==================== shot_clock_core
$ cat config.mk
export PLATFORM = sky130hd
export DESIGN_NAME = shot_clock_core
export DESIGN_NICKNAME = d
export VERILOG_FILES = /design/src/rtl/shotclock_pkg.sv /design/src/rtl/bcd_down_counter.sv /design/src/rtl/shot_clock_core.sv
export SDC_FILE = /design/constraint.sdc
export NUM_CORES = 1
export LEC_CHECK = 0
export CAP_MARGIN = 10
export CORE_MARGIN = 2
export CORE_UTILIZATION = 57
export CTS_BUF_LIST = sky130_fd_sc_hd__clkbuf_4
export CTS_CLUSTER_DIAMETER = 80
export DETAILED_ROUTE_END_ITERATION = 16
export GPL_ROUTABILITY_DRIVEN = 1
export HOLD_SLACK_MARGIN = 0.1
export PLACE_DENSITY_LB_ADDON = 0.15
export RECOVER_POWER = 25
export SYNTH_ARGS = -nofsm -noshare
export SYNTH_HDL_FRONTEND = slang
export SYNTH_SLANG_ARGS = --single-unit
$ cat constraint.sdc
create_clock -name clk -period 3.2 [get_ports clk]
set_input_delay 0.48 -clock clk [delete_from_list [all_inputs] [get_ports clk]]
set_output_delay 0.48 -clock clk [all_outputs]
set_load 0.05 [all_outputs]
$ cat src/rtl/shotclock_pkg.sv
// Shared types and helpers for the shot/game clock engine.
package shotclock_pkg;

  typedef enum logic [1:0] {
    ST_IDLE,
    ST_RUN,
    ST_PAUSE,
    ST_EXPIRED
  } state_t;

  typedef logic [3:0] bcd_t;

  localparam bcd_t BCD_BLANK  = 4'hF;
  localparam int   MAX_DIGITS = 4;

  // Elaboration-time integer to packed BCD, least-significant digit in [3:0].
  function automatic logic [4*MAX_DIGITS-1:0] to_bcd(input int value);
    logic [4*MAX_DIGITS-1:0] r;
    int v;
    r = '0;
    v = value;
    for (int i = 0; i < MAX_DIGITS; i++) begin
      r[4*i +: 4] = 4'(v % 10);
      v = v / 10;
    end
    return r;
  endfunction

endpackage

$ cat src/rtl/bcd_down_counter.sv
// Saturating BCD down-counter: N_DIG digits with a ripple borrow chain.
module bcd_down_counter #(
  parameter int                 N_DIG     = 3,
  parameter logic [4*N_DIG-1:0] RESET_VAL = '0
) (
  input  logic               clk,
  input  logic               rst_n,
  input  logic               load,
  input  logic [4*N_DIG-1:0] load_val,
  input  logic               dec,
  output logic [4*N_DIG-1:0] q,
  output logic               zero
);

  logic [4*N_DIG-1:0] q_dec;
  logic               borrow;

  assign zero = (q == '0);

  // Borrow ripples up from the lowest digit; a zero digit under borrow wraps to 9.
  always_comb begin
    // NOTE: every variable gets a value before any branch, so no latch can be inferred.
    q_dec  = q;
    borrow = 1'b1;
    for (int i = 0; i < N_DIG; i++) begin
      if (borrow) begin
        if (q[4*i +: 4] == 4'd0) begin
          q_dec[4*i +: 4] = 4'd9;
        end else begin
          q_dec[4*i +: 4] = q[4*i +: 4] - 4'd1;
          borrow          = 1'b0;
        end
      end
    end
  end

  // Count register: load beats decrement; decrement stops at zero.
  always_ff @(posedge clk) begin
    // NOTE: state registers use non-blocking assignment so every flop samples pre-edge values.
    if (!rst_n) begin
      q <= RESET_VAL;
    end else if (load) begin
      q <= load_val;
    end else if (dec && !zero) begin
      q <= q_dec;
    end
  end

endmodule

$ cat src/rtl/shot_clock_core.sv
// Shot/game clock: tenths BCD countdown, pause/resume, reloads, tenths display, buzzer.
module shot_clock_core
  import shotclock_pkg::*;
#(
  parameter int CLK_HZ        = 100_000_000,
  parameter int N_DIGITS      = 2,
  parameter int FULL_LOAD     = 24,
  parameter int SHORT_LOAD    = 14,
  parameter int TENTHS_EN     = 1,
  parameter int TENTHS_THRESH = 5,
  parameter int BUZZ_CYCLES   = CLK_HZ / 2
) (
  input  logic                  clk,
  input  logic                  rst_n,
  input  logic                  start,
  input  logic                  stop,
  input  logic                  load_full,
  input  logic                  load_short,
  output logic [4*N_DIGITS-1:0] digits,
  output logic [N_DIGITS-1:0]   dp_mask,
  output logic                  running,
  output logic                  expired,
  output logic                  buzzer
);

  localparam int PRESC_N = CLK_HZ / 10;
  localparam int PRESC_W = (PRESC_N > 1) ? $clog2(PRESC_N) : 1;
  localparam int BUZZ_W  = (BUZZ_CYCLES > 0) ? $clog2(BUZZ_CYCLES + 1) : 1;
  localparam int CNT_W   = 4 * (N_DIGITS + 1);

  localparam logic [PRESC_W-1:0]      PRESC_TC  = PRESC_W'(PRESC_N - 1);
  localparam logic [4*MAX_DIGITS-1:0] FULL_BCD  = to_bcd(FULL_LOAD);
  localparam logic [4*MAX_DIGITS-1:0] SHORT_BCD = to_bcd(SHORT_LOAD);
  localparam logic [CNT_W-1:0]        FULL_VAL  = {FULL_BCD[4*N_DIGITS-1:0], 4'h0};
  localparam logic [CNT_W-1:0]        SHORT_VAL = {SHORT_BCD[4*N_DIGITS-1:0], 4'h0};
  localparam logic [CNT_W-1:0]        ONE_TENTH = CNT_W'(1);

  state_t              state, state_next;
  logic [PRESC_W-1:0]  presc;
  logic [BUZZ_W-1:0]   buzz_cnt;
  logic [CNT_W-1:0]    count;
  logic                count_zero;
  logic                any_load;
  logic                tick;
  logic                dec_en;
  logic                buzz_load;
  int                  sec_val;
  logic                tenths_mode;
  logic                leading;

  assign any_load = load_full | load_short;
  assign tick     = (state == ST_RUN) && (presc == PRESC_TC);
  assign dec_en   = tick && !any_load && !stop;
  assign buzzer   = (buzz_cnt != '0);

  bcd_down_counter #(
    .N_DIG     (N_DIGITS + 1),
    .RESET_VAL (FULL_VAL)
  ) u_count (
    .clk      (clk),
    .rst_n    (rst_n),
    .load     (any_load),
    .load_val (load_full ? FULL_VAL : SHORT_VAL),
    .dec      (dec_en),
    .q        (count),
    .zero     (count_zero)
  );

  // Next state: load > stop > start; the final tick in RUN expires the clock.
  always_comb begin
    state_next = state;
    buzz_load  = 1'b0;
    unique case (state)
      ST_IDLE, ST_PAUSE: begin
        if (!any_load && !stop && start) state_next = ST_RUN;
      end
      ST_RUN: begin
        if (any_load) begin
          state_next = ST_RUN;
        end else if (stop) begin
          state_next = ST_PAUSE;
        end else if (tick && (count == ONE_TENTH || count_zero)) begin
          state_next = ST_EXPIRED;
          buzz_load  = 1'b1;
        end
      end
      ST_EXPIRED: begin
        if (any_load) state_next = ST_IDLE;
      end
      default: state_next = ST_IDLE;
    endcase
  end

  // State register with registered status flags.
  always_ff @(posedge clk) begin
    if (!rst_n) begin
      state   <= ST_IDLE;
      running <= 1'b0;
      expired <= 1'b0;
    end else begin
      state   <= state_next;
      running <= (state_next == ST_RUN);
      expired <= (state_next == ST_EXPIRED);
    end
  end

  // Prescaler: clears on load or a fresh start, advances only while staying in RUN.
  always_ff @(posedge clk) begin
    if (!rst_n) begin
      presc <= '0;
    end else if (any_load || (state == ST_IDLE && state_next == ST_RUN)) begin
      presc <= '0;
    end else if (state == ST_RUN && state_next == ST_RUN) begin
      presc <= (presc == PRESC_TC) ? '0 : presc + 1'b1;
    end
  end

  // Buzzer timer: armed on expiry, cleared by any load.
  always_ff @(posedge clk) begin
    if (!rst_n) begin
      buzz_cnt <= '0;
    end else if (any_load) begin
      buzz_cnt <= '0;
    end else if (buzz_load) begin
      buzz_cnt <= BUZZ_W'(BUZZ_CYCLES);
    end else if (buzz_cnt != '0) begin
      buzz_cnt <= buzz_cnt - 1'b1;
    end
  end

  // Display mapping: tenths mode below threshold, else right-aligned seconds with blanking.
  always_comb begin
    sec_val = 0;
    for (int i = N_DIGITS - 1; i >= 0; i--) begin
      sec_val = sec_val * 10 + int'(count[4*(i+1) +: 4]);
    end
    tenths_mode = (TENTHS_EN != 0) && (sec_val < TENTHS_THRESH);
    digits      = {N_DIGITS{BCD_BLANK}};
    dp_mask     = '0;
    leading     = 1'b1;
    if (tenths_mode) begin
      digits[3:0] = count[3:0];
      digits[7:4] = count[7:4];
      dp_mask[1]  = 1'b1;
    end else begin
      for (int i = N_DIGITS - 1; i >= 0; i--) begin
        if (leading && i != 0 && count[4*(i+1) +: 4] == 4'd0) begin
          digits[4*i +: 4] = BCD_BLANK;
        end else begin
          digits[4*i +: 4] = count[4*(i+1) +: 4];
          leading          = 1'b0;
        end
      end
    end
  end

endmodule

Fig. 1: shot_clock_core, sequential cells colored by netlist name
The bar under the picture is 20 um long. Other sequential cells in the stronger gray, the rest of the logic in the fainter gray.
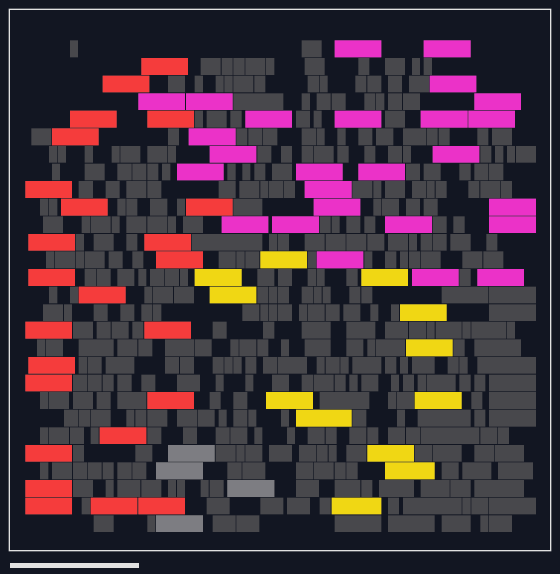
Yellow shows u_count.q, sequential cells 12. Red shows presc, sequential cells 24. Magenta shows buzz_cnt, sequential cells 26.
sequential standard cell area: 1330 um2
Seq area share: 0.316
Seq power: 0.00108 W
utilization after layout: 0.697

Fig. 2: shot_clock_core, close-up of the layout
Window x 1 to 41, y 43 to 83 um. Cells in gray, sequential cells in the stronger gray; small squares are vias.
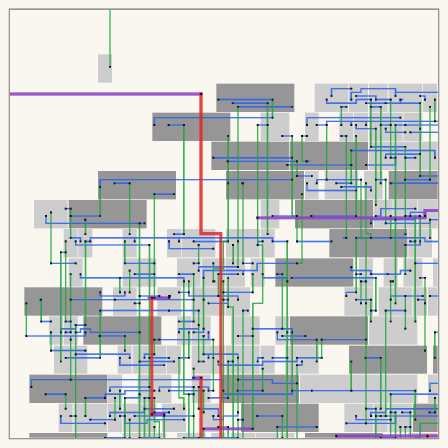
Blue shows met1. Red shows met4. Purple shows met3. Green shows met2.
Most frequent: nor2_1 (22), dfxtp_1 (18), xor2_1 (9). Netlist names of flops here include presc (11), buzz_cnt (7). Sequential cells in the window: 18. 92 logic cells have their middle in the window.

synthesized netlist by cell type (all sizes together) (2+ instances only):
library cell,number,area (um2)
and2,8,51.3
buf,6,31.3
nor2,61,229
a21o,3,22.5
or4b,3,30.0
a31oi,3,18.8
dfxtp,66,1320
fa,2,40.0
o31ai,2,20.0
o21ai,25,129
mux2,3,33.8
a21oi,18,93.8
and4,4,36.3
nand2b,4,25.0
clkbuf,5,18.8
or3,4,25.0
nand4b,2,17.5
nor4,14,133
or2,4,25.0
ha,14,175
a21boi,2,15.0
xor2,28,245
xnor2,18,158
nor2b,6,37.5
nor3b,2,20.0
a211oi,4,30.0
o22ai,2,12.5
and3,10,62.6
nor3,15,80.1
nand3,16,80.1
a211o,2,17.5
nand2,24,90.1
o21a,2,15.0
nand4,16,106
nor4b,2,23.8
inv,18,67.6
power by group through the flow:
stage | clock network [W] | registers, W | logic (W)
2_1_floorplan | 0 | 0.00107 | 0.00214
3_3_place_gp | 0 | 0.00109 | 0.00258
3_5_place_dp | 0 | 0.00109 | 0.00265
4_1_cts | 0.000565 | 0.00108 | 0.00265
5_1_grt | 0.000607 | 0.00110 | 0.00296
6_report | 0.000556 | 0.00108 | 0.00263
==> impl_metrics.xml <==
<?xml version="1.0" encoding="UTF-8"?>
<metrics>
  <group name="critical_path">
    <metric name="reg2reg_setup_slack" unit="ns">0.37</metric>
  </group>
  <group name="sta">
    <metric name="timing.final.hold_violations" unit="">0</metric>
    <metric name="setup_violations" unit="">0</metric>
    <metric name="setup-tns-final" unit="ns">0</metric>
    <metric name="slew_viol_final" unit="">0</metric>
  </group>
  <group name="clock_tree">
    <metric name="cts_tree" unit="">built</metric>
    <metric name="cts_resized" unit="">5</metric>
  </group>
  <group name="die">
    <metric name="fp.dieArea" unit="um2">6980</metric>
  </group>
  <group name="global_route">
    <metric name="groute.layer.met2.usage" unit="">0.359</metric>
    <metric name="grt_pass1_vias" unit="">2949</metric>
  </group>
  <group name="status">
    <metric name="run_status" unit="">complete, no violations</metric>
  </group>
  <group name="cells_and_area">
    <metric name="fillers" unit="">496</metric>
    <metric name="post-route-cell-area" unit="um2">4200</metric>
  </group>
  <group name="min_path">
    <metric name="min_from" unit="">buzz_cnt[12]</metric>
  </group>
  <group name="routing">
    <metric name="detail_route.wirelength.met1" unit="um">3650</metric>
  </group>
  <group name="logic_synthesis">
    <metric name="warnings_synthesis" unit="">0</metric>
  </group>
</metrics>

==================== regfile_wb_buffer_flat
**config.mk**
```make
export PLATFORM = sky130hd
export DESIGN_NAME = regfile_wb_buffer_flat
export DESIGN_NICKNAME = d
export VERILOG_FILES = /design/src/rtl/regfile_wb_buffer_pkg.sv /design/src/rtl/regfile_wb_buffer_if.sv /design/src/rtl/regfile_wb_buffer_wb_queue.sv /design/src/rtl/regfile_wb_buffer.sv /design/src/flat_wrapper.sv
export SDC_FILE = /design/constraint.sdc
export NUM_CORES = 1
export LEC_CHECK = 0
export CAP_MARGIN = 0
export CORE_UTILIZATION = 58
export CTS_BUF_LIST = sky130_fd_sc_hd__clkbuf_8
export DETAILED_ROUTE_END_ITERATION = 7
export PLACE_DENSITY_LB_ADDON = 0.08
export SLEW_MARGIN = 25
export SYNTH_ARGS = -nofsm -noshare
export SYNTH_HDL_FRONTEND = slang
export SYNTH_HIERARCHICAL = 1
export SYNTH_SLANG_ARGS = --single-unit
```
**constraint.sdc**
```tcl
create_clock -name clk -period 4.1 [get_ports clk]
set_input_delay 0.615 -clock clk [delete_from_list [all_inputs] [get_ports clk]]
set_output_delay 0.615 -clock clk [all_outputs]
set_load 0.1 [all_outputs]
```
**src/rtl/regfile_wb_buffer_pkg.sv**
```systemverilog
// regfile_wb_buffer_pkg: widths shared with the register file (rf_defs) plus pointer sizing helper
package regfile_wb_buffer_pkg;
    localparam int RF_BW_DATA = 32;
    localparam int RF_BW_ADDR = 5;
    localparam int WB_DEPTH   = 4;
    function automatic int ptr_w(input int depth);
        return (depth > 1) ? $clog2(depth) : 1;
    endfunction
endpackage

```
**src/rtl/regfile_wb_buffer_if.sv**
```systemverilog
// regfile_wb_buffer_if: write request, register file write port, forwarding ports and occupancy
interface regfile_wb_buffer_if import regfile_wb_buffer_pkg::*; #(
    parameter int BW_DATA = RF_BW_DATA,
    parameter int BW_ADDR = RF_BW_ADDR,
    parameter int DEPTH   = WB_DEPTH
);
    logic                   in_valid;
    logic                   in_ready;
    logic [BW_ADDR-1:0]     in_addr;
    logic [BW_DATA-1:0]     in_data;
    logic                   wr_stall;
    logic                   wen;
    logic [BW_ADDR-1:0]     wr_addr;
    logic [BW_DATA-1:0]     wr_data;
    logic [BW_ADDR-1:0]     rd_addr0;
    logic [BW_ADDR-1:0]     rd_addr1;
    logic                   fwd_hit0;
    logic [BW_DATA-1:0]     fwd_data0;
    logic                   fwd_hit1;
    logic [BW_DATA-1:0]     fwd_data1;
    logic [ptr_w(DEPTH):0]  count;
    modport master (
        output in_valid, in_addr, in_data, wr_stall, rd_addr0, rd_addr1,
        input  in_ready, wen, wr_addr, wr_data, fwd_hit0, fwd_data0, fwd_hit1, fwd_data1, count
    );
    modport slave (
        input  in_valid, in_addr, in_data, wr_stall, rd_addr0, rd_addr1,
        output in_ready, wen, wr_addr, wr_data, fwd_hit0, fwd_data0, fwd_hit1, fwd_data1, count
    );
endinterface

```
**src/rtl/regfile_wb_buffer_wb_queue.sv**
```systemverilog
// wb_queue: circular buffer of pending register writes with per-entry valid bits
module wb_queue import regfile_wb_buffer_pkg::*; #(
    parameter int BW_DATA = RF_BW_DATA,
    parameter int BW_ADDR = RF_BW_ADDR,
    parameter int DEPTH   = WB_DEPTH,
    localparam int PW     = ptr_w(DEPTH)
) (
    input  logic                            clk,
    input  logic                            rst,
    input  logic                            push,
    input  logic                            pop,
    input  logic [BW_ADDR-1:0]              push_addr,
    input  logic [BW_DATA-1:0]              push_data,
    output logic [BW_ADDR-1:0]              head_addr,
    output logic [BW_DATA-1:0]              head_data,
    output logic [DEPTH-1:0][BW_ADDR-1:0]   ent_addr,
    output logic [DEPTH-1:0][BW_DATA-1:0]   ent_data,
    output logic [DEPTH-1:0]                ent_vld,
    output logic [PW-1:0]                   wr_ptr,
    output logic [PW:0]                     count
);
    logic [DEPTH-1:0][BW_ADDR-1:0] addr_q, addr_d;
    logic [DEPTH-1:0][BW_DATA-1:0] data_q, data_d;
    logic [DEPTH-1:0]              vld_q, vld_d;
    logic [PW-1:0]                 wr_ptr_q, wr_ptr_d, rd_ptr_q, rd_ptr_d;
    logic [PW:0]                   count_q, count_d;

    always_comb begin
        addr_d   = addr_q;
        data_d   = data_q;
        vld_d    = vld_q;
        wr_ptr_d = wr_ptr_q;
        rd_ptr_d = rd_ptr_q;
        if (pop) begin
            vld_d[rd_ptr_q] = 1'b0;
            rd_ptr_d        = rd_ptr_q + 1'b1;
        end
        if (push) begin
            addr_d[wr_ptr_q] = push_addr;
            data_d[wr_ptr_q] = push_data;
            vld_d[wr_ptr_q]  = 1'b1;
            wr_ptr_d         = wr_ptr_q + 1'b1;
        end
        count_d = count_q + {{PW{1'b0}}, push} - {{PW{1'b0}}, pop};
    end

    always_ff @(posedge clk or posedge rst) begin
        if (rst) begin
            vld_q    <= '0;
            wr_ptr_q <= '0;
            rd_ptr_q <= '0;
            count_q  <= '0;
        end else begin
            vld_q    <= vld_d;
            wr_ptr_q <= wr_ptr_d;
            rd_ptr_q <= rd_ptr_d;
            count_q  <= count_d;
        end
    end

    // payload is qualified by the valid bits, so it needs no reset
    always_ff @(posedge clk) begin
        addr_q <= addr_d;
        data_q <= data_d;
    end

    assign head_addr = addr_q[rd_ptr_q];
    assign head_data = data_q[rd_ptr_q];
    assign ent_addr  = addr_q;
    assign ent_data  = data_q;
    assign ent_vld   = vld_q;
    assign wr_ptr    = wr_ptr_q;
    assign count     = count_q;
endmodule

```
**src/rtl/regfile_wb_buffer.sv**
```systemverilog
// regfile_wb_buffer: write-back queue in front of the 2R/1W register file with read forwarding
module regfile_wb_buffer import regfile_wb_buffer_pkg::*; #(
    parameter int BW_DATA     = RF_BW_DATA,
    parameter int BW_ADDR     = RF_BW_ADDR,
    parameter int DEPTH       = WB_DEPTH,
    parameter bit ZERO_REG_EN = 1'b1,
    localparam int PW         = ptr_w(DEPTH)
) (
    input logic                 clk,
    input logic                 rst,
    regfile_wb_buffer_if.slave  bus
);
    logic                          push, pop, full, drop;
    logic [BW_ADDR-1:0]            head_addr;
    logic [BW_DATA-1:0]            head_data;
    logic [DEPTH-1:0][BW_ADDR-1:0] ent_addr;
    logic [DEPTH-1:0][BW_DATA-1:0] ent_data;
    logic [DEPTH-1:0]              ent_vld;
    logic [PW-1:0]                 wr_ptr;
    logic [PW:0]                   count;
    logic [DEPTH-1:0][PW-1:0]      age_idx;
    logic                          hit0, hit1;
    logic [BW_DATA-1:0]            data0, data1;

    // count never exceeds DEPTH (a power of two), so its top bit alone means full
    assign full         = count[PW];
    assign drop         = ZERO_REG_EN && (bus.in_addr == '0);
    assign bus.in_ready = !rst && !full;
    assign push         = bus.in_valid && bus.in_ready && !drop;
    assign pop          = (count != '0) && !bus.wr_stall;
    assign bus.wen      = pop;
    assign bus.wr_addr  = head_addr;
    assign bus.wr_data  = head_data;
    assign bus.count    = count;

    wb_queue #(.BW_DATA(BW_DATA), .BW_ADDR(BW_ADDR), .DEPTH(DEPTH)) u_queue (
        .clk       (clk),
        .rst       (rst),
        .push      (push),
        .pop       (pop),
        .push_addr (bus.in_addr),
        .push_data (bus.in_data),
        .head_addr (head_addr),
        .head_data (head_data),
        .ent_addr  (ent_addr),
        .ent_data  (ent_data),
        .ent_vld   (ent_vld),
        .wr_ptr    (wr_ptr),
        .count     (count)
    );

    // age_idx[0] is the youngest slot, age_idx[DEPTH-1] the oldest
    for (genvar g = 0; g < DEPTH; g++) begin : g_age
        assign age_idx[g] = wr_ptr - PW'(g + 1);
    end

    // scan oldest to youngest so the youngest match is the one left standing
    always_comb begin
        hit0  = 1'b0;
        data0 = '0;
        hit1  = 1'b0;
        data1 = '0;
        for (int i = DEPTH - 1; i >= 0; i--) begin
            if (ent_vld[age_idx[i]] && ent_addr[age_idx[i]] == bus.rd_addr0) begin
                hit0  = 1'b1;
                data0 = ent_data[age_idx[i]];
            end
            if (ent_vld[age_idx[i]] && ent_addr[age_idx[i]] == bus.rd_addr1) begin
                hit1  = 1'b1;
                data1 = ent_data[age_idx[i]];
            end
        end
        if (ZERO_REG_EN && bus.rd_addr0 == '0) begin
            hit0  = 1'b0;
            data0 = '0;
        end
        if (ZERO_REG_EN && bus.rd_addr1 == '0) begin
            hit1  = 1'b0;
            data1 = '0;
        end
    end

    assign bus.fwd_hit0  = hit0;
    assign bus.fwd_data0 = data0;
    assign bus.fwd_hit1  = hit1;
    assign bus.fwd_data1 = data1;
endmodule

```
**src/flat_wrapper.sv**
```systemverilog
// flat-port wrapper written by rule: the top's interface ports become plain ports
module regfile_wb_buffer_flat import regfile_wb_buffer_pkg::*;
#(
    parameter int BW_DATA     = RF_BW_DATA,
    parameter int BW_ADDR     = RF_BW_ADDR,
    parameter int DEPTH       = WB_DEPTH,
    parameter bit ZERO_REG_EN = 1'b1,
    localparam int PW         = ptr_w(DEPTH)
)
  (clk, rst, bus_in_valid, bus_in_addr, bus_in_data, bus_wr_stall, bus_rd_addr0, bus_rd_addr1, bus_in_ready, bus_wen, bus_wr_addr, bus_wr_data, bus_fwd_hit0, bus_fwd_data0, bus_fwd_hit1, bus_fwd_data1, bus_count);
  regfile_wb_buffer_if #(.BW_DATA(BW_DATA), .BW_ADDR(BW_ADDR), .DEPTH(DEPTH)) bus_i ();
  input logic clk;
  input logic rst;
  input wire logic [$bits(bus_i.in_valid)-1:0] bus_in_valid;
  input wire logic [$bits(bus_i.in_addr)-1:0] bus_in_addr;
  input wire logic [$bits(bus_i.in_data)-1:0] bus_in_data;
  input wire logic [$bits(bus_i.wr_stall)-1:0] bus_wr_stall;
  input wire logic [$bits(bus_i.rd_addr0)-1:0] bus_rd_addr0;
  input wire logic [$bits(bus_i.rd_addr1)-1:0] bus_rd_addr1;
  output wire logic [$bits(bus_i.in_ready)-1:0] bus_in_ready;
  output wire logic [$bits(bus_i.wen)-1:0] bus_wen;
  output wire logic [$bits(bus_i.wr_addr)-1:0] bus_wr_addr;
  output wire logic [$bits(bus_i.wr_data)-1:0] bus_wr_data;
  output wire logic [$bits(bus_i.fwd_hit0)-1:0] bus_fwd_hit0;
  output wire logic [$bits(bus_i.fwd_data0)-1:0] bus_fwd_data0;
  output wire logic [$bits(bus_i.fwd_hit1)-1:0] bus_fwd_hit1;
  output wire logic [$bits(bus_i.fwd_data1)-1:0] bus_fwd_data1;
  output wire logic [$bits(bus_i.count)-1:0] bus_count;
  assign bus_i.in_valid = bus_in_valid;
  assign bus_i.in_addr = bus_in_addr;
  assign bus_i.in_data = bus_in_data;
  assign bus_i.wr_stall = bus_wr_stall;
  assign bus_i.rd_addr0 = bus_rd_addr0;
  assign bus_i.rd_addr1 = bus_rd_addr1;
  assign bus_in_ready = bus_i.in_ready;
  assign bus_wen = bus_i.wen;
  assign bus_wr_addr = bus_i.wr_addr;
  assign bus_wr_data = bus_i.wr_data;
  assign bus_fwd_hit0 = bus_i.fwd_hit0;
  assign bus_fwd_data0 = bus_i.fwd_data0;
  assign bus_fwd_hit1 = bus_i.fwd_hit1;
  assign bus_fwd_data1 = bus_i.fwd_data1;
  assign bus_count = bus_i.count;
  regfile_wb_buffer #(.BW_DATA(BW_DATA), .BW_ADDR(BW_ADDR), .DEPTH(DEPTH), .ZERO_REG_EN(ZERO_REG_EN)) u_core (.clk(clk), .rst(rst), .bus(bus_i));
endmodule
```
Fig. 3: regfile_wb_buffer_flat, nets reached from selected ports
The bar under the picture is 50 um long.
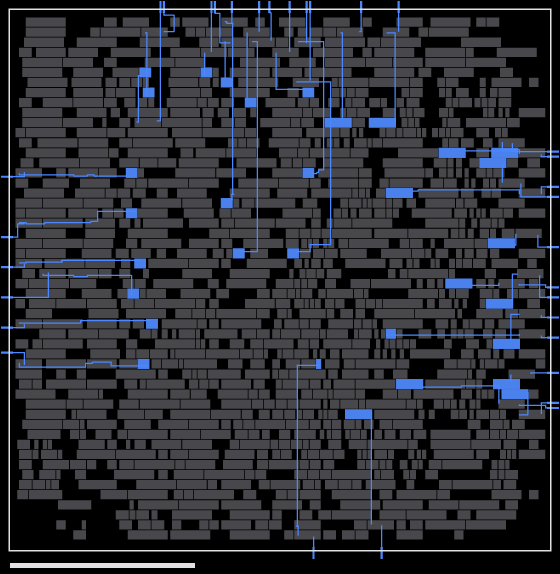
Blue shows bus_fwd_data1, bits 32, direction output, edge 12 top, 12 right, 6 left, 2 bottom, end cells 32, buffers 32, wire 1070 um.
number of top-level pins: 159
port bufs: 158

==> impl_metrics.xml <==
<?xml version="1.0" encoding="UTF-8"?>
<metrics>
  <group name="critical_path">
    <metric name="timing.critical_path.to_type" unit="">output pin</metric>
    <metric name="critical_path_class" unit="">reg2out</metric>
    <metric name="worstSetupStartpointType" unit="">register</metric>
  </group>
  <group name="power">
    <metric name="clock_net_power" unit="W">0.00118</metric>
    <metric name="comb-power" unit="W">0.00860</metric>
    <metric name="finalPower" unit="W">0.0121</metric>
  </group>
  <group name="routing">
    <metric name="dr_wl_met2" unit="um">16900</metric>
    <metric name="detail_route.wirelength.met1" unit="um">12700</metric>
  </group>
  <group name="sta">
    <metric name="slew_headroom" unit="">0.348</metric>
    <metric name="worst_pin_slew" unit="ns">0.975</metric>
    <metric name="final.setup_skew" unit="ns">0.0102</metric>
    <metric name="slew_viol_final" unit="">0</metric>
    <metric name="finalCritPeriodShare" unit="">0.998</metric>
  </group>
  <group name="cells_and_area">
    <metric name="num-nets-final" unit="">1188</metric>
    <metric name="inverters" unit="">11</metric>
    <metric name="fillers" unit="">1217</metric>
    <metric name="n_all_buffers" unit="">221</metric>
  </group>
  <group name="clock_tree">
    <metric name="cts_inserted_buffers" unit="">17</metric>
    <metric name="worst_skew_pair.late_latency" unit="ns">0.46</metric>
    <metric name="cts-hold-fix-buffers" unit="">0</metric>
  </group>
  <group name="logic_synthesis">
    <metric name="synth-edff-count" unit="">148</metric>
    <metric name="netlist_area" unit="um2">12000</metric>
    <metric name="synth_seq_share" unit="">0.392</metric>
    <metric name="syn-mean-instance-area" unit="um2">12.3</metric>
    <metric name="fa_ha_area_frac" unit="">0.0121</metric>
  </group>
  <group name="placed_design">
    <metric name="placement.cell_area" unit="um2">14700</metric>
  </group>
  <group name="die">
    <metric name="tap-cell-count" unit="">270</metric>
  </group>
  <group name="global_route">
    <metric name="grt.met3_usage" unit="">0.0575</metric>
  </group>
  <group name="status">
    <metric name="run_status" unit="">complete, no violations</metric>
  </group>
</metrics>
Fig. 4: regfile_wb_buffer_flat, wiring by layer
Only two layers are drawn.
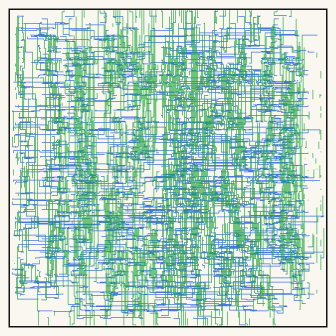
Blue shows met1, wire length 12700 um. Green shows met2, wire length 16900 um.
DR WL/cell: 24.0 um
Post-Route WL: 33800 um
Total Routing Usage GR: 0.312
Via Count: 9691

stage by stage:
| step | setup slack (ns) | cells | utilization | hold WS [ns] |
|---|---|---|---|---|
| 4_1_cts | -0.0176 | 1388 | 0.752 | 0.496 |
| 3_3_place_gp | 0.300 | 1347 | 0.727 | 0.480 |
| 3_5_place_dp | 0.223 | 1347 | 0.727 | 0.500 |
| 6_report | 0.00636 | 1409 | 0.771 | 0.516 |
| 5_1_grt | -0.0745 | 1409 | 0.771 | 0.511 |
| 2_1_floorplan | 0.0441 | 982 | - | 0.466 |
critical path, cell delays in order, from the launching register on:
cell	delay, ns
sky130_fd_sc_hd__dfrtp_4	0.48
sky130_fd_sc_hd__clkbuf_4	0.20
sky130_fd_sc_hd__mux4_2	0.58
sky130_fd_sc_hd__xnor2_1	0.22
sky130_fd_sc_hd__nand3_2	0.15
sky130_fd_sc_hd__nor3_4	0.30
sky130_fd_sc_hd__buf_4	0.28
sky130_fd_sc_hd__mux2i_1	0.10
sky130_fd_sc_hd__o21a_1	0.21
sky130_fd_sc_hd__a211oi_4	0.27
sky130_fd_sc_hd__buf_12	0.21

==================== axi_stream_width_down_flat
Fig. 5: axi_stream_width_down_flat, nets reached from selected ports
The bar under the picture is 50 um long.
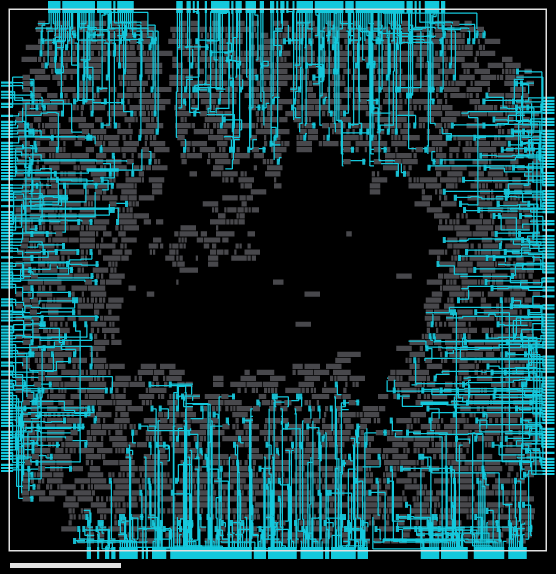
Fig. 6: axi_stream_width_down_flat, the clock network
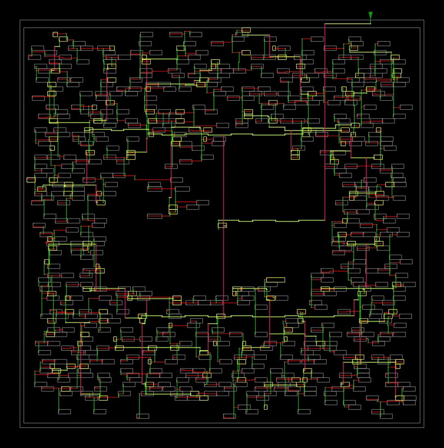
`config.mk`:
```
export PLATFORM = sky130hd
export DESIGN_NAME = axi_stream_width_down_flat
export DESIGN_NICKNAME = d
export VERILOG_FILES = /design/src/rtl/common_pkg.sv /design/src/rtl/if_axi_stream.sv /design/src/rtl/axi_stream_width_down_chk.sv /design/src/rtl/axi_stream_width_down.sv /design/src/flat_wrapper.sv
export SDC_FILE = /design/constraint.sdc
export NUM_CORES = 1
export LEC_CHECK = 0
export CAP_MARGIN = 10
export CORE_AREA = 2 2 240 242
export CTS_BUF_LIST = sky130_fd_sc_hd__clkbuf_4 sky130_fd_sc_hd__clkbuf_8
export DETAILED_ROUTE_END_ITERATION = 8
export DIE_AREA = 0 0 242 244
export GPL_ROUTABILITY_DRIVEN = 0
export GPL_TIMING_DRIVEN = 1
export PLACE_DENSITY = 0.68
export SLEW_MARGIN = 25
export SYNTH_ARGS = -nofsm -noshare
export SYNTH_HDL_FRONTEND = slang
export SYNTH_HIERARCHICAL = 1
export SYNTH_SLANG_ARGS = --single-unit
```
`constraint.sdc`:
```
create_clock -name i_clk -period 5.91 [get_ports i_clk]
set_input_delay 0.591 -clock i_clk [delete_from_list [all_inputs] [get_ports i_clk]]
set_output_delay 0.591 -clock i_clk [all_outputs]
set_load 0.03 [all_outputs]
```
`src/rtl/common_pkg.sv`:
```
// Shared constants, FSM encoding and helpers for the stream width converters.
package common_pkg;

  localparam int AXIS_DOWN_RATIO_MAX = 64;

  typedef enum logic {
    ST_EMPTY = 1'b0,
    ST_HOLD  = 1'b1
  } wd_state_e;

  function automatic int ceil_div(input int a, input int b);
    return (a + b - 1) / b;
  endfunction

  // Width of a byte-count "mod" field; a 1-byte bus still carries one bit.
  function automatic int mod_width(input int byts);
    return (byts > 1) ? $clog2(byts) : 1;
  endfunction

endpackage

```
`src/rtl/if_axi_stream.sv`:
```
// Byte-oriented streaming bus with packet framing (sop/eop/mod), sideband ctl and err.
interface if_axi_stream #(
  parameter int DAT_BYTS = 8,
  parameter int CTL_BITS = 8
);
  localparam int MOD_W = (DAT_BYTS > 1) ? $clog2(DAT_BYTS) : 1;

  logic                  val;
  logic                  rdy;
  logic                  sop;
  logic                  eop;
  logic                  err;
  logic [DAT_BYTS*8-1:0] dat;
  logic [MOD_W-1:0]      mod;
  logic [CTL_BITS-1:0]   ctl;

  modport source (output val, sop, eop, err, dat, mod, ctl, input rdy);
  modport sink   (input val, sop, eop, err, dat, mod, ctl, output rdy);
endinterface

```
`src/rtl/axi_stream_width_down_chk.sv`:
```
// Simulation-only protocol checker for the wide input side of axi_stream_width_down.
module axi_stream_width_down_chk
  import common_pkg::*;
#(
  parameter int IN_BYTS  = 64,
  parameter int OUT_BYTS = 8
) (
  input logic                 i_clk,
  input logic                 i_rst,
  input logic                 i_val,
  input logic                 i_rdy,
  input logic                 i_sop,
  input logic                 i_eop,
  input logic [IN_BYTS*8-1:0] i_dat
);

  logic                 stall_q;
  logic                 open_q;
  logic [IN_BYTS*8-1:0] dat_q;

  always_ff @(posedge i_clk) begin
    assert ((IN_BYTS % OUT_BYTS == 0) && (IN_BYTS / OUT_BYTS <= AXIS_DOWN_RATIO_MAX))
      else $fatal(1, "axis_width_down: IN_BYTS must be a multiple of OUT_BYTS");
    if (i_rst) begin
      stall_q <= 1'b0;
      open_q  <= 1'b0;
      dat_q   <= '0;
    end else begin
      if (stall_q) begin
        assert (i_val && (i_dat == dat_q))
          else $fatal(1, "axis_width_down: input beat dropped or changed while stalled");
      end
      if (i_val) begin
        assert (!(i_sop && open_q))
          else $fatal(1, "axis_width_down: sop while a packet is open");
        assert (i_sop || open_q)
          else $fatal(1, "axis_width_down: beat without a preceding sop");
      end
      if (i_val && i_rdy) begin
        open_q <= !i_eop;
      end
      stall_q <= i_val && !i_rdy;
      dat_q   <= i_dat;
    end
  end

endmodule

```
`src/rtl/axi_stream_width_down.sv`:
```
// Wide-to-narrow stream converter: holds one wide beat and emits it LSB-first as narrow slices.
// Optional protocol checker enabled by defining AXIS_WIDTH_DOWN_CHECK_EN.
//
// state    | meaning
// ST_EMPTY | no beat held, input ready
// ST_HOLD  | beat held, slice idx_q presented on the output
module axi_stream_width_down
  import common_pkg::*;
#(
  parameter int IN_BYTS  = 64,
  parameter int OUT_BYTS = 8,
  parameter int CTL_BITS = 8
) (
  input logic           i_clk,
  input logic           i_rst,
  if_axi_stream.sink    i_axi,
  if_axi_stream.source  o_axi
);

  localparam int R      = IN_BYTS / OUT_BYTS;
  localparam int OUT_W  = OUT_BYTS * 8;
  localparam int IDX_W  = $clog2(R);
  localparam int IMOD_W = mod_width(IN_BYTS);
  localparam int OMOD_W = mod_width(OUT_BYTS);

  typedef logic [IDX_W-1:0]  idx_t;
  typedef logic [IMOD_W:0]   vld_t;
  typedef logic [OMOD_W-1:0] lmod_t;

  typedef struct packed {
    logic [R-1:0][OUT_W-1:0] dat;
    logic                    sop;
    logic                    eop;
    logic                    err;
    logic [CTL_BITS-1:0]     ctl;
    idx_t                    last_idx;
    lmod_t                   lmod;
  } hold_t;

  wd_state_e state_q, state_d;
  idx_t      idx_q, idx_d;
  hold_t     hold_q, hold_d, cap;
  vld_t      cap_valid;
  logic      held, last_slice, eop_slice, in_rdy, in_xfer, out_xfer;

  assign held       = (state_q == ST_HOLD);
  assign last_slice = (idx_q == hold_q.last_idx);
  assign eop_slice  = held && hold_q.eop && last_slice;
  assign in_rdy     = !i_rst && (!held || (o_axi.rdy && last_slice));
  assign in_xfer    = i_axi.val && in_rdy;
  assign out_xfer   = held && o_axi.rdy;
  assign i_axi.rdy  = in_rdy;

  // Slice bookkeeping is resolved at capture so the output path is a plain mux.
  always_comb begin
    cap_valid    = (i_axi.eop && (i_axi.mod != '0)) ? vld_t'(i_axi.mod) : vld_t'(IN_BYTS);
    cap.dat      = i_axi.dat;
    cap.sop      = i_axi.sop;
    cap.eop      = i_axi.eop;
    cap.err      = i_axi.err && i_axi.eop;
    cap.ctl      = i_axi.ctl;
    cap.last_idx = idx_t'(ceil_div(int'(cap_valid), OUT_BYTS) - 1);
    cap.lmod     = lmod_t'(int'(cap_valid) % OUT_BYTS);
  end

  always_ff @(posedge i_clk) begin
    if (i_rst) begin
      state_q <= ST_EMPTY;
      idx_q   <= '0;
      hold_q  <= '0;
    end else begin
      state_q <= state_d;
      idx_q   <= idx_d;
      hold_q  <= hold_d;
    end
  end

  always_comb begin
    state_d = state_q;
    idx_d   = idx_q;
    hold_d  = hold_q;
    if (out_xfer) begin
      if (last_slice) begin
        state_d = ST_EMPTY;
        idx_d   = '0;
      end else begin
        idx_d = idx_q + idx_t'(1);
      end
    end
    // A capture on the final-slice cycle overrides the drain: no bubble.
    if (in_xfer) begin
      state_d = ST_HOLD;
      idx_d   = '0;
      hold_d  = cap;
    end
  end

  always_comb begin
    o_axi.val = held;
    o_axi.dat = hold_q.dat[idx_q];
    o_axi.sop = held && hold_q.sop && (idx_q == '0);
    o_axi.eop = eop_slice;
    o_axi.mod = eop_slice ? hold_q.lmod : '0;
    o_axi.ctl = hold_q.ctl;
    o_axi.err = eop_slice && hold_q.err;
  end

`ifdef AXIS_WIDTH_DOWN_CHECK_EN
  axi_stream_width_down_chk #(
    .IN_BYTS  (IN_BYTS),
    .OUT_BYTS (OUT_BYTS)
  ) u_chk (
    .i_clk (i_clk),
    .i_rst (i_rst),
    .i_val (i_axi.val),
    .i_rdy (in_rdy),
    .i_sop (i_axi.sop),
    .i_eop (i_axi.eop),
    .i_dat (i_axi.dat)
  );
`else
`endif

endmodule

```
`src/flat_wrapper.sv`:
```
// flat-port wrapper written by rule: the top's interface ports become plain ports
module axi_stream_width_down_flat import common_pkg::*;
#(
  parameter int IN_BYTS  = 64,
  parameter int OUT_BYTS = 8,
  parameter int CTL_BITS = 8
)
  (i_clk, i_rst, i_axi_val, i_axi_sop, i_axi_eop, i_axi_err, i_axi_dat, i_axi_mod, i_axi_ctl, i_axi_rdy, o_axi_val, o_axi_sop, o_axi_eop, o_axi_err, o_axi_dat, o_axi_mod, o_axi_ctl, o_axi_rdy);
  if_axi_stream #(.DAT_BYTS(IN_BYTS), .CTL_BITS(CTL_BITS)) i_axi_i ();
  if_axi_stream #(.DAT_BYTS(OUT_BYTS), .CTL_BITS(CTL_BITS)) o_axi_i ();
  input logic i_clk;
  input logic i_rst;
  input wire logic [$bits(i_axi_i.val)-1:0] i_axi_val;
  input wire logic [$bits(i_axi_i.sop)-1:0] i_axi_sop;
  input wire logic [$bits(i_axi_i.eop)-1:0] i_axi_eop;
  input wire logic [$bits(i_axi_i.err)-1:0] i_axi_err;
  input wire logic [$bits(i_axi_i.dat)-1:0] i_axi_dat;
  input wire logic [$bits(i_axi_i.mod)-1:0] i_axi_mod;
  input wire logic [$bits(i_axi_i.ctl)-1:0] i_axi_ctl;
  output wire logic [$bits(i_axi_i.rdy)-1:0] i_axi_rdy;
  output wire logic [$bits(o_axi_i.val)-1:0] o_axi_val;
  output wire logic [$bits(o_axi_i.sop)-1:0] o_axi_sop;
  output wire logic [$bits(o_axi_i.eop)-1:0] o_axi_eop;
  output wire logic [$bits(o_axi_i.err)-1:0] o_axi_err;
  output wire logic [$bits(o_axi_i.dat)-1:0] o_axi_dat;
  output wire logic [$bits(o_axi_i.mod)-1:0] o_axi_mod;
  output wire logic [$bits(o_axi_i.ctl)-1:0] o_axi_ctl;
  input wire logic [$bits(o_axi_i.rdy)-1:0] o_axi_rdy;
  assign i_axi_i.val = i_axi_val;
  assign i_axi_i.sop = i_axi_sop;
  assign i_axi_i.eop = i_axi_eop;
  assign i_axi_i.err = i_axi_err;
  assign i_axi_i.dat = i_axi_dat;
  assign i_axi_i.mod = i_axi_mod;
  assign i_axi_i.ctl = i_axi_ctl;
  assign i_axi_rdy = i_axi_i.rdy;
  assign o_axi_val = o_axi_i.val;
  assign o_axi_sop = o_axi_i.sop;
  assign o_axi_eop = o_axi_i.eop;
  assign o_axi_err = o_axi_i.err;
  assign o_axi_dat = o_axi_i.dat;
  assign o_axi_mod = o_axi_i.mod;
  assign o_axi_ctl = o_axi_i.ctl;
  assign o_axi_i.rdy = o_axi_rdy;
  axi_stream_width_down #(.IN_BYTS(IN_BYTS), .OUT_BYTS(OUT_BYTS), .CTL_BITS(CTL_BITS)) u_core (.i_clk(i_clk), .i_rst(i_rst), .i_axi(i_axi_i), .o_axi(o_axi_i));
endmodule
```
==> impl_metrics.xml <==
<?xml version="1.0" encoding="UTF-8"?>
<metrics>
  <group name="status">
    <metric name="run_status" unit="">complete, no violations</metric>
  </group>
  <group name="power">
    <metric name="power_report.internal_total" unit="W">0.00675</metric>
  </group>
  <group name="clock_tree">
    <metric name="cts.reportedPaths.clkPinSlew" unit="ns">0.06</metric>
  </group>
  <group name="critical_path">
    <metric name="worst_r2r_endpoint" unit="">u_core/o_axi.ctl[6]</metric>
    <metric name="critPathBufInv" unit="">1</metric>
    <metric name="critical_path_class" unit="">reg2out</metric>
    <metric name="worstSetupStartpointType" unit="">register</metric>
    <metric name="crit_path_frequent_cell" unit="">sky130_fd_sc_hd__and3_1</metric>
  </group>
  <group name="die">
    <metric name="rows" unit="">87</metric>
    <metric name="tap-cell-count" unit="">756</metric>
  </group>
  <group name="cells_and_area">
    <metric name="n_all_buffers" unit="">633</metric>
    <metric name="drive_above_1_share" unit="">0.120</metric>
    <metric name="largest_reg_flops" unit="">521</metric>
  </group>
  <group name="placed_design">
    <metric name="io_buffers" unit="">612</metric>
  </group>
  <group name="min_path">
    <metric name="min_delay_path_class" unit="">reg2reg</metric>
  </group>
  <group name="logic_synthesis">
    <metric name="synth_chip_area" unit="um2">22600</metric>
    <metric name="synth_cells" unit="">2579</metric>
    <metric name="xor_area_frac" unit="">0.00194</metric>
    <metric name="floorplan.nets" unit="">3115</metric>
  </group>
  <group name="sta">
    <metric name="layout_min_cycle_time" unit="ns">4.27</metric>
    <metric name="grt_setup_unrepaired" unit="">false</metric>
  </group>
  <group name="global_route">
    <metric name="grt.met3_usage" unit="">0.0599</metric>
    <metric name="gr-usage-all-layers" unit="">0.227</metric>
  </group>
</metrics>
About Fig. 5:
Cyan shows i_axi_dat, bits 512, direction input, edge 161 bottom, 137 top, 109 left, 105 right, end cells 512, buffers 512, wire 20.3 mm.

About Fig. 6:
number of clock sinks: 533
number of clock buffers in the layout: 140
Worst Clk Skew: 0.0223 ns

[cell usage after synthesis (all sizes together)]
| cell type | number | area, um2 |
|---|---|---|
| a21oi | 4 | 20.0 |
| a2bb2oi | 1 | 8.76 |
| a31oi | 1 | 6.26 |
| a41o | 1 | 10.0 |
| a41oi | 1 | 8.76 |
| and2 | 4 | 25.0 |
| and3 | 2 | 12.5 |
| and3b | 1 | 8.76 |
| and4b | 1 | 10.0 |
| buf | 102 | 892 |
| clkbuf | 120 | 450 |
| dfxtp | 533 | 10700 |
| ha | 3 | 37.5 |
| inv | 6 | 22.5 |
| mux2 | 64 | 721 |
| mux2i | 1 | 10.0 |
| mux4 | 128 | 2880 |
| nand2 | 1054 | 3960 |
| nand2b | 1 | 6.26 |
| nand3 | 6 | 30.0 |
| nor2 | 4 | 15.0 |
| nor3b | 1 | 7.51 |
| o21ai | 528 | 2640 |
| o311ai | 1 | 8.76 |
| o31a | 1 | 8.76 |
| o31ai | 1 | 7.51 |
| or3 | 1 | 6.26 |
| or3b | 1 | 8.76 |
| or4 | 1 | 7.51 |
| or4b | 1 | 10.0 |
| xnor2 | 4 | 35.0 |
| xor2 | 1 | 8.76 |

==================== mux_sel_arbiter_flat
$ cat src/rtl/mux_sel_arbiter_if.sv
// Handshake bundle between the two requesters / consumer and the mux select arbiter.
// The master side drives the requests and consumer ready; the slave (arbiter) side drives select and grants.
interface mux_sel_arbiter_if;
  logic       req_0;
  logic       req_1;
  logic       out_ready;
  logic       sel;
  logic       gnt_0;
  logic       gnt_1;
  logic       out_valid;
  logic [7:0] burst_cnt;

  modport master (
    output req_0, req_1, out_ready,
    input  sel, gnt_0, gnt_1, out_valid, burst_cnt
  );

  modport slave (
    input  req_0, req_1, out_ready,
    output sel, gnt_0, gnt_1, out_valid, burst_cnt
  );
endinterface

$ cat src/rtl/mux_sel_arbiter.sv
// Round-robin arbiter driving the select line of a 2:1 data mux, with a bounded burst
// length per owner and a valid/ready handshake toward the consumer.
module mux_sel_arbiter #(
  parameter int BURST_MAX = 4
) (
  input  logic             clk,
  input  logic             rst,
  mux_sel_arbiter_if.slave bus
);

  typedef enum logic [1:0] {IDLE = 2'd0, OWN0 = 2'd1, OWN1 = 2'd2} state_t;

  state_t     state_q;
  logic       sel_q;
  logic       last_q;
  logic [7:0] cnt_q;

  logic own, req_own, req_oth, valid, xfer, wrap, pick;

  assign own     = (state_q == OWN1);
  assign req_own = own ? bus.req_1 : bus.req_0;
  assign req_oth = own ? bus.req_0 : bus.req_1;
  assign valid   = (state_q == OWN0 || state_q == OWN1) && req_own;
  assign xfer    = valid && bus.out_ready;
  assign wrap    = ({1'b0, cnt_q} + 9'd1) == 9'(BURST_MAX);
  // Contended pick from IDLE goes to whoever did not own last.
  assign pick    = (bus.req_0 && bus.req_1) ? ~last_q : bus.req_1;

  always_ff @(posedge clk or posedge rst) begin
    if (rst) begin
      state_q <= IDLE;
      sel_q   <= 1'b0;
      last_q  <= 1'b1;
      cnt_q   <= 8'd0;
    end else begin
      case (state_q)
        IDLE: begin
          if (bus.req_0 || bus.req_1) begin
            state_q <= pick ? OWN1 : OWN0;
            sel_q   <= pick;
            last_q  <= pick;
            cnt_q   <= 8'd0;
          end
        end
        OWN0, OWN1: begin
          if (!req_own) begin
            cnt_q <= 8'd0;
            if (req_oth) begin
              state_q <= own ? OWN0 : OWN1;
              sel_q   <= ~own;
              last_q  <= ~own;
            end else begin
              state_q <= IDLE;
            end
          end else if (xfer) begin
            if (wrap) begin
              // Burst limit reached: hand over only if the other side is waiting.
              cnt_q <= 8'd0;
              if (req_oth) begin
                state_q <= own ? OWN0 : OWN1;
                sel_q   <= ~own;
                last_q  <= ~own;
              end
            end else begin
              cnt_q <= cnt_q + 8'd1;
            end
          end
        end
        default: begin
          state_q <= IDLE;
          cnt_q   <= 8'd0;
        end
      endcase
    end
  end

  assign bus.sel       = sel_q;
  assign bus.gnt_0     = (state_q == OWN0);
  assign bus.gnt_1     = (state_q == OWN1);
  assign bus.out_valid = valid;
  assign bus.burst_cnt = cnt_q;

endmodule

$ cat src/flat_wrapper.sv
// flat-port wrapper written by rule: the top's interface ports become plain ports
module mux_sel_arbiter_flat 
#(
  parameter int BURST_MAX = 4
)
  (clk, rst, bus_req_0, bus_req_1, bus_out_ready, bus_sel, bus_gnt_0, bus_gnt_1, bus_out_valid, bus_burst_cnt);
  mux_sel_arbiter_if bus_i ();
  input  logic clk;
  input  logic rst;
  input wire logic [$bits(bus_i.req_0)-1:0] bus_req_0;
  input wire logic [$bits(bus_i.req_1)-1:0] bus_req_1;
  input wire logic [$bits(bus_i.out_ready)-1:0] bus_out_ready;
  output wire logic [$bits(bus_i.sel)-1:0] bus_sel;
  output wire logic [$bits(bus_i.gnt_0)-1:0] bus_gnt_0;
  output wire logic [$bits(bus_i.gnt_1)-1:0] bus_gnt_1;
  output wire logic [$bits(bus_i.out_valid)-1:0] bus_out_valid;
  output wire logic [$bits(bus_i.burst_cnt)-1:0] bus_burst_cnt;
  assign bus_i.req_0 = bus_req_0;
  assign bus_i.req_1 = bus_req_1;
  assign bus_i.out_ready = bus_out_ready;
  assign bus_sel = bus_i.sel;
  assign bus_gnt_0 = bus_i.gnt_0;
  assign bus_gnt_1 = bus_i.gnt_1;
  assign bus_out_valid = bus_i.out_valid;
  assign bus_burst_cnt = bus_i.burst_cnt;
  mux_sel_arbiter #(.BURST_MAX(BURST_MAX)) u_core (.clk(clk), .rst(rst), .bus(bus_i));
endmodule
$ cat config.mk
export PLATFORM = sky130hd
export DESIGN_NAME = mux_sel_arbiter_flat
export DESIGN_NICKNAME = d
export VERILOG_FILES = /design/src/rtl/mux_sel_arbiter_if.sv /design/src/rtl/mux_sel_arbiter.sv /design/src/flat_wrapper.sv
export SDC_FILE = /design/constraint.sdc
export NUM_CORES = 1
export LEC_CHECK = 0
export CAP_MARGIN = 20
export CELL_PAD_IN_SITES_DETAIL_PLACEMENT = 0
export CELL_PAD_IN_SITES_GLOBAL_PLACEMENT = 1
export CORE_MARGIN = 1.5
export CORE_UTILIZATION = 40
export DETAILED_ROUTE_END_ITERATION = 8
export PLACE_DENSITY_LB_ADDON = 0.25
export SLEW_MARGIN = 20
export SYNTH_ARGS = -nofsm -noshare
export SYNTH_HDL_FRONTEND = slang
export SYNTH_SLANG_ARGS = --single-unit
$ cat constraint.sdc
create_clock -name clk -period 6.55 [get_ports clk]
set_clock_uncertainty 0.1 [all_clocks]
set_input_delay 0.9825 -clock clk [delete_from_list [all_inputs] [get_ports clk]]
set_output_delay 0.9825 -clock clk [all_outputs]
set_load 0.05 [all_outputs]
==> impl_metrics.xml <==
<?xml version="1.0" encoding="UTF-8"?>
<metrics>
  <group name="cells_and_area">
    <metric name="combAreaFraction" unit="">0.492</metric>
    <metric name="area.share.sequential" unit="">0.279</metric>
    <metric name="seq_cell_count" unit="">12</metric>
    <metric name="seq_area" unit="um2">302</metric>
    <metric name="mi_logic_area" unit="um2">532</metric>
    <metric name="area_growth_syn_to_layout" unit="%">24.0</metric>
    <metric name="dominant_cells" unit="">multi-input combinational cells</metric>
    <metric name="logic_gate_count" unit="">75</metric>
  </group>
  <group name="run">
    <metric name="log.warning_count" unit="">30</metric>
  </group>
  <group name="die">
    <metric name="floorplanUtilization" unit="">0.435</metric>
    <metric name="number_of_top_level_pins" unit="">17</metric>
  </group>
  <group name="routing">
    <metric name="routed.top_layer" unit="">met4</metric>
  </group>
  <group name="sta">
    <metric name="worst_pin_slew" unit="ns">0.588</metric>
    <metric name="layout_min_cycle_time" unit="ns">4.08</metric>
  </group>
  <group name="status">
    <metric name="run_status" unit="">complete, no violations</metric>
  </group>
  <group name="power">
    <metric name="finalPower" unit="W">0.000431</metric>
  </group>
  <group name="logic_synthesis">
    <metric name="proportion_of_register_bits_with_asynchronous_set_or_reset_after_synthesis" unit="">1.00</metric>
    <metric name="synth-edff-count" unit="">0</metric>
  </group>
  <group name="critical_path">
    <metric name="critical_path_peak_fanout" unit="">10</metric>
    <metric name="reg2reg_setup_slack" unit="ns">4.01</metric>
  </group>
  <group name="clock_tree">
    <metric name="cts_inserted_buffers" unit="">3</metric>
    <metric name="clock_sink_count" unit="">12</metric>
  </group>
  <group name="placed_design">
    <metric name="placement.cell_area" unit="um2">1050</metric>
  </group>
</metrics>
state kept, by name (all words and copies together), names as in the netlist:
signal / flops
u_core.bus.burst_cnt: 8
u_core.bus.sel: 1
u_core.state_q: 2
u_core.last_q: 1
final timing paths:
check,cells after the start,endpoint,start
min,1,u_core.bus.sel,u_core.bus.sel
min in group asynchronous,2,u_core.bus.burst_cnt[7],rst
max in group asynchronous,2,u_core.last_q,rst
min reg2reg,1,u_core.bus.sel,u_core.bus.sel
max,5,bus_out_valid,bus_req_0
max reg2reg,7,u_core.state_q[0],u_core.state_q[0]
power groups by stage:
stage | logic [W] | clock network [W] | registers (W)
after global placement | 0.000269 | 0 | 0.000111
after CTS | 0.000271 | 0.0000504 | 0.000111
after floorplan | 0.000186 | 0 | 0.000131
after detailed placement | 0.000269 | 0 | 0.000112
final | 0.000271 | 0.0000503 | 0.000110
after global routing | 0.000299 | 0.0000558 | 0.000113
critical path, stage by stage:
cell and delay (ns):
sky130_fd_sc_hd__clkdlybuf4s50_1 0.64, sky130_fd_sc_hd__mux2i_1 0.14, sky130_fd_sc_hd__nand2b_1 0.27, sky130_fd_sc_hd__inv_1 0.14
sky130_fd_sc_hd__clkdlybuf4s50_1 0.81
Fig. 7: mux_sel_arbiter_flat, routed metal per tile
The die is cut into 10 by 10 equal tiles; dark blue is low, red is high, scaled to the fullest tile. Values are wire area over tile area, all layers added.
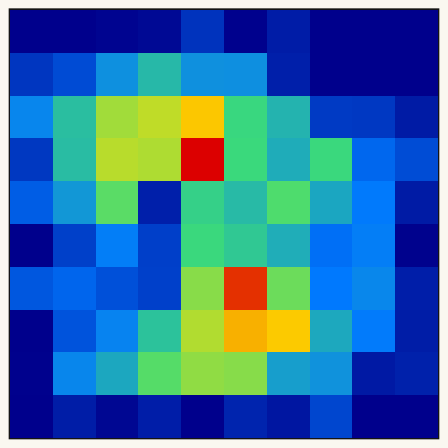
The mean over all tiles is 0.12. The fullest tile reaches 0.45. 17% of the tiles are over half the peak. The densest ninth of the die: middle. The emptiest ninth of the die: top right.
DR WL/cell: 13.6 um
Total Routing Usage GR: 0.175
Via Count: 784


==================== pmod_spi_responder
Fig. 8: pmod_spi_responder, wiring by layer
Only two layers are drawn.
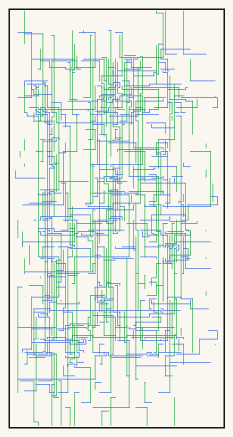
Fig. 9: pmod_spi_responder, routed metal per tile
The die is cut into 9 by 17 equal tiles; dark blue is low, red is high, scaled to the fullest tile. Values are wire area over tile area, all layers added.
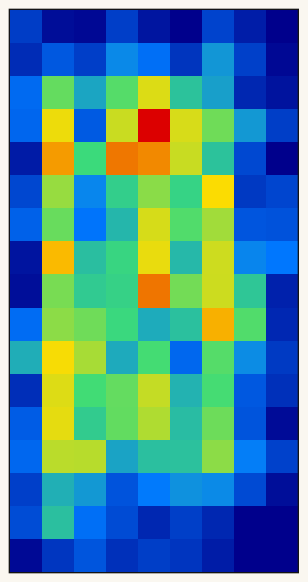
Fig. 10: pmod_spi_responder, sequential cells colored by netlist name
The bar under the picture is 10 um long. Other sequential cells in the stronger gray, the rest of the logic in the fainter gray.
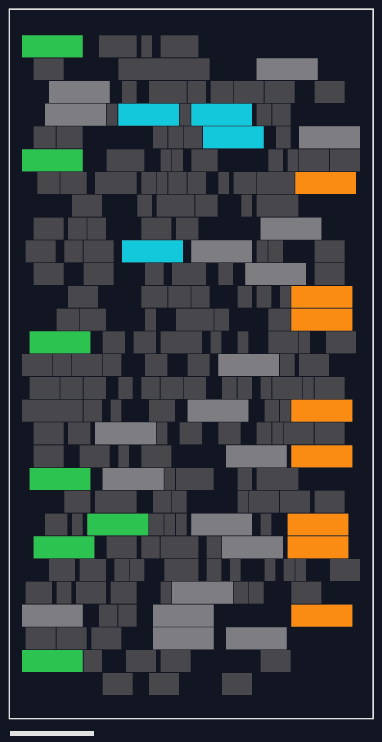
## config.mk

```make
export PLATFORM = sky130hd
export DESIGN_NAME = pmod_spi_responder
export DESIGN_NICKNAME = d
export VERILOG_FILES = /design/src/rtl/pmod_spi_responder.sv
export SDC_FILE = /design/constraint.sdc
export NUM_CORES = 1
export LEC_CHECK = 0
export CORE_ASPECT_RATIO = 2
export CORE_UTILIZATION = 50
export CTS_CLUSTER_DIAMETER = 150
export DETAILED_ROUTE_END_ITERATION = 6
export MAX_ROUTING_LAYER = met4
export PLACE_DENSITY_LB_ADDON = 0.08
export SYNTH_ARGS = -nofsm -noshare
export SYNTH_HDL_FRONTEND = slang
export SYNTH_SLANG_ARGS = --single-unit
```

## constraint.sdc

```tcl
create_clock -name clk -period 2.6 [get_ports clk]
set_clock_uncertainty 0.15 [all_clocks]
set_input_delay 0.52 -clock clk [delete_from_list [all_inputs] [get_ports clk]]
set_output_delay 0.52 -clock clk [all_outputs]
set_load 0.05 [all_outputs]
```

## src/rtl/pmod_spi_responder.sv

```systemverilog
// SPI mode-0 responder for the Pmod top row: oversamples SS/SCK/MOSI on clk, valid/ready byte ports.
// Define PMOD_SPI_RESPONDER_SYNC2_EN for a two-flop pin synchronizer (asynchronous master).
module pmod_spi_responder #(
    parameter logic [7:0] FILL_BYTE = 8'hFF
) (
    input  logic       clk,
    input  logic       reset,
    input  logic       ss_i,
    input  logic       sck_i,
    input  logic       io0_i,
    output logic       io1_o,
    output logic       io1_t,
    output logic [7:0] rx_data,
    output logic       rx_valid,
    input  logic       rx_ready,
    input  logic [7:0] tx_data,
    input  logic       tx_valid,
    output logic       tx_ready,
    output logic       overrun,
    output logic       frame_abort,
    output logic [1:0] state_o
);

    localparam logic [1:0] ST_IDLE  = 2'd0;
    localparam logic [1:0] ST_SHIFT = 2'd1;
    localparam logic [1:0] ST_ABORT = 2'd2;

    // Pin sampling keeps running through reset so the edge detector never sees a false SS fall.
    logic [2:0] sync_q;
    logic [1:0] prev_q;
`ifdef PMOD_SPI_RESPONDER_SYNC2_EN
    logic [2:0] meta_q;
    always_ff @(posedge clk) begin
        meta_q <= {ss_i, sck_i, io0_i};
        sync_q <= meta_q;
        prev_q <= sync_q[2:1];
    end
`else
    always_ff @(posedge clk) begin
        sync_q <= {ss_i, sck_i, io0_i};
        prev_q <= sync_q[2:1];
    end
`endif

    logic ss_n, sck_s, mosi_s, ss_prev, sck_prev, sck_r, sck_f;
    assign ss_n     = sync_q[2];
    assign sck_s    = sync_q[1];
    assign mosi_s   = sync_q[0];
    assign ss_prev  = prev_q[1];
    assign sck_prev = prev_q[0];
    assign sck_r    = sck_s & ~sck_prev;
    assign sck_f    = ~sck_s & sck_prev;

    logic [1:0] state_q, state_d;
    logic [3:0] cnt_q, cnt_d;
    logic [7:0] rx_sh_q, rx_sh_d;
    logic [7:0] tx_sh_q, tx_sh_d;
    logic       io1_q, io1_d;
    logic       io1_t_q, io1_t_d;
    logic [7:0] rx_data_q, rx_data_d;
    logic       rx_valid_q, rx_valid_d;
    logic       overrun_q, overrun_d;
    logic       abort_q, abort_d;
    logic       load_evt;
    logic [7:0] load_byte;
    logic [7:0] rx_byte;

    assign load_byte = tx_valid ? tx_data : FILL_BYTE;
    assign rx_byte   = {rx_sh_q[6:0], mosi_s};

    always_comb begin
        state_d    = state_q;
        cnt_d      = cnt_q;
        rx_sh_d    = rx_sh_q;
        tx_sh_d    = tx_sh_q;
        io1_d      = io1_q;
        io1_t_d    = io1_t_q;
        rx_data_d  = rx_data_q;
        rx_valid_d = rx_valid_q & ~rx_ready;
        overrun_d  = 1'b0;
        abort_d    = 1'b0;
        load_evt   = 1'b0;
        case (state_q)
            ST_IDLE: begin
                io1_t_d = 1'b1;
                // Low SS without a seen fall means we came up mid-frame.
                if (!ss_n) begin
                    if (ss_prev) begin
                        load_evt = 1'b1;
                        tx_sh_d  = load_byte;
                        io1_d    = load_byte[7];
                        io1_t_d  = 1'b0;
                        cnt_d    = 4'd0;
                        state_d  = ST_SHIFT;
                    end else begin
                        state_d = ST_ABORT;
                    end
                end
            end
            ST_SHIFT: begin
                if (ss_n) begin
                    io1_t_d = 1'b1;
                    state_d = ST_IDLE;
                    abort_d = (cnt_q >= 4'd1) && (cnt_q <= 4'd7);
                end else if (sck_r) begin
                    rx_sh_d = rx_byte;
                    cnt_d   = cnt_q + 4'd1;
                    if (cnt_q == 4'd7) begin
                        if (!rx_valid_q || rx_ready) begin
                            rx_data_d  = rx_byte;
                            rx_valid_d = 1'b1;
                        end else begin
                            overrun_d = 1'b1;
                        end
                    end
                end else if (sck_f) begin
                    if (cnt_q == 4'd8) begin
                        load_evt = 1'b1;
                        tx_sh_d  = load_byte;
                        io1_d    = load_byte[7];
                        cnt_d    = 4'd0;
                    end else if (cnt_q != 4'd0) begin
                        tx_sh_d = {tx_sh_q[6:0], 1'b0};
                        io1_d   = tx_sh_q[6];
                    end
                end
            end
            default: begin
                io1_t_d = 1'b1;
                if (ss_n) begin
                    state_d = ST_IDLE;
                end
            end
        endcase
    end

    always_ff @(posedge clk) begin
        if (reset) begin
            state_q    <= ST_IDLE;
            cnt_q      <= 4'd0;
            rx_sh_q    <= 8'h00;
            tx_sh_q    <= 8'h00;
            io1_q      <= 1'b1;
            io1_t_q    <= 1'b1;
            rx_data_q  <= 8'h00;
            rx_valid_q <= 1'b0;
            overrun_q  <= 1'b0;
            abort_q    <= 1'b0;
        end else begin
            state_q    <= state_d;
            cnt_q      <= cnt_d;
            rx_sh_q    <= rx_sh_d;
            tx_sh_q    <= tx_sh_d;
            io1_q      <= io1_d;
            io1_t_q    <= io1_t_d;
            rx_data_q  <= rx_data_d;
            rx_valid_q <= rx_valid_d;
            overrun_q  <= overrun_d;
            abort_q    <= abort_d;
        end
    end

    // tx_ready is combinational so the producer sees the transfer in the cycle it happens.
    assign tx_ready    = load_evt & tx_valid & ~reset;
    assign io1_o       = io1_q;
    assign io1_t       = io1_t_q;
    assign rx_data     = rx_data_q;
    assign rx_valid    = rx_valid_q;
    assign overrun     = overrun_q;
    assign frame_abort = abort_q;
    assign state_o     = state_q;

endmodule

```

==> impl_metrics.xml <==
<?xml version="1.0" encoding="UTF-8"?>
<metrics>
  <group name="critical_path">
    <metric name="reg2reg_setup_slack" unit="ns">0.47</metric>
    <metric name="ff2ff_path_depth" unit="">6</metric>
    <metric name="arrival" unit="ns">1.68</metric>
  </group>
  <group name="clock_tree">
    <metric name="cts_tree" unit="">built</metric>
  </group>
  <group name="power">
    <metric name="power_switching_share" unit="">0.277</metric>
    <metric name="power.share.clock" unit="">0.341</metric>
    <metric name="dominant_power_group" unit="">sequential cells</metric>
  </group>
  <group name="sta">
    <metric name="worst_pin_slew" unit="ns">0.542</metric>
    <metric name="setup_violations" unit="">0</metric>
    <metric name="finalCritPeriodShare" unit="">0.903</metric>
  </group>
  <group name="logic_synthesis">
    <metric name="synth_seq_share" unit="">0.446</metric>
    <metric name="netlist_area" unit="um2">1710</metric>
  </group>
  <group name="status">
    <metric name="run_status" unit="">complete, no violations</metric>
  </group>
  <group name="routing">
    <metric name="dr.first_iter.drc_count" unit="">39</metric>
  </group>
  <group name="global_route">
    <metric name="grt_pass1_vias" unit="">1437</metric>
  </group>
  <group name="cells_and_area">
    <metric name="dominant_cells" unit="">multi-input combinational cells</metric>
    <metric name="clock_area_frac" unit="">0.0493</metric>
    <metric name="post-route-cell-area" unit="um2">2160</metric>
    <metric name="mostFrequentLayoutCell" unit="">sky130_fd_sc_hd__dfxtp_1</metric>
    <metric name="num-clock-buffers" unit="">7</metric>
  </group>
  <group name="placed_design">
    <metric name="post-place-ws" unit="ns">0.393</metric>
  </group>
</metrics>
Notes on Fig. 8 above:
Green shows met2, wire length 2060 um. Blue shows met1, wire length 1370 um.

Notes on Fig. 9 above:
The emptiest ninth of the die: bottom right. The mean over all tiles is 0.16. 6.5% of the tiles are nearly empty. The fullest tile reaches 0.47.

Notes on Fig. 10 above:
Orange shows rx_data, sequential cells 8. Cyan shows cnt_q, sequential cells 4, where top middle. Green shows tx_sh_q, sequential cells 7.
Another 19 sequential cells are not colored.
utilization after layout: 0.675
Seq area share: 0.353
Seq power: 0.000654 W
sequential standard cell area: 761 um2

[cells in the mapped netlist, drive strengths merged, types with 2 or more instances]
cell    count
a211oi      2
dfxtp      38
o41ai       6
nand3b      4
clkbuf      4
nor2       14
nand2b     11
nand3       3
a21oi      12
nand2      10
nor3b       2
o211ai      6
and4bb      2
ha          6
inv         7
mux2i      16
buf         7
nor3        3
and3        3
a31oi       2
o21ai      12
[layer usage]
layer  global-route usage  up-vias
met5                    -        -
met4                0.132        0
met1                0.227      671
li1                     -      717
met3               0.0624       14
met2                0.389       37
[state kept, by name (all words and copies together), names as in the netlist]
name	cells
rx_valid	1
io1_o	1
rx_data	8
tx_sh_q	7
sync_q	3
frame_abort	1
cnt_q	4
state_o	2
prev_q	2
rx_sh_q	7
overrun	1
io1_t	1
[how the worst min path moves through the flow]
stage | depth (start not counted) | slack, ns | start | to
floorplan | 0 | 0.21 | sync_q[1] | prev_q[0]
global placement | 0 | 0.21 | sync_q[1] | prev_q[0]
detailed placement | 0 | 0.22 | sync_q[1] | prev_q[0]
CTS | 0 | 0.23 | sync_q[1] | prev_q[0]
global route | 0 | 0.24 | sync_q[1] | prev_q[0]
finish | 0 | 0.23 | sync_q[1] | prev_q[0]

==================== instr_mem_ctrl
Fig. 11: instr_mem_ctrl, close-up of the layout
Window x 24 to 64, y 87 to 127 um. Cells in gray, sequential cells in the stronger gray; small squares are vias.
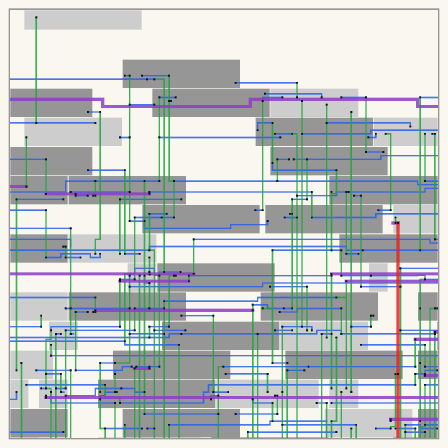
Fig. 12: instr_mem_ctrl, sequential cells colored by netlist name
The bar under the picture is 50 um long. Other sequential cells in the stronger gray, the rest of the logic in the fainter gray.
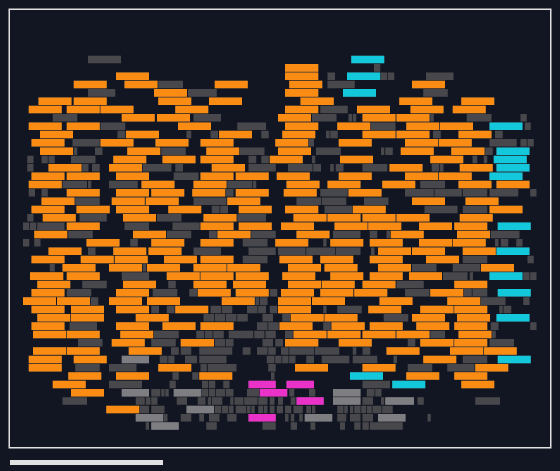
==> src/rtl/instr_mem_pkg.sv <==
// Shared types and constants for the instruction memory controller.
package instr_mem_pkg;

  typedef enum logic [1:0] {
    CLEAR = 2'd0,
    RUN   = 2'd1,
    PROG  = 2'd2
  } state_t;

  localparam logic [1:0]  FLT_NONE     = 2'b00;
  localparam logic [1:0]  FLT_MISALIGN = 2'b01;
  localparam logic [1:0]  FLT_RANGE    = 2'b10;

  localparam logic [15:0] NOP_WORD_DEF = 16'h0000;

  // Misalignment wins when a fetch is both odd and out of range.
  function automatic logic [1:0] fetch_fault_code(input logic misaligned,
                                                  input logic out_of_range);
    if (misaligned)        return FLT_MISALIGN;
    else if (out_of_range) return FLT_RANGE;
    else                   return FLT_NONE;
  endfunction

endpackage

==> src/rtl/instr_mem_array.sv <==
// DEPTH x DATA_W instruction storage: one write port shared by the clear
// sequencer and the program-load port, one registered read port.
module instr_mem_array
  import instr_mem_pkg::*;
#(
  parameter int                 DATA_W   = 16,
  parameter int                 DEPTH    = 16,
  parameter logic [DATA_W-1:0]  NOP_WORD = '0
) (
  input  logic                         clk,
  input  state_t                       state,
  input  logic [$clog2(DEPTH)-1:0]     clr_idx,
  input  logic                         prog_we,
  input  logic [$clog2(DEPTH)-1:0]     prog_addr,
  input  logic [DATA_W-1:0]            prog_data,
  input  logic                         rd_en,
  input  logic [$clog2(DEPTH)-1:0]     rd_addr,
  output logic [DATA_W-1:0]            rd_data
);

  localparam int               IDX_W   = $clog2(DEPTH);
  localparam logic [IDX_W:0]   DEPTH_L = (IDX_W+1)'(DEPTH);

  logic [DATA_W-1:0] mem [DEPTH];
  logic              wr_en_p0;
  logic [IDX_W-1:0]  wr_addr_p0;
  logic [DATA_W-1:0] wr_data_p0;

  // Select the write source by controller state; loads past DEPTH are dropped.
  always_comb begin
    wr_en_p0   = 1'b0;
    wr_addr_p0 = clr_idx;
    wr_data_p0 = NOP_WORD;
    case (state)
      CLEAR: wr_en_p0 = 1'b1;
      PROG: begin
        wr_en_p0   = prog_we && ({1'b0, prog_addr} < DEPTH_L);
        wr_addr_p0 = prog_addr;
        wr_data_p0 = prog_data;
      end
      default: ;
    endcase
  end

  // Storage write.
  always_ff @(posedge clk) begin
    if (wr_en_p0) mem[wr_addr_p0] <= wr_data_p0;
  end

  // Registered read; holds its value when no read is issued.
  always_ff @(posedge clk) begin
    if (rd_en) rd_data <= mem[rd_addr];
  end

endmodule

==> src/rtl/instr_mem_ctrl.sv <==
// Instruction memory controller: post-reset clear, runtime program load and
// a one-cycle registered fetch port with alignment/range fault reporting.
module instr_mem_ctrl
  import instr_mem_pkg::*;
#(
  parameter int                DATA_W   = 16,
  parameter int                ADDR_W   = 16,
  parameter int                DEPTH    = 16,
  parameter logic [DATA_W-1:0] NOP_WORD = DATA_W'(NOP_WORD_DEF)
) (
  input  logic                       clk,
  input  logic                       reset,
  input  logic [ADDR_W-1:0]          pc,
  input  logic                       fetch_req,
  input  logic                       fetch_stall,
  output logic [DATA_W-1:0]          instruction_out,
  output logic                       instr_valid,
  output logic                       fetch_fault,
  output logic [1:0]                 fault_code,
  input  logic                       prog_mode,
  input  logic                       prog_we,
  input  logic [$clog2(DEPTH)-1:0]   prog_addr,
  input  logic [DATA_W-1:0]          prog_data,
  output logic [$clog2(DEPTH):0]     prog_count,
  output logic                       prog_err,
  output logic                       ready
);

  localparam int                  IDX_W    = $clog2(DEPTH);
  localparam logic [IDX_W:0]      DEPTH_L  = (IDX_W+1)'(DEPTH);
  localparam logic [ADDR_W-2:0]   DEPTH_W  = (ADDR_W-1)'(DEPTH);
  localparam logic [IDX_W-1:0]    LAST_IDX = IDX_W'(DEPTH-1);

  state_t            state, state_nxt;
  logic [IDX_W-1:0]  clr_idx;

  logic              misalign_p0;
  logic              range_p0;
  logic              fault_p0;
  logic              fetch_go_p0;
  logic              rd_en_p0;
  logic [DATA_W-1:0] rd_data_p1;
  logic              out_nop_p1;

  // ---- stage p0: fetch decode from the incoming PC ----
  assign misalign_p0 = pc[0];
  assign range_p0    = (pc[ADDR_W-1:1] >= DEPTH_W);
  assign fault_p0    = misalign_p0 | range_p0;
  assign fetch_go_p0 = (state == RUN) && !prog_mode && !fetch_stall && fetch_req;
  assign rd_en_p0    = fetch_go_p0 && !fault_p0;

  instr_mem_array #(
    .DATA_W   (DATA_W),
    .DEPTH    (DEPTH),
    .NOP_WORD (NOP_WORD)
  ) u_array (
    .clk       (clk),
    .state     (state),
    .clr_idx   (clr_idx),
    .prog_we   (prog_we),
    .prog_addr (prog_addr),
    .prog_data (prog_data),
    .rd_en     (rd_en_p0),
    .rd_addr   (pc[IDX_W:1]),
    .rd_data   (rd_data_p1)
  );

  // State register.
  always_ff @(posedge clk or negedge reset) begin
    if (!reset) state <= CLEAR;
    else        state <= state_nxt;
  end

  // Next-state logic: CLEAR runs once over every index, then RUN/PROG follow prog_mode.
  always_comb begin
    state_nxt = state;
    case (state)
      CLEAR:   if (clr_idx == LAST_IDX) state_nxt = RUN;
      RUN:     if (prog_mode)           state_nxt = PROG;
      PROG:    if (!prog_mode)          state_nxt = RUN;
      default:                          state_nxt = CLEAR;
    endcase
  end

  // Clear sequencer index, advanced once per CLEAR cycle.
  always_ff @(posedge clk or negedge reset) begin
    if (!reset)              clr_idx <= '0;
    else if (state == CLEAR) clr_idx <= clr_idx + 1'b1;
  end

  // ---- stage p1: fetch result flags; a faulted fetch substitutes NOP_WORD ----
  always_ff @(posedge clk or negedge reset) begin
    if (!reset) begin
      instr_valid <= 1'b0;
      fetch_fault <= 1'b0;
      fault_code  <= FLT_NONE;
      out_nop_p1  <= 1'b1;
    end else if (state == RUN) begin
      if (prog_mode) begin
        instr_valid <= 1'b0;
        fetch_fault <= 1'b0;
        fault_code  <= FLT_NONE;
      end else if (!fetch_stall) begin
        if (fetch_req) begin
          instr_valid <= 1'b1;
          fetch_fault <= fault_p0;
          fault_code  <= fetch_fault_code(misalign_p0, range_p0);
          out_nop_p1  <= fault_p0;
        end else begin
          instr_valid <= 1'b0;
        end
      end
    end
  end

  assign instruction_out = out_nop_p1 ? NOP_WORD : rd_data_p1;

  // Load bookkeeping: restart on PROG entry, count accepted writes, flag dropped ones.
  always_ff @(posedge clk or negedge reset) begin
    if (!reset) begin
      prog_count <= '0;
      prog_err   <= 1'b0;
    end else if ((state == RUN) && prog_mode) begin
      prog_count <= '0;
      prog_err   <= 1'b0;
    end else if ((state == PROG) && prog_we) begin
      if ({1'b0, prog_addr} < DEPTH_L) begin
        if (prog_count < DEPTH_L) prog_count <= prog_count + 1'b1;
      end else begin
        prog_err <= 1'b1;
      end
    end
  end

  assign ready = (state == RUN);

endmodule

==> config.mk <==
export PLATFORM = sky130hd
export DESIGN_NAME = instr_mem_ctrl
export DESIGN_NICKNAME = d
export VERILOG_FILES = /design/src/rtl/instr_mem_pkg.sv /design/src/rtl/instr_mem_array.sv /design/src/rtl/instr_mem_ctrl.sv
export SDC_FILE = /design/constraint.sdc
export NUM_CORES = 1
export LEC_CHECK = 0
export CORE_ASPECT_RATIO = 0.8
export CORE_MARGIN = 4
export CORE_UTILIZATION = 50
export CTS_CLUSTER_DIAMETER = 80
export DETAILED_ROUTE_END_ITERATION = 10
export DONT_BUFFER_PORTS = 1
export HOLD_SLACK_MARGIN = 0.06
export PLACE_DENSITY = 0.68
export SLEW_MARGIN = 20
export SYNTH_ARGS = -nofsm -noshare
export SYNTH_HDL_FRONTEND = slang
export SYNTH_SLANG_ARGS = --single-unit
export TNS_END_PERCENT = 100
==> constraint.sdc <==
create_clock -name clk -period 3.7 [get_ports clk]
set_input_delay 0.74 -clock clk [delete_from_list [all_inputs] [get_ports clk]]
set_output_delay 0.74 -clock clk [all_outputs]
set_load 0.005 [all_outputs]
==> impl_metrics.xml <==
<?xml version="1.0" encoding="UTF-8"?>
<metrics>
  <group name="logic_synthesis">
    <metric name="aoi_share" unit="">0.0344</metric>
    <metric name="netlist_top_cells_area" unit="">sky130_fd_sc_hd__edfxtp_1, sky130_fd_sc_hd__mux4_2, sky130_fd_sc_hd__dfrtp_1</metric>
    <metric name="syn-mean-instance-area" unit="um2">20.4</metric>
  </group>
  <group name="power">
    <metric name="power_report.internal_total" unit="W">0.00659</metric>
    <metric name="clock_net_power" unit="W">0.00291</metric>
    <metric name="power-per-cell-area" unit="nW/um2">693</metric>
    <metric name="ir_worst_vdd" unit="mV">0.719</metric>
    <metric name="p_leak" unit="nW">4.20</metric>
  </group>
  <group name="critical_path">
    <metric name="arrival" unit="ns">2.94</metric>
    <metric name="timing.rr.start" unit="">state[1]</metric>
    <metric name="worstSetupStartpointType" unit="">register</metric>
  </group>
  <group name="clock_tree">
    <metric name="cts_max_level" unit="">1</metric>
    <metric name="cts.path.max_buffers" unit="">3</metric>
    <metric name="worst_skew_pair.late_latency" unit="ns">0.52</metric>
    <metric name="cts.reportedPaths.clkPinSlew" unit="ns">0.07</metric>
    <metric name="cts_tree" unit="">built</metric>
  </group>
  <group name="cells_and_area">
    <metric name="clock_area_frac" unit="">0.0739</metric>
    <metric name="post-route-cell-area" unit="um2">12700</metric>
    <metric name="layout.cells.non_filler" unit="">898</metric>
  </group>
  <group name="global_route">
    <metric name="grt_first_pass_wirelength" unit="um">34800</metric>
    <metric name="antenna_found_initial" unit="">0</metric>
  </group>
  <group name="sta">
    <metric name="setup_violations" unit="">0</metric>
    <metric name="setup-tns-final" unit="ns">0</metric>
  </group>
  <group name="placed_design">
    <metric name="hpwlAfterDp" unit="um">15000</metric>
  </group>
  <group name="status">
    <metric name="run_status" unit="">complete, no violations</metric>
  </group>
</metrics>
Notes on Fig. 11 above:
Red shows met4. Blue shows met1. Purple shows met3. Green shows met2.
Sequential cells in the window: 19. Most frequent: edfxtp_1 (19), a22oi_1 (4), mux4_2 (4). 34 logic cells have their middle in the window. Netlist names of flops here include u_array.mem (19).

Notes on Fig. 12 above:
Magenta shows prog_count, sequential cells 5, where bottom middle. Cyan shows u_array.rd_data, sequential cells 16. Orange shows u_array.mem, sequential cells 256.
Another 11 sequential cells are not colored.
Seq area share: 0.673
Seq power: 0.00454 W
sequential standard cell area: 8570 um2
utilization after layout: 0.581

registers in the layout, indices dropped and copies added, names as in the netlist:
name	flops
clr_idx	4
fault_code	2
fetch_fault	1
instr_valid	1
out_nop_p1	1
prog_count	5
state	2
u_array.mem	256
u_array.rd_data	16
layer usage:
layer,vias to the layer above,GRT usage,part of all wire
li1,2345,-,-
met1,2842,0.275,0.42
met2,196,0.299,0.48
met3,26,0.0455,0.080
met4,0,0.0340,0.013
met5,-,0,0
how the worst max path moves through the flow:
stage / startpoint / endpoint / slack (ns) / cells past startpoint
2_1_floorplan: fetch_stall / u_array.rd_data[0] / 0.95 / 3
3_3_place_gp: state[1] / u_array.mem[7][14] / 1.17 / 4
3_5_place_dp: state[1] / u_array.mem[7][14] / 1.05 / 4
4_1_cts: state[1] / u_array.mem[7][8] / 1.00 / 4
5_1_grt: state[1] / u_array.mem[7][8] / 0.83 / 4
6_report: state[1] / u_array.mem[7][13] / 0.98 / 4
cell usage in the layout (no fill, tap or decap), drive strengths merged, types with 8 or more instances in the layout:
cell	count
mux4	64
nor2b	20
dfrtp	15
clkinv	8
buf	21
edfxtp	272
and2	18
a22oi	32
clkbuf	33
nand2	22
nor3	18

==================== mux_scan_nx1
**src/rtl/mux_pkg.sv**
```systemverilog
// -----------------------------------------------------------------------------
// mux_pkg
// Shared definitions for the scanning N:1 multiplexer (mux_scan_nx1).
//   - mode_e      : operating mode encoding (manual select / auto-scan)
//   - DWELL_MAX   : largest dwell time the scan controller supports
//   - clog2_min1  : ceil(log2(x)) clamped to at least 1, used to size
//                   counters that must never collapse to zero bits
// -----------------------------------------------------------------------------
package mux_pkg;

    typedef enum logic {
        MODE_MANUAL = 1'b0,
        MODE_SCAN   = 1'b1
    } mode_e;

    localparam int unsigned DWELL_MAX = 32'd65535;

    // ceil(log2(value)), but never less than one bit
    function automatic int unsigned clog2_min1(input int unsigned value);
        int unsigned w;
        w = $clog2(value);
        if (w < 32'd1) begin
            w = 32'd1;
        end else begin
            w = w;
        end
        return w;
    endfunction

endpackage

```
**src/rtl/mux_scan_ctrl.sv**
```systemverilog
// -----------------------------------------------------------------------------
// mux_scan_ctrl
// Round-robin scan pointer with programmable dwell for mux_scan_nx1.
// The pointer stays on each channel for DWELL enabled cycles, then moves to
// the next channel, wrapping N_CH-1 -> 0 (valid for any N_CH, not only
// powers of two). Outside scan mode the state is parked at zero so that the
// first scan cycle after a mode change always starts a fresh frame.
//
// Ports:
//   clk            in   rising-edge clock
//   rst            in   synchronous reset, active-high
//   en             in   enable; 0 freezes pointer and dwell counter
//   scan           in   1 = auto-scan mode active, 0 = manual (state parked)
//   ptr            out  current scan channel (SEL_W bits)
//   first_of_frame out  1 while ptr = 0 and the dwell counter = 0
// -----------------------------------------------------------------------------
module mux_scan_ctrl
    import mux_pkg::*;
#(
    parameter  int unsigned N_CH  = 8,
    parameter  int unsigned DWELL = 1,
    localparam int unsigned SEL_W = $clog2(N_CH),
    localparam int unsigned CNT_W = clog2_min1(DWELL + 1)
) (
    input  logic             clk,
    input  logic             rst,
    input  logic             en,
    input  logic             scan,
    output logic [SEL_W-1:0] ptr,
    output logic             first_of_frame
);

    localparam logic [SEL_W-1:0] PTR_LAST = SEL_W'(N_CH - 1);
    localparam logic [CNT_W-1:0] CNT_LAST = CNT_W'(DWELL - 1);

    logic [SEL_W-1:0] ptr_r;
    logic [SEL_W-1:0] ptr_nxt_s;
    logic [CNT_W-1:0] cnt_r;
    logic [CNT_W-1:0] cnt_nxt_s;

    // Next-state for the dwell counter and scan pointer
    always_comb begin
        ptr_nxt_s = ptr_r;
        cnt_nxt_s = cnt_r;
        if (!en) begin
            ptr_nxt_s = ptr_r;
            cnt_nxt_s = cnt_r;
        end else if (scan) begin
            if (cnt_r == CNT_LAST) begin
                cnt_nxt_s = {CNT_W{1'b0}};
                // explicit wrap so a non-power-of-two N_CH never overshoots
                if (ptr_r == PTR_LAST) begin
                    ptr_nxt_s = {SEL_W{1'b0}};
                end else begin
                    ptr_nxt_s = ptr_r + SEL_W'(1);
                end
            end else begin
                cnt_nxt_s = cnt_r + CNT_W'(1);
                ptr_nxt_s = ptr_r;
            end
        end else begin
            // manual mode discards scan progress; next scan restarts at ch0
            ptr_nxt_s = {SEL_W{1'b0}};
            cnt_nxt_s = {CNT_W{1'b0}};
        end
    end

    // Scan state registers
    always_ff @(posedge clk) begin
        if (rst) begin
            ptr_r <= {SEL_W{1'b0}};
            cnt_r <= {CNT_W{1'b0}};
        end else begin
            ptr_r <= ptr_nxt_s;
            cnt_r <= cnt_nxt_s;
        end
    end

    assign ptr            = ptr_r;
    assign first_of_frame = (ptr_r == {SEL_W{1'b0}}) && (cnt_r == {CNT_W{1'b0}});

endmodule

```
**src/rtl/mux_scan_nx1.sv**
```systemverilog
// -----------------------------------------------------------------------------
// mux_scan_nx1
// Parametrised N:1 multiplexer with a registered output, used as a
// time-division serialiser. Manual mode picks the channel from sel_in;
// auto-scan mode walks every channel round-robin, holding each for DWELL
// cycles. One cycle of latency from inputs to all outputs.
//
// Optional build macro: MUX_PARITY_EN adds out_par, the even parity
// (XOR reduction) of the value loaded into out.
//
// Parameters: N_CH (2..256), DATA_W (>=1), DWELL (1..65535).
// Ports:
//   clk          in   rising-edge clock
//   rst          in   synchronous reset, active-high (overrides en/mode)
//   en           in   0 holds out/sel_out/scan state, clears the flags
//   mode         in   0 = manual, 1 = auto-scan
//   sel_in       in   manual channel select (SEL_W bits)
//   I            in   packed channels, channel k = I[k*DATA_W +: DATA_W]
//   out          out  registered selected data
//   sel_out      out  channel index that produced out
//   out_valid    out  out carries valid data this cycle
//   frame_start  out  pulse on the first cycle of channel 0 in auto-scan
//   sel_err      out  manual select out of range (sel_in >= N_CH)
//   out_par      out  (MUX_PARITY_EN only) even parity of out
// -----------------------------------------------------------------------------
module mux_scan_nx1
    import mux_pkg::*;
#(
    parameter  int unsigned N_CH   = 8,
    parameter  int unsigned DATA_W = 1,
    parameter  int unsigned DWELL  = 1,
    localparam int unsigned SEL_W  = $clog2(N_CH)
) (
    input  logic                     clk,
    input  logic                     rst,
    input  logic                     en,
    input  logic                     mode,
    input  logic [SEL_W-1:0]         sel_in,
    input  logic [N_CH*DATA_W-1:0]   I,
    output logic [DATA_W-1:0]        out,
    output logic [SEL_W-1:0]         sel_out,
    output logic                     out_valid,
    output logic                     frame_start,
    output logic                     sel_err
`ifdef MUX_PARITY_EN
    ,
    output logic                     out_par
`endif
);

    // AND-OR channel slice; an index with no matching channel yields zero
    function automatic logic [DATA_W-1:0] chan_pick(
        input logic [N_CH*DATA_W-1:0] bus,
        input logic [SEL_W-1:0]       idx
    );
        logic [DATA_W-1:0] res;
        logic              hit;
        res = {DATA_W{1'b0}};
        for (int k = 0; k < int'(N_CH); k++) begin
            hit = (idx == SEL_W'(k));
            res = res | (bus[k*DATA_W +: DATA_W] & {DATA_W{hit}});
        end
        return res;
    endfunction

`ifdef MUX_PARITY_EN
    // even parity of one data word
    function automatic logic even_par(input logic [DATA_W-1:0] v);
        return ^v;
    endfunction
`endif

    logic                   scan_s;
    logic [SEL_W-1:0]       ptr_s;
    logic                   first_s;
    logic [SEL_W-1:0]       idx_s;
    logic [DATA_W-1:0]      pick_s;
    logic                   range_err_s;

    logic [DATA_W-1:0]      out_nxt_s;
    logic [SEL_W-1:0]       sel_out_nxt_s;
    logic                   valid_nxt_s;
    logic                   fs_nxt_s;
    logic                   err_nxt_s;

    logic [DATA_W-1:0]      out_r;
    logic [SEL_W-1:0]       sel_out_r;
    logic                   valid_r;
    logic                   fs_r;
    logic                   err_r;

    assign scan_s = (mode == MODE_SCAN);

    mux_scan_ctrl #(
        .N_CH  (N_CH),
        .DWELL (DWELL)
    ) u_ctrl (
        .clk            (clk),
        .rst            (rst),
        .en             (en),
        .scan           (scan_s),
        .ptr            (ptr_s),
        .first_of_frame (first_s)
    );

    // Range check: extend by one bit so N_CH = 2**SEL_W is representable
    assign range_err_s = ({1'b0, sel_in} >= (SEL_W + 1)'(N_CH));

    assign idx_s  = scan_s ? ptr_s : sel_in;
    assign pick_s = chan_pick(I, idx_s);

    // Next values for the output registers
    always_comb begin
        out_nxt_s     = out_r;
        sel_out_nxt_s = sel_out_r;
        valid_nxt_s   = 1'b0;
        fs_nxt_s      = 1'b0;
        err_nxt_s     = 1'b0;
        if (!en) begin
            // data and index hold, all flags drop
            out_nxt_s     = out_r;
            sel_out_nxt_s = sel_out_r;
        end else if (scan_s) begin
            out_nxt_s     = pick_s;
            sel_out_nxt_s = ptr_s;
            valid_nxt_s   = 1'b1;
            fs_nxt_s      = first_s;
        end else if (range_err_s) begin
            out_nxt_s     = {DATA_W{1'b0}};
            sel_out_nxt_s = sel_in;
            err_nxt_s     = 1'b1;
        end else begin
            out_nxt_s     = pick_s;
            sel_out_nxt_s = sel_in;
            valid_nxt_s   = 1'b1;
        end
    end

    // Output registers
    always_ff @(posedge clk) begin
        if (rst) begin
            out_r     <= {DATA_W{1'b0}};
            sel_out_r <= {SEL_W{1'b0}};
            valid_r   <= 1'b0;
            fs_r      <= 1'b0;
            err_r     <= 1'b0;
        end else begin
            out_r     <= out_nxt_s;
            sel_out_r <= sel_out_nxt_s;
            valid_r   <= valid_nxt_s;
            fs_r      <= fs_nxt_s;
            err_r     <= err_nxt_s;
        end
    end

`ifdef MUX_PARITY_EN
    logic par_r;

    // Parity register; follows out_nxt_s so it also holds while en=0
    always_ff @(posedge clk) begin
        if (rst) begin
            par_r <= 1'b0;
        end else begin
            par_r <= even_par(out_nxt_s);
        end
    end

    assign out_par = par_r;
`endif

    assign out         = out_r;
    assign sel_out     = sel_out_r;
    assign out_valid   = valid_r;
    assign frame_start = fs_r;
    assign sel_err     = err_r;

endmodule

```
**config.mk**
```make
export PLATFORM = sky130hd
export DESIGN_NAME = mux_scan_nx1
export DESIGN_NICKNAME = d
export VERILOG_FILES = /design/src/rtl/mux_pkg.sv /design/src/rtl/mux_scan_ctrl.sv /design/src/rtl/mux_scan_nx1.sv
export SDC_FILE = /design/constraint.sdc
export NUM_CORES = 1
export LEC_CHECK = 0
export CELL_PAD_IN_SITES_DETAIL_PLACEMENT = 0
export CELL_PAD_IN_SITES_GLOBAL_PLACEMENT = 1
export CORE_AREA = 2 2 44 46
export DETAILED_ROUTE_END_ITERATION = 8
export DIE_AREA = 0 0 46 48
export GPL_TIMING_DRIVEN = 0
export PLACE_DENSITY_LB_ADDON = 0.1
export SYNTH_ARGS = -nofsm -noshare
export SYNTH_HDL_FRONTEND = slang
export SYNTH_SLANG_ARGS = --single-unit
export TNS_END_PERCENT = 30
```
**constraint.sdc**
```tcl
create_clock -name clk -period 2.04 [get_ports clk]
set_input_delay 0.408 -clock clk [delete_from_list [all_inputs] [get_ports clk]]
set_output_delay 0.408 -clock clk [all_outputs]
set_load 0.01 [all_outputs]
```
Fig. 13: mux_scan_nx1, cell classes on the final placement
Fill, decap, tap and diode cells in gray.
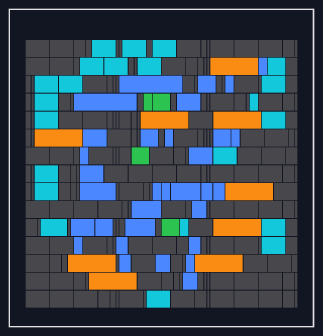
Green shows clock drivers and dummy loads, cells 4, share of their area 3.9%. Blue shows all other logic, cells 32, share of their area 39%. Cyan shows other buffers and delay cells, cells 22, share of their area 31%. Orange shows flip-flops, cells 9, share of their area 27%.
Seq area share: 0.259
number of placement rows: 15
utilization after layout: 0.413
Post-Layout Inst Area: 697 um2
CORE AREA: 1690 um2

Fig. 14: mux_scan_nx1, wiring by layer
Only two layers are drawn.
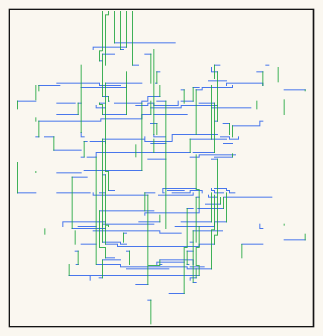
Blue shows met1, wire length 487 um. Green shows met2, wire length 393 um.

layout make-up:
class                      instances  area share
sequential                         9       0.259
clock buffer                       4      0.0377
inverter                           2      0.0108
multi-input combinational         30       0.366
buffer                             4      0.0377
timing repair buffer              18       0.259
tap                               17      0.0305
sequential cells by signal (all words and copies together), names as in the netlist:
register	count
sel_out	3
out	1
frame_start	1
u_ctrl.ptr	3
out_valid	1
worst paths after layout:
| path | endpoint | cells after the start |
|---|---|---|
| setup / recovery | out | 5 |
| setup reg to reg | out | 4 |
| hold reg to reg | frame_start | 1 |
| hold / removal | frame_start | 3 |
report_power, final:
part / internal (W) / switching (W)
sequential: 0.000185 / 0.00000509
combinational: 0.0000547 / 0.0000295
clock: 0.0000754 / 0.0000625
layer usage:
metal / vias up / track usage / routed length [um]
li1: 200 / - / -
met1: 163 / 0.128 / 487
met2: 15 / 0.131 / 392
met3: 0 / 0.0377 / 75
met4: 0 / 0.0514 / 0
met5: - / 0 / 0
kinds of logic after synthesis:
family	after synthesis	synth area share
other	1	0.00799
adder cells (fa/ha/maj)	3	0.0800
buffers and inverters	6	0.0720
AND-OR/OR-AND	5	0.0693
flip-flops	9	0.384
AND/OR/NAND/NOR	13	0.136
multiplexers	8	0.251
==> impl_metrics.xml <==
<?xml version="1.0" encoding="UTF-8"?>
<metrics>
  <group name="critical_path">
    <metric name="critPathSlowestCell" unit="">sky130_fd_sc_hd__mux4_1</metric>
    <metric name="worstPathCellList" unit="">clkdlybuf4s50_1, mux2_4, mux4_1, mux2i_1, a211oi_1</metric>
    <metric name="reg2reg_setup_slack" unit="ns">0.56</metric>
    <metric name="timing.rr.start" unit="">u_ctrl.ptr[2]</metric>
    <metric name="critical_path_class" unit="">in2reg</metric>
    <metric name="crit_family" unit="">multiplexers</metric>
    <metric name="critical_path_peak_fanout" unit="">3</metric>
  </group>
  <group name="status">
    <metric name="run_status" unit="">complete, no violations</metric>
  </group>
  <group name="global_route">
    <metric name="grt_start_max_net_pins" unit="">11</metric>
  </group>
  <group name="sta">
    <metric name="max_freq" unit="GHz">0.598</metric>
    <metric name="slew_viol_final" unit="">0</metric>
    <metric name="setup-tns-final" unit="ns">0</metric>
  </group>
  <group name="run">
    <metric name="cap_viol_max_count" unit="">0</metric>
  </group>
  <group name="clock_tree">
    <metric name="clockRootBuffer" unit="">sky130_fd_sc_hd__clkbuf_4</metric>
    <metric name="cts-hold-fix-buffers" unit="">0</metric>
  </group>
  <group name="cells_and_area">
    <metric name="drive_above_1_share" unit="">0.0896</metric>
    <metric name="area_growth_syn_to_layout" unit="%">48.5</metric>
  </group>
  <group name="die">
    <metric name="die_y" unit="um">48</metric>
    <metric name="floorplanUtilization" unit="">0.278</metric>
  </group>
  <group name="logic_synthesis">
    <metric name="most_common_cell" unit="">sky130_fd_sc_hd__dfxtp_1</metric>
    <metric name="synth.ff_latch_count" unit="">9</metric>
  </group>
</metrics>

==================== uart_tx_feeder_flat
Fig. 15: uart_tx_feeder_flat, sequential cells colored by netlist name
The bar under the picture is 20 um long. Other sequential cells in the stronger gray, the rest of the logic in the fainter gray.
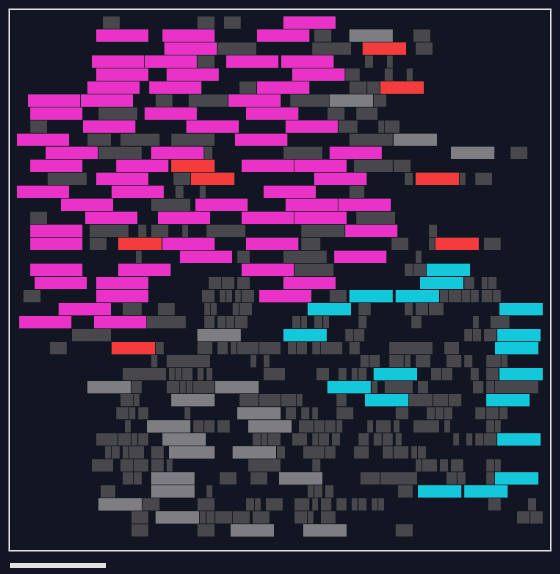
Fig. 16: uart_tx_feeder_flat, close-up of the layout
Window x 8 to 48, y 65 to 105 um. Cells in gray, sequential cells in the stronger gray; small squares are vias.
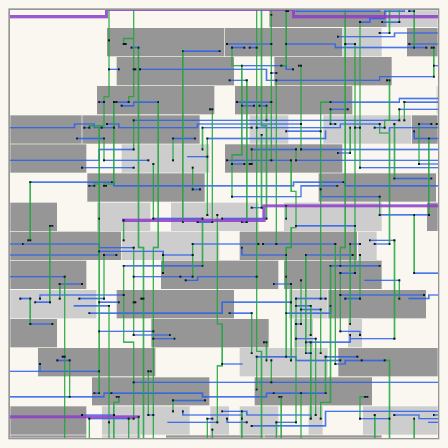
Fig. 17: uart_tx_feeder_flat, wiring by layer
Only two layers are drawn.
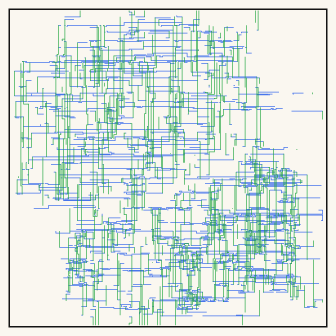
`config.mk`:
```
export PLATFORM = sky130hd
export DESIGN_NAME = uart_tx_feeder_flat
export DESIGN_NICKNAME = d
export VERILOG_FILES = /design/src/rtl/uart_tx_feeder_if.sv /design/src/rtl/uart_tx_feeder.sv /design/src/flat_wrapper.sv
export SDC_FILE = /design/constraint.sdc
export NUM_CORES = 1
export LEC_CHECK = 0
export CORE_UTILIZATION = 40
export CTS_CLUSTER_SIZE = 25
export DETAILED_ROUTE_END_ITERATION = 6
export GPL_ROUTABILITY_DRIVEN = 0
export PLACE_DENSITY = 0.57
export SYNTH_ARGS = -nofsm -noshare
export SYNTH_HDL_FRONTEND = slang
export SYNTH_SLANG_ARGS = --single-unit
export TNS_END_PERCENT = 50
```
`constraint.sdc`:
```
create_clock -name clk -period 2.73 [get_ports clk]
set_input_delay 0.4095 -clock clk [delete_from_list [all_inputs] [get_ports clk]]
set_output_delay 0.4095 -clock clk [all_outputs]
set_load 0.01 [all_outputs]
```
`src/rtl/uart_tx_feeder_if.sv`:
```
// Handshake bundle between a byte producer, the feeder and a UART
// transmitter. The feeder is the slave; the producer/UART side is the master.
interface uart_tx_feeder_if #(
  parameter int DEPTH = 8
) ();
  logic                     wr_en;
  logic [7:0]               wr_data;
  logic                     ovf_clr;
  logic                     tx_busy;
  logic                     tx_done;
  logic [7:0]               tx_data;
  logic                     tx_en;
  logic                     full;
  logic                     empty;
  logic [$clog2(DEPTH):0]   count;
  logic                     overflow;
  logic                     timeout;

  modport master (
    output wr_en, wr_data, ovf_clr, tx_busy, tx_done,
    input  tx_data, tx_en, full, empty, count, overflow, timeout
  );

  modport slave (
    input  wr_en, wr_data, ovf_clr, tx_busy, tx_done,
    output tx_data, tx_en, full, empty, count, overflow, timeout
  );
endinterface

```
`src/rtl/uart_tx_feeder.sv`:
```
// Byte FIFO that feeds a UART transmitter: pops one byte whenever the UART
// is free, pulses tx_en, waits for tx_done (bounded by TIMEOUT) and then
// inserts GAP_CYCLES idle clocks before the next byte.
module uart_tx_feeder #(
  parameter int DEPTH      = 8,
  parameter int GAP_CYCLES = 16,
  parameter int TIMEOUT    = 200000
) (
  input logic            clk,
  input logic            rst,
  uart_tx_feeder_if.slave bus
);
  localparam int PW = (DEPTH > 1) ? $clog2(DEPTH) : 1;
  localparam int CW = PW + 1;
  localparam int TW = $clog2(TIMEOUT + 1);
  localparam int GW = (GAP_CYCLES > 1) ? $clog2(GAP_CYCLES) : 1;

  typedef enum logic [1:0] {
    IDLE  = 2'd0,
    ISSUE = 2'd1,
    WAIT  = 2'd2,
    GAP   = 2'd3
  } state_t;

  state_t        state_r;
  logic [7:0]    mem_r [DEPTH];
  logic [PW-1:0] wr_ptr_r;
  logic [PW-1:0] rd_ptr_r;
  logic [CW-1:0] count_r;
  logic          full_r;
  logic          empty_r;
  logic          overflow_r;
  logic          timeout_r;
  logic          tx_en_r;
  logic [7:0]    tx_data_r;
  logic [TW-1:0] wait_cnt_r;
  logic [GW-1:0] gap_cnt_r;

  logic          push_s;
  logic          pop_s;
  logic          ovf_set_s;
  logic          to_set_s;
  logic [CW-1:0] count_nxt_s;

  // Push/pop qualification, timeout detection and next occupancy.
  always_comb begin
    push_s    = bus.wr_en && !full_r;
    ovf_set_s = bus.wr_en && full_r;
    pop_s     = (state_r == IDLE) && !empty_r && !bus.tx_busy;
    // wait_cnt_r holds the clocks elapsed since tx_en rose; a late tx_done
    // on the last allowed edge still wins over the timeout.
    to_set_s  = (state_r == WAIT) && !bus.tx_done &&
                (wait_cnt_r == TW'(TIMEOUT - 1));
    count_nxt_s = count_r;
    if (push_s && !pop_s) begin
      count_nxt_s = count_r + CW'(1);
    end else if (pop_s && !push_s) begin
      count_nxt_s = count_r - CW'(1);
    end else begin
      count_nxt_s = count_r;
    end
  end

  // Storage array; contents are don't-care until written, so no reset.
  always_ff @(posedge clk) begin
    if (push_s) begin
      mem_r[wr_ptr_r] <= bus.wr_data;
    end
  end

  // Pointers, occupancy flags and the sticky overflow flag.
  always_ff @(posedge clk or negedge rst) begin
    if (!rst) begin
      wr_ptr_r   <= '0;
      rd_ptr_r   <= '0;
      count_r    <= '0;
      full_r     <= 1'b0;
      empty_r    <= 1'b1;
      overflow_r <= 1'b0;
    end else begin
      // Power-of-two depth: pointers wrap DEPTH-1 -> 0 by natural overflow.
      if (push_s) begin
        wr_ptr_r <= wr_ptr_r + PW'(1);
      end
      if (pop_s) begin
        rd_ptr_r <= rd_ptr_r + PW'(1);
      end
      count_r <= count_nxt_s;
      full_r  <= (count_nxt_s == CW'(DEPTH));
      empty_r <= (count_nxt_s == '0);
      // A set event outranks a simultaneous clear.
      if (ovf_set_s) begin
        overflow_r <= 1'b1;
      end else if (bus.ovf_clr) begin
        overflow_r <= 1'b0;
      end
    end
  end

  // Transmit sequencer with registered tx_en/tx_data and the timeout flag.
  always_ff @(posedge clk or negedge rst) begin
    if (!rst) begin
      state_r    <= IDLE;
      tx_en_r    <= 1'b0;
      tx_data_r  <= 8'h00;
      wait_cnt_r <= '0;
      gap_cnt_r  <= '0;
      timeout_r  <= 1'b0;
    end else begin
      tx_en_r <= 1'b0;
      if (to_set_s) begin
        timeout_r <= 1'b1;
      end else if (bus.ovf_clr) begin
        timeout_r <= 1'b0;
      end
      case (state_r)
        IDLE: begin
          if (pop_s) begin
            tx_data_r  <= mem_r[rd_ptr_r];
            tx_en_r    <= 1'b1;
            wait_cnt_r <= '0;
            state_r    <= ISSUE;
          end
        end
        ISSUE: begin
          // tx_done is deliberately not looked at here.
          wait_cnt_r <= TW'(1);
          state_r    <= WAIT;
        end
        WAIT: begin
          if (bus.tx_done || to_set_s) begin
            gap_cnt_r <= '0;
            state_r   <= (GAP_CYCLES == 0) ? IDLE : GAP;
          end else begin
            wait_cnt_r <= wait_cnt_r + TW'(1);
          end
        end
        GAP: begin
          if (gap_cnt_r == GW'(GAP_CYCLES - 1)) begin
            state_r <= IDLE;
          end else begin
            gap_cnt_r <= gap_cnt_r + GW'(1);
          end
        end
        default: begin
          state_r <= IDLE;
        end
      endcase
    end
  end

  assign bus.tx_data  = tx_data_r;
  assign bus.tx_en    = tx_en_r;
  assign bus.full     = full_r;
  assign bus.empty    = empty_r;
  assign bus.count    = count_r;
  assign bus.overflow = overflow_r;
  assign bus.timeout  = timeout_r;

endmodule

```
`src/flat_wrapper.sv`:
```
// flat-port wrapper written by rule: the top's interface ports become plain ports
module uart_tx_feeder_flat 
#(
  parameter int DEPTH      = 8,
  parameter int GAP_CYCLES = 16,
  parameter int TIMEOUT    = 200000
)
  (clk, rst, bus_wr_en, bus_wr_data, bus_ovf_clr, bus_tx_busy, bus_tx_done, bus_tx_data, bus_tx_en, bus_full, bus_empty, bus_count, bus_overflow, bus_timeout);
  uart_tx_feeder_if #(.DEPTH(DEPTH)) bus_i ();
  input logic clk;
  input logic rst;
  input wire logic [$bits(bus_i.wr_en)-1:0] bus_wr_en;
  input wire logic [$bits(bus_i.wr_data)-1:0] bus_wr_data;
  input wire logic [$bits(bus_i.ovf_clr)-1:0] bus_ovf_clr;
  input wire logic [$bits(bus_i.tx_busy)-1:0] bus_tx_busy;
  input wire logic [$bits(bus_i.tx_done)-1:0] bus_tx_done;
  output wire logic [$bits(bus_i.tx_data)-1:0] bus_tx_data;
  output wire logic [$bits(bus_i.tx_en)-1:0] bus_tx_en;
  output wire logic [$bits(bus_i.full)-1:0] bus_full;
  output wire logic [$bits(bus_i.empty)-1:0] bus_empty;
  output wire logic [$bits(bus_i.count)-1:0] bus_count;
  output wire logic [$bits(bus_i.overflow)-1:0] bus_overflow;
  output wire logic [$bits(bus_i.timeout)-1:0] bus_timeout;
  assign bus_i.wr_en = bus_wr_en;
  assign bus_i.wr_data = bus_wr_data;
  assign bus_i.ovf_clr = bus_ovf_clr;
  assign bus_i.tx_busy = bus_tx_busy;
  assign bus_i.tx_done = bus_tx_done;
  assign bus_tx_data = bus_i.tx_data;
  assign bus_tx_en = bus_i.tx_en;
  assign bus_full = bus_i.full;
  assign bus_empty = bus_i.empty;
  assign bus_count = bus_i.count;
  assign bus_overflow = bus_i.overflow;
  assign bus_timeout = bus_i.timeout;
  uart_tx_feeder #(.DEPTH(DEPTH), .GAP_CYCLES(GAP_CYCLES), .TIMEOUT(TIMEOUT)) u_core (.clk(clk), .rst(rst), .bus(bus_i));
endmodule
```
==> impl_metrics.xml <==
<?xml version="1.0" encoding="UTF-8"?>
<metrics>
  <group name="status">
    <metric name="run_status" unit="">complete, no violations</metric>
  </group>
  <group name="logic_synthesis">
    <metric name="proportion_of_register_bits_with_asynchronous_set_or_reset_after_synthesis" unit="">0.423</metric>
    <metric name="synth-main-ff-cell" unit="">sky130_fd_sc_hd__edfxtp_1</metric>
    <metric name="fa_ha_area_frac" unit="">0.0255</metric>
    <metric name="yosys-stat-cells" unit="">362</metric>
    <metric name="topCombFamilyByArea" unit="">simple AND/OR/NAND/NOR gates</metric>
    <metric name="most_common_cell" unit="">sky130_fd_sc_hd__edfxtp_1</metric>
  </group>
  <group name="global_route">
    <metric name="grt_start_max_net_pins" unit="">26</metric>
    <metric name="antenna_found_initial" unit="">0</metric>
    <metric name="grt-ovfl-total" unit="">0</metric>
  </group>
  <group name="run">
    <metric name="log.warning_count" unit="">30</metric>
  </group>
  <group name="cells_and_area">
    <metric name="largest_reg_flops" unit="">64</metric>
    <metric name="mi_logic_area" unit="um2">1680</metric>
  </group>
  <group name="sta">
    <metric name="max_freq" unit="GHz">0.452</metric>
    <metric name="grt_setup_unrepaired" unit="">false</metric>
    <metric name="slew_headroom" unit="">0.526</metric>
    <metric name="final.setup_skew" unit="ns">0.00794</metric>
  </group>
  <group name="routing">
    <metric name="dr.first_iter.drc_count" unit="">242</metric>
    <metric name="dr_wl_cell" unit="um">17.2</metric>
    <metric name="detailedRoute.firstPassIterationCount" unit="">4</metric>
    <metric name="remaining_drc_errors" unit="">0</metric>
  </group>
  <group name="placed_design">
    <metric name="hpwlAfterDp" unit="um">6370</metric>
    <metric name="dp_cells" unit="">540</metric>
  </group>
  <group name="critical_path">
    <metric name="worst_r2r_endpoint" unit="">u_core.wait_cnt_r[16]</metric>
    <metric name="total_number_of_cells_along_the_worst_setup_path" unit="">7</metric>
    <metric name="timing.critical_path.to_type" unit="">register</metric>
  </group>
  <group name="die">
    <metric name="die_y" unit="um">113</metric>
    <metric name="floorplan.core_area" unit="um2">12000</metric>
  </group>
</metrics>
Notes on Fig. 15 above:
Magenta shows u_core.mem_r, sequential cells 64. Cyan shows u_core.wait_cnt_r, sequential cells 18. Red shows u_core.bus.tx_data, sequential cells 8.
Another 21 sequential cells are not colored.
sequential standard cell area: 3100 um2
utilization after layout: 0.480

Notes on Fig. 16 above:
Blue shows met1. Purple shows met3. Green shows met2.
Most frequent: edfxtp_1 (24), mux4_2 (8). Netlist names of flops here include u_core.mem_r (24), u_core.bus.tx_data (2). 46 logic cells have their middle in the window. Sequential cells in the window: 26.

Notes on Fig. 17 above:
Blue shows met1, wire length 4530 um. Green shows met2, wire length 4630 um.

per-layer routing:
metal,GRT usage,vias to the layer above,share of wire
met5,0,-,0
met4,0.0427,0,0.0097
met3,0.0471,9,0.034
met2,0.260,38,0.48
met1,0.225,1534,0.47
li1,-,1465,-
layout by cell type, fill, tap and decap left out, drive strengths merged, types with 15 or more instances in the layout:
master	Yosys	routed
mux4	16	16
dfrtp	46	46
inv	14	18
clkdlybuf4s50	0	29
nand2	25	25
a21oi	15	15
buf	7	18
edfxtp	64	64
nor2	26	26
o21ai	24	24
stage by stage:
step                setup WS, ns  total power (W)  instance area (um2)   util  hold WS [ns]
floorplan                  0.821          0.00375                 4910      -         0.114
global placement           0.439          0.00441                 5440  0.455         0.419
detailed placement         0.313          0.00445                 5440  0.455         0.421
CTS                        0.510          0.00579                 5740  0.480        0.0418
global route               0.258          0.00607                 5740  0.480        0.0588
finish                     0.519          0.00570                 5740  0.480        0.0379
power breakdown:
part | internal (W) | switching, W
Clock | 0.000675 | 0.000640
Combinational | 0.000949 | 0.00107
Sequential | 0.00213 | 0.000231
Total | 0.00376 | 0.00194

==================== spi_slave_regif
Fig. 18: spi_slave_regif, nets reached from selected ports
The bar under the picture is 20 um long.
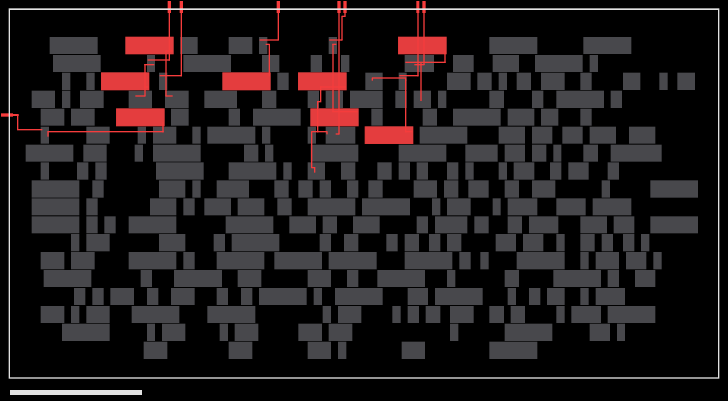
Fig. 19: spi_slave_regif, routed metal per tile
The die is cut into 21 by 11 equal tiles; dark blue is low, red is high, scaled to the fullest tile. Values are wire area over tile area, all layers added.
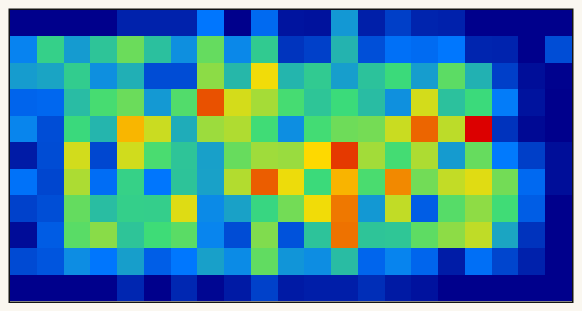
Fig. 20: spi_slave_regif, sequential cells colored by netlist name
The bar under the picture is 20 um long. Other sequential cells in the stronger gray, the rest of the logic in the fainter gray.
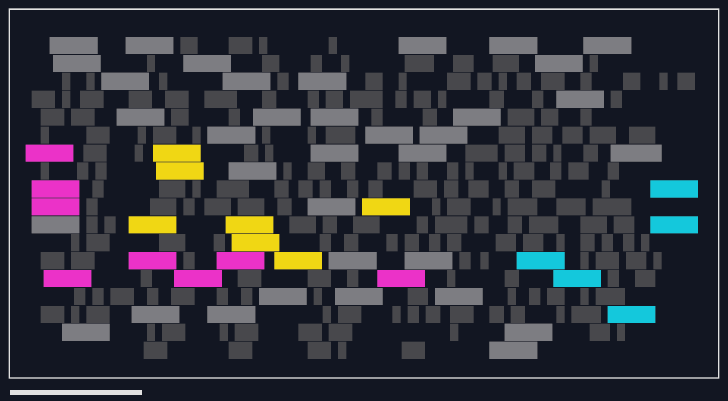
[src/rtl/spi_slave_regif.sv]
// SPI slave register-interface front end: oversamples the SPI pins in the clk domain and turns each
// 16-bit command/data transaction into single-cycle register strobes. Define SPI_SLAVE_XFERERR_EN for xfer_err.
module spi_slave_regif (
  input  logic       clk,
  input  logic       reset,
  input  logic       sclk,
  input  logic       ssn,
  input  logic       mosi,
  output logic       miso,
  output logic       miso_oe,
  output logic [3:0] reg_addr,
  output logic [7:0] reg_wdata,
  output logic       reg_wr,
  output logic       reg_rd,
  input  logic [7:0] reg_rdata,
  output logic       xfer_err
);

  typedef enum logic [2:0] {IDLE, CMD, DATA, DONE, OVER} state_t;
  state_t state, state_nx;

  // [0] metastable stage, [1] synced value, [2] delayed copy for edge detect
  logic [2:0] sclk_sy;
  logic [2:0] ssn_sy;
  logic [1:0] mosi_sy;

  logic       ssn_s, mosi_s, rise, ssn_fall, active, step;
  logic [4:0] cnt;
  logic [6:0] sr;
  logic       rw;
  logic [7:0] hold;
  logic [7:0] mshift;
  logic       rd_d1;
  logic       cap_addr, rd_go, load_miso, wr_go;

  // ssn flops reset low so a transaction already running at reset release shows no ssn fall
  always_ff @(posedge clk) begin
    if (reset) begin
      sclk_sy <= 3'b111;
      ssn_sy  <= 3'b000;
      mosi_sy <= 2'b00;
    end else begin
      sclk_sy <= {sclk_sy[1:0], sclk};
      ssn_sy  <= {ssn_sy[1:0], ssn};
      mosi_sy <= {mosi_sy[0], mosi};
    end
  end

  assign ssn_s    = ssn_sy[1];
  assign mosi_s   = mosi_sy[1];
  assign rise     = sclk_sy[1] & ~sclk_sy[2];
  assign ssn_fall = ~ssn_sy[1] & ssn_sy[2];
  assign active   = (state != IDLE);
  assign step     = rise & active & ~ssn_s;

  always_ff @(posedge clk) begin
    if (reset) state <= IDLE;
    else       state <= state_nx;
  end

  always_comb begin
    state_nx = state;
    case (state)
      IDLE:    if (ssn_fall) state_nx = CMD;
      CMD:     if (step && cnt == 5'd7) state_nx = DATA;
      DATA:    if (step && cnt == 5'd15) state_nx = DONE;
      DONE:    if (step) state_nx = OVER;
      OVER:    state_nx = OVER;
      default: state_nx = IDLE;
    endcase
    if (active && ssn_s) state_nx = IDLE;
  end

  // The shift register holds the previous bits; the bit arriving with the current rise is mosi_s.
  always_comb begin
    cap_addr  = (state == CMD) && step && (cnt == 5'd4);
    rd_go     = cap_addr && sr[3];
    load_miso = (state == CMD) && step && (cnt == 5'd7) && rw;
    wr_go     = (state == DATA) && step && (cnt == 5'd15) && !rw;
  end

  always_ff @(posedge clk) begin
    if (reset) begin
      cnt       <= '0;
      sr        <= '0;
      rw        <= 1'b0;
      hold      <= '0;
      mshift    <= '0;
      rd_d1     <= 1'b0;
      reg_rd    <= 1'b0;
      reg_wr    <= 1'b0;
      reg_addr  <= '0;
      reg_wdata <= '0;
    end else begin
      reg_rd <= rd_go;
      rd_d1  <= reg_rd;
      reg_wr <= wr_go;
      if (rd_d1)    hold <= reg_rdata;
      if (cap_addr) begin
        reg_addr <= {sr[2:0], mosi_s};
        rw       <= sr[3];
      end
      if (wr_go) reg_wdata <= {sr[6:0], mosi_s};
      if (!active || ssn_s) begin
        cnt    <= '0;
        sr     <= '0;
        mshift <= '0;
      end else if (step) begin
        sr <= {sr[5:0], mosi_s};
        if (cnt != 5'd17) cnt <= cnt + 5'd1;
        if (load_miso) mshift <= hold;
        else           mshift <= {mshift[6:0], 1'b0};
      end
    end
  end

  assign miso    = mshift[7];
  assign miso_oe = ~ssn_s & (active | ssn_fall);

`ifdef SPI_SLAVE_XFERERR_EN
  logic ssn_rise;
  assign ssn_rise = ssn_sy[1] & ~ssn_sy[2];

  always_ff @(posedge clk) begin
    if (reset) xfer_err <= 1'b0;
    else       xfer_err <= active && ssn_rise && (cnt != 5'd0) && (cnt != 5'd16);
  end
`else
  assign xfer_err = 1'b0;
`endif

endmodule

[config.mk]
export PLATFORM = sky130hd
export DESIGN_NAME = spi_slave_regif
export DESIGN_NICKNAME = d
export VERILOG_FILES = /design/src/rtl/spi_slave_regif.sv
export SDC_FILE = /design/constraint.sdc
export NUM_CORES = 1
export LEC_CHECK = 0
export CAP_MARGIN = 10
export CELL_PAD_IN_SITES_DETAIL_PLACEMENT = 1
export CELL_PAD_IN_SITES_GLOBAL_PLACEMENT = 1
export CORE_ASPECT_RATIO = 0.5
export CORE_MARGIN = 2
export CORE_UTILIZATION = 41
export DETAILED_ROUTE_END_ITERATION = 16
export GPL_TIMING_DRIVEN = 0
export PLACE_DENSITY_LB_ADDON = 0.1
export RECOVER_POWER = 25
export SETUP_SLACK_MARGIN = 0.15
export SKIP_CTS_REPAIR_TIMING = 1
export SLEW_MARGIN = 20
export SYNTH_ARGS = -nofsm -noshare
export SYNTH_HDL_FRONTEND = slang
export SYNTH_SLANG_ARGS = --single-unit
[constraint.sdc]
create_clock -name clk -period 2.4 [get_ports clk]
set_clock_uncertainty 0.15 [all_clocks]
set_input_delay 0.72 -clock clk [delete_from_list [all_inputs] [get_ports clk]]
set_output_delay 0.72 -clock clk [all_outputs]
set_load 0.05 [all_outputs]
==> impl_metrics.xml <==
<?xml version="1.0" encoding="UTF-8"?>
<metrics>
  <group name="status">
    <metric name="run_status" unit="">complete, no violations</metric>
  </group>
  <group name="sta">
    <metric name="setup-tns-final" unit="ns">0</metric>
    <metric name="slew_headroom" unit="">0.509</metric>
    <metric name="final.hold.worst_slack" unit="ns">0.273</metric>
  </group>
  <group name="routing">
    <metric name="number_of_vias_per_cell" unit="">5.18</metric>
    <metric name="dr.first_iter.drc_count" unit="">57</metric>
  </group>
  <group name="cells_and_area">
    <metric name="num-clock-buffers" unit="">5</metric>
    <metric name="num-nets-final" unit="">276</metric>
    <metric name="drive_above_1_share" unit="">0.151</metric>
    <metric name="combAreaFraction" unit="">0.389</metric>
  </group>
  <group name="logic_synthesis">
    <metric name="netlist_top_cells_area" unit="">sky130_fd_sc_hd__dfxtp_1, sky130_fd_sc_hd__mux2i_1, sky130_fd_sc_hd__o21ai_0</metric>
    <metric name="aoi_share" unit="">0.119</metric>
    <metric name="xor_area_frac" unit="">0.0120</metric>
    <metric name="netlist_area" unit="um2">2190</metric>
  </group>
  <group name="power">
    <metric name="comb_power_share" unit="">0.042</metric>
    <metric name="ir_worst_vdd" unit="mV">0.246</metric>
    <metric name="seq_cell_power" unit="W">0.000921</metric>
  </group>
  <group name="placed_design">
    <metric name="io_buffers" unit="">28</metric>
    <metric name="finalWeightedCongestion" unit="">0.754</metric>
    <metric name="post-place-ws" unit="ns">-0.463</metric>
  </group>
  <group name="critical_path">
    <metric name="critical_path_class" unit="">reg2out</metric>
    <metric name="critPathSlowestCell" unit="">sky130_fd_sc_hd__or3_4</metric>
  </group>
  <group name="global_route">
    <metric name="groute.layer.met2.usage" unit="">0.290</metric>
  </group>
  <group name="min_path">
    <metric name="timing.hold.worst_path_depth" unit="">1</metric>
  </group>
  <group name="clock_tree">
    <metric name="cts.reportedPaths.clkPinSlew" unit="ns">0.10</metric>
  </group>
  <group name="die">
    <metric name="number_of_top_level_pins" unit="">30</metric>
    <metric name="die_y" unit="um">55.7</metric>
    <metric name="tap-cell-count" unit="">70</metric>
  </group>
  <group name="run">
    <metric name="cap_viol_max_count" unit="">0</metric>
  </group>
</metrics>
## Picture notes: Fig. 18
Red shows reg_wdata, bits 8, direction output, edge 7 top, 1 left, end cells 8, buffers 8, wire 188 um.

## Picture notes: Fig. 19
29% of the tiles are over half the peak. The mean over all tiles is 0.13. The densest ninth of the die: middle. The fullest tile reaches 0.37.
Via Count: 1703
Post-Route WL: 4940 um
Total Routing Usage GR: 0.179
DR WL/cell: 15.0 um

## Picture notes: Fig. 20
Yellow shows sr, sequential cells 7. Magenta shows mshift, sequential cells 8. Cyan shows cnt, sequential cells 5.
Another 35 sequential cells are not colored.

-- cells in the final DEF (no fill, tap or decap), drive strengths merged, types with 7 or more instances in the layout --
cell,synthesis,final
dfxtp,55,55
clkbuf,12,30
mux2i,21,21
nor2,20,20
o21ai,20,20
nor2b,12,12
clkdlybuf4s50,0,11
buf,5,9
a21oi,8,8
nand2b,7,7
o221a,7,7
nor3,7,7
-- cell families after synthesis --
family / after synthesis
AND-OR/OR-AND: 40
adder cells (fa/ha/maj): 4
XOR/XNOR: 3
buffers and inverters: 21
other: 1
AND/OR/NAND/NOR: 76
flip-flops: 55
multiplexers: 21
-- final timing paths --
| kind | slack, ns | startpoint | endpoint |
|---|---|---|---|
| worst max-delay path | 0.08 | state[1] | miso_oe |
| worst min-delay path | 0.27 | sclk_sy[0] | sclk_sy[1] |
| worst max register to register | 0.28 | state[0] | sr[5] |
| worst min register to register | 0.27 | sclk_sy[0] | sclk_sy[1] |
-- state kept, by name (all words and copies together) (netlist names), 4 cells and up --
signal,flops
reg_wdata,8
hold,8
cnt,5
reg_addr,4
mshift,8
sr,7


## Gallery

Sequential cells colored by netlist name.
(a)
The bar under the picture is 10 um long. Other sequential cells in the stronger gray, the rest of the logic in the fainter gray.
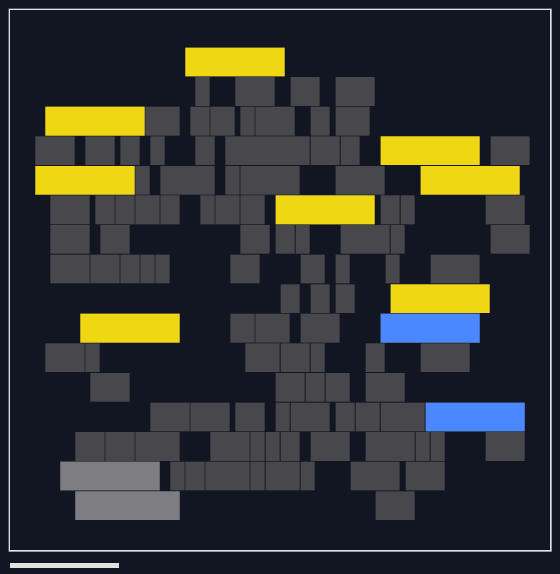
(b)
The bar under the picture is 50 um long. Other sequential cells in the stronger gray, the rest of the logic in the fainter gray.
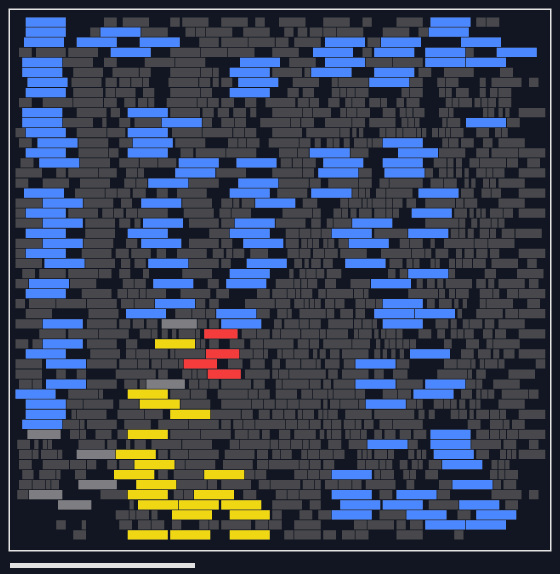
(c)
The bar under the picture is 50 um long. Other sequential cells in the stronger gray, the rest of the logic in the fainter gray.
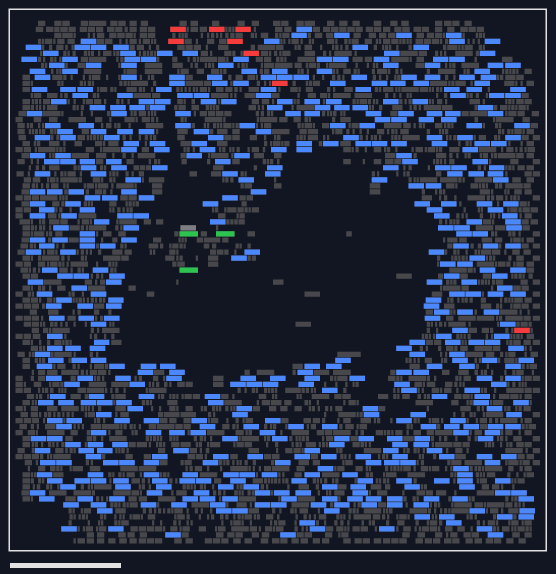
The one with the smallest die is (a).
The one with the fewest sequential cells is (a).
- regfile_wb_buffer_flat = (b)
- axi_stream_width_down_flat = (c)
- mux_sel_arbiter_flat = (a)

Key to (c):
Green shows u_core/idx_q, sequential cells 3. Blue shows u_core/hold_q, sequential cells 521, where widely spread. Red shows u_core/o_axi.ctl, sequential cells 8, where top middle.
Another 1 sequential cells are not colored.


==> screenshots <==
Nets reached from selected ports.
image #1
The bar under the picture is 50 um long.
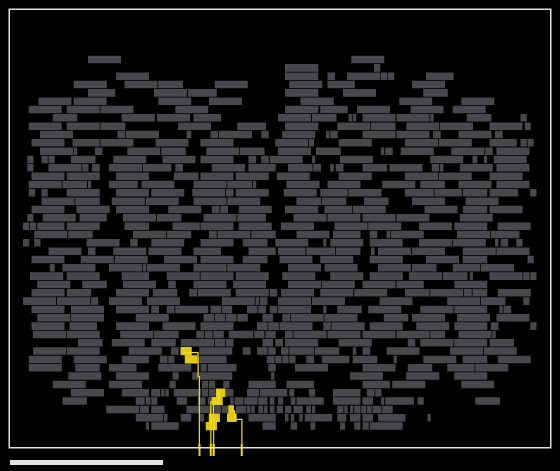
image #2
The bar under the picture is 10 um long.
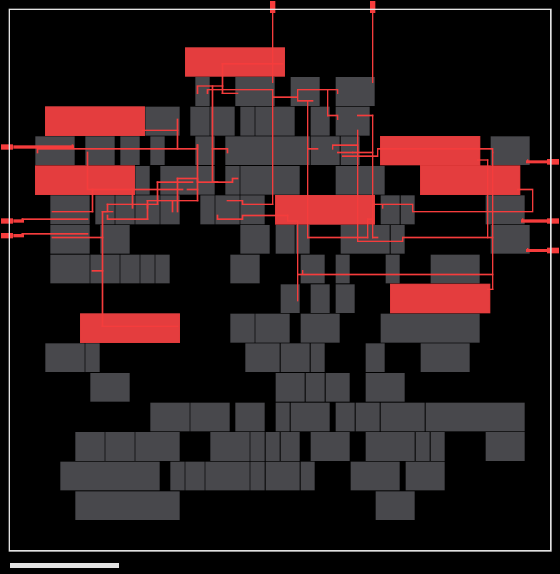
image #3
The bar under the picture is 10 um long.
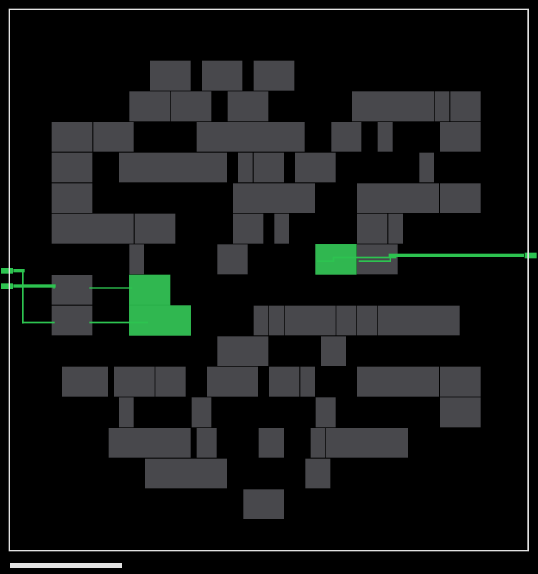
image #4
The bar under the picture is 20 um long.
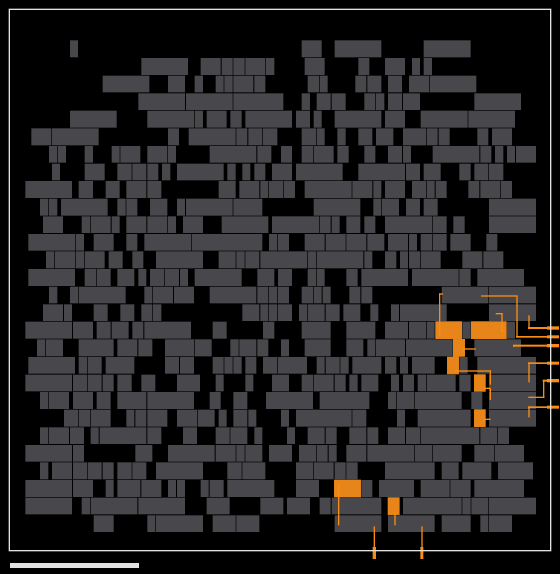
image #5
The bar under the picture is 20 um long.
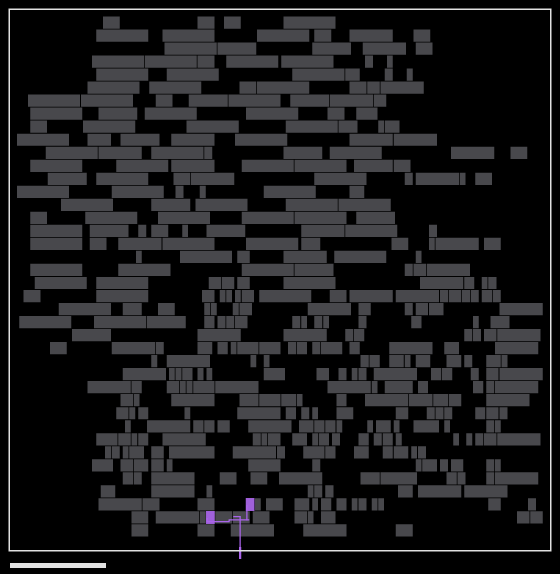
image #6
The bar under the picture is 10 um long.
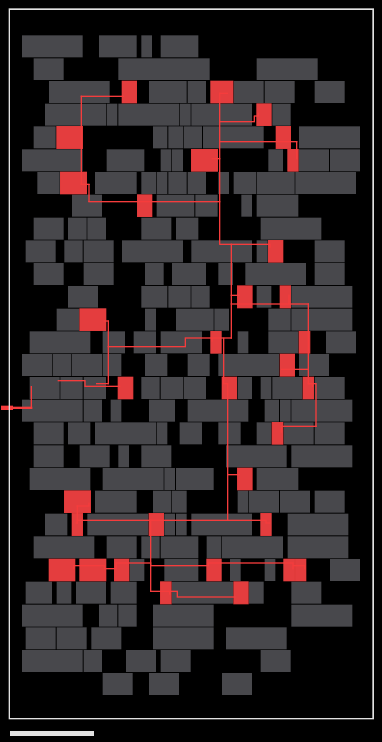
- fewest cells: image #3
- largest die: image #1
| picture | from |
|---|---|
| image #6 | pmod_spi_responder |
| image #1 | instr_mem_ctrl |
| image #3 | mux_scan_nx1 |
| image #2 | mux_sel_arbiter_flat |
| image #4 | shot_clock_core |
| image #5 | uart_tx_feeder_flat |

Key to image #5:
Purple shows bus_ovf_clr, bits 1, direction input, edge bottom, end cells 2, buffers 1, wire 20.8 um.

Power and IR drop assume default switching activity.
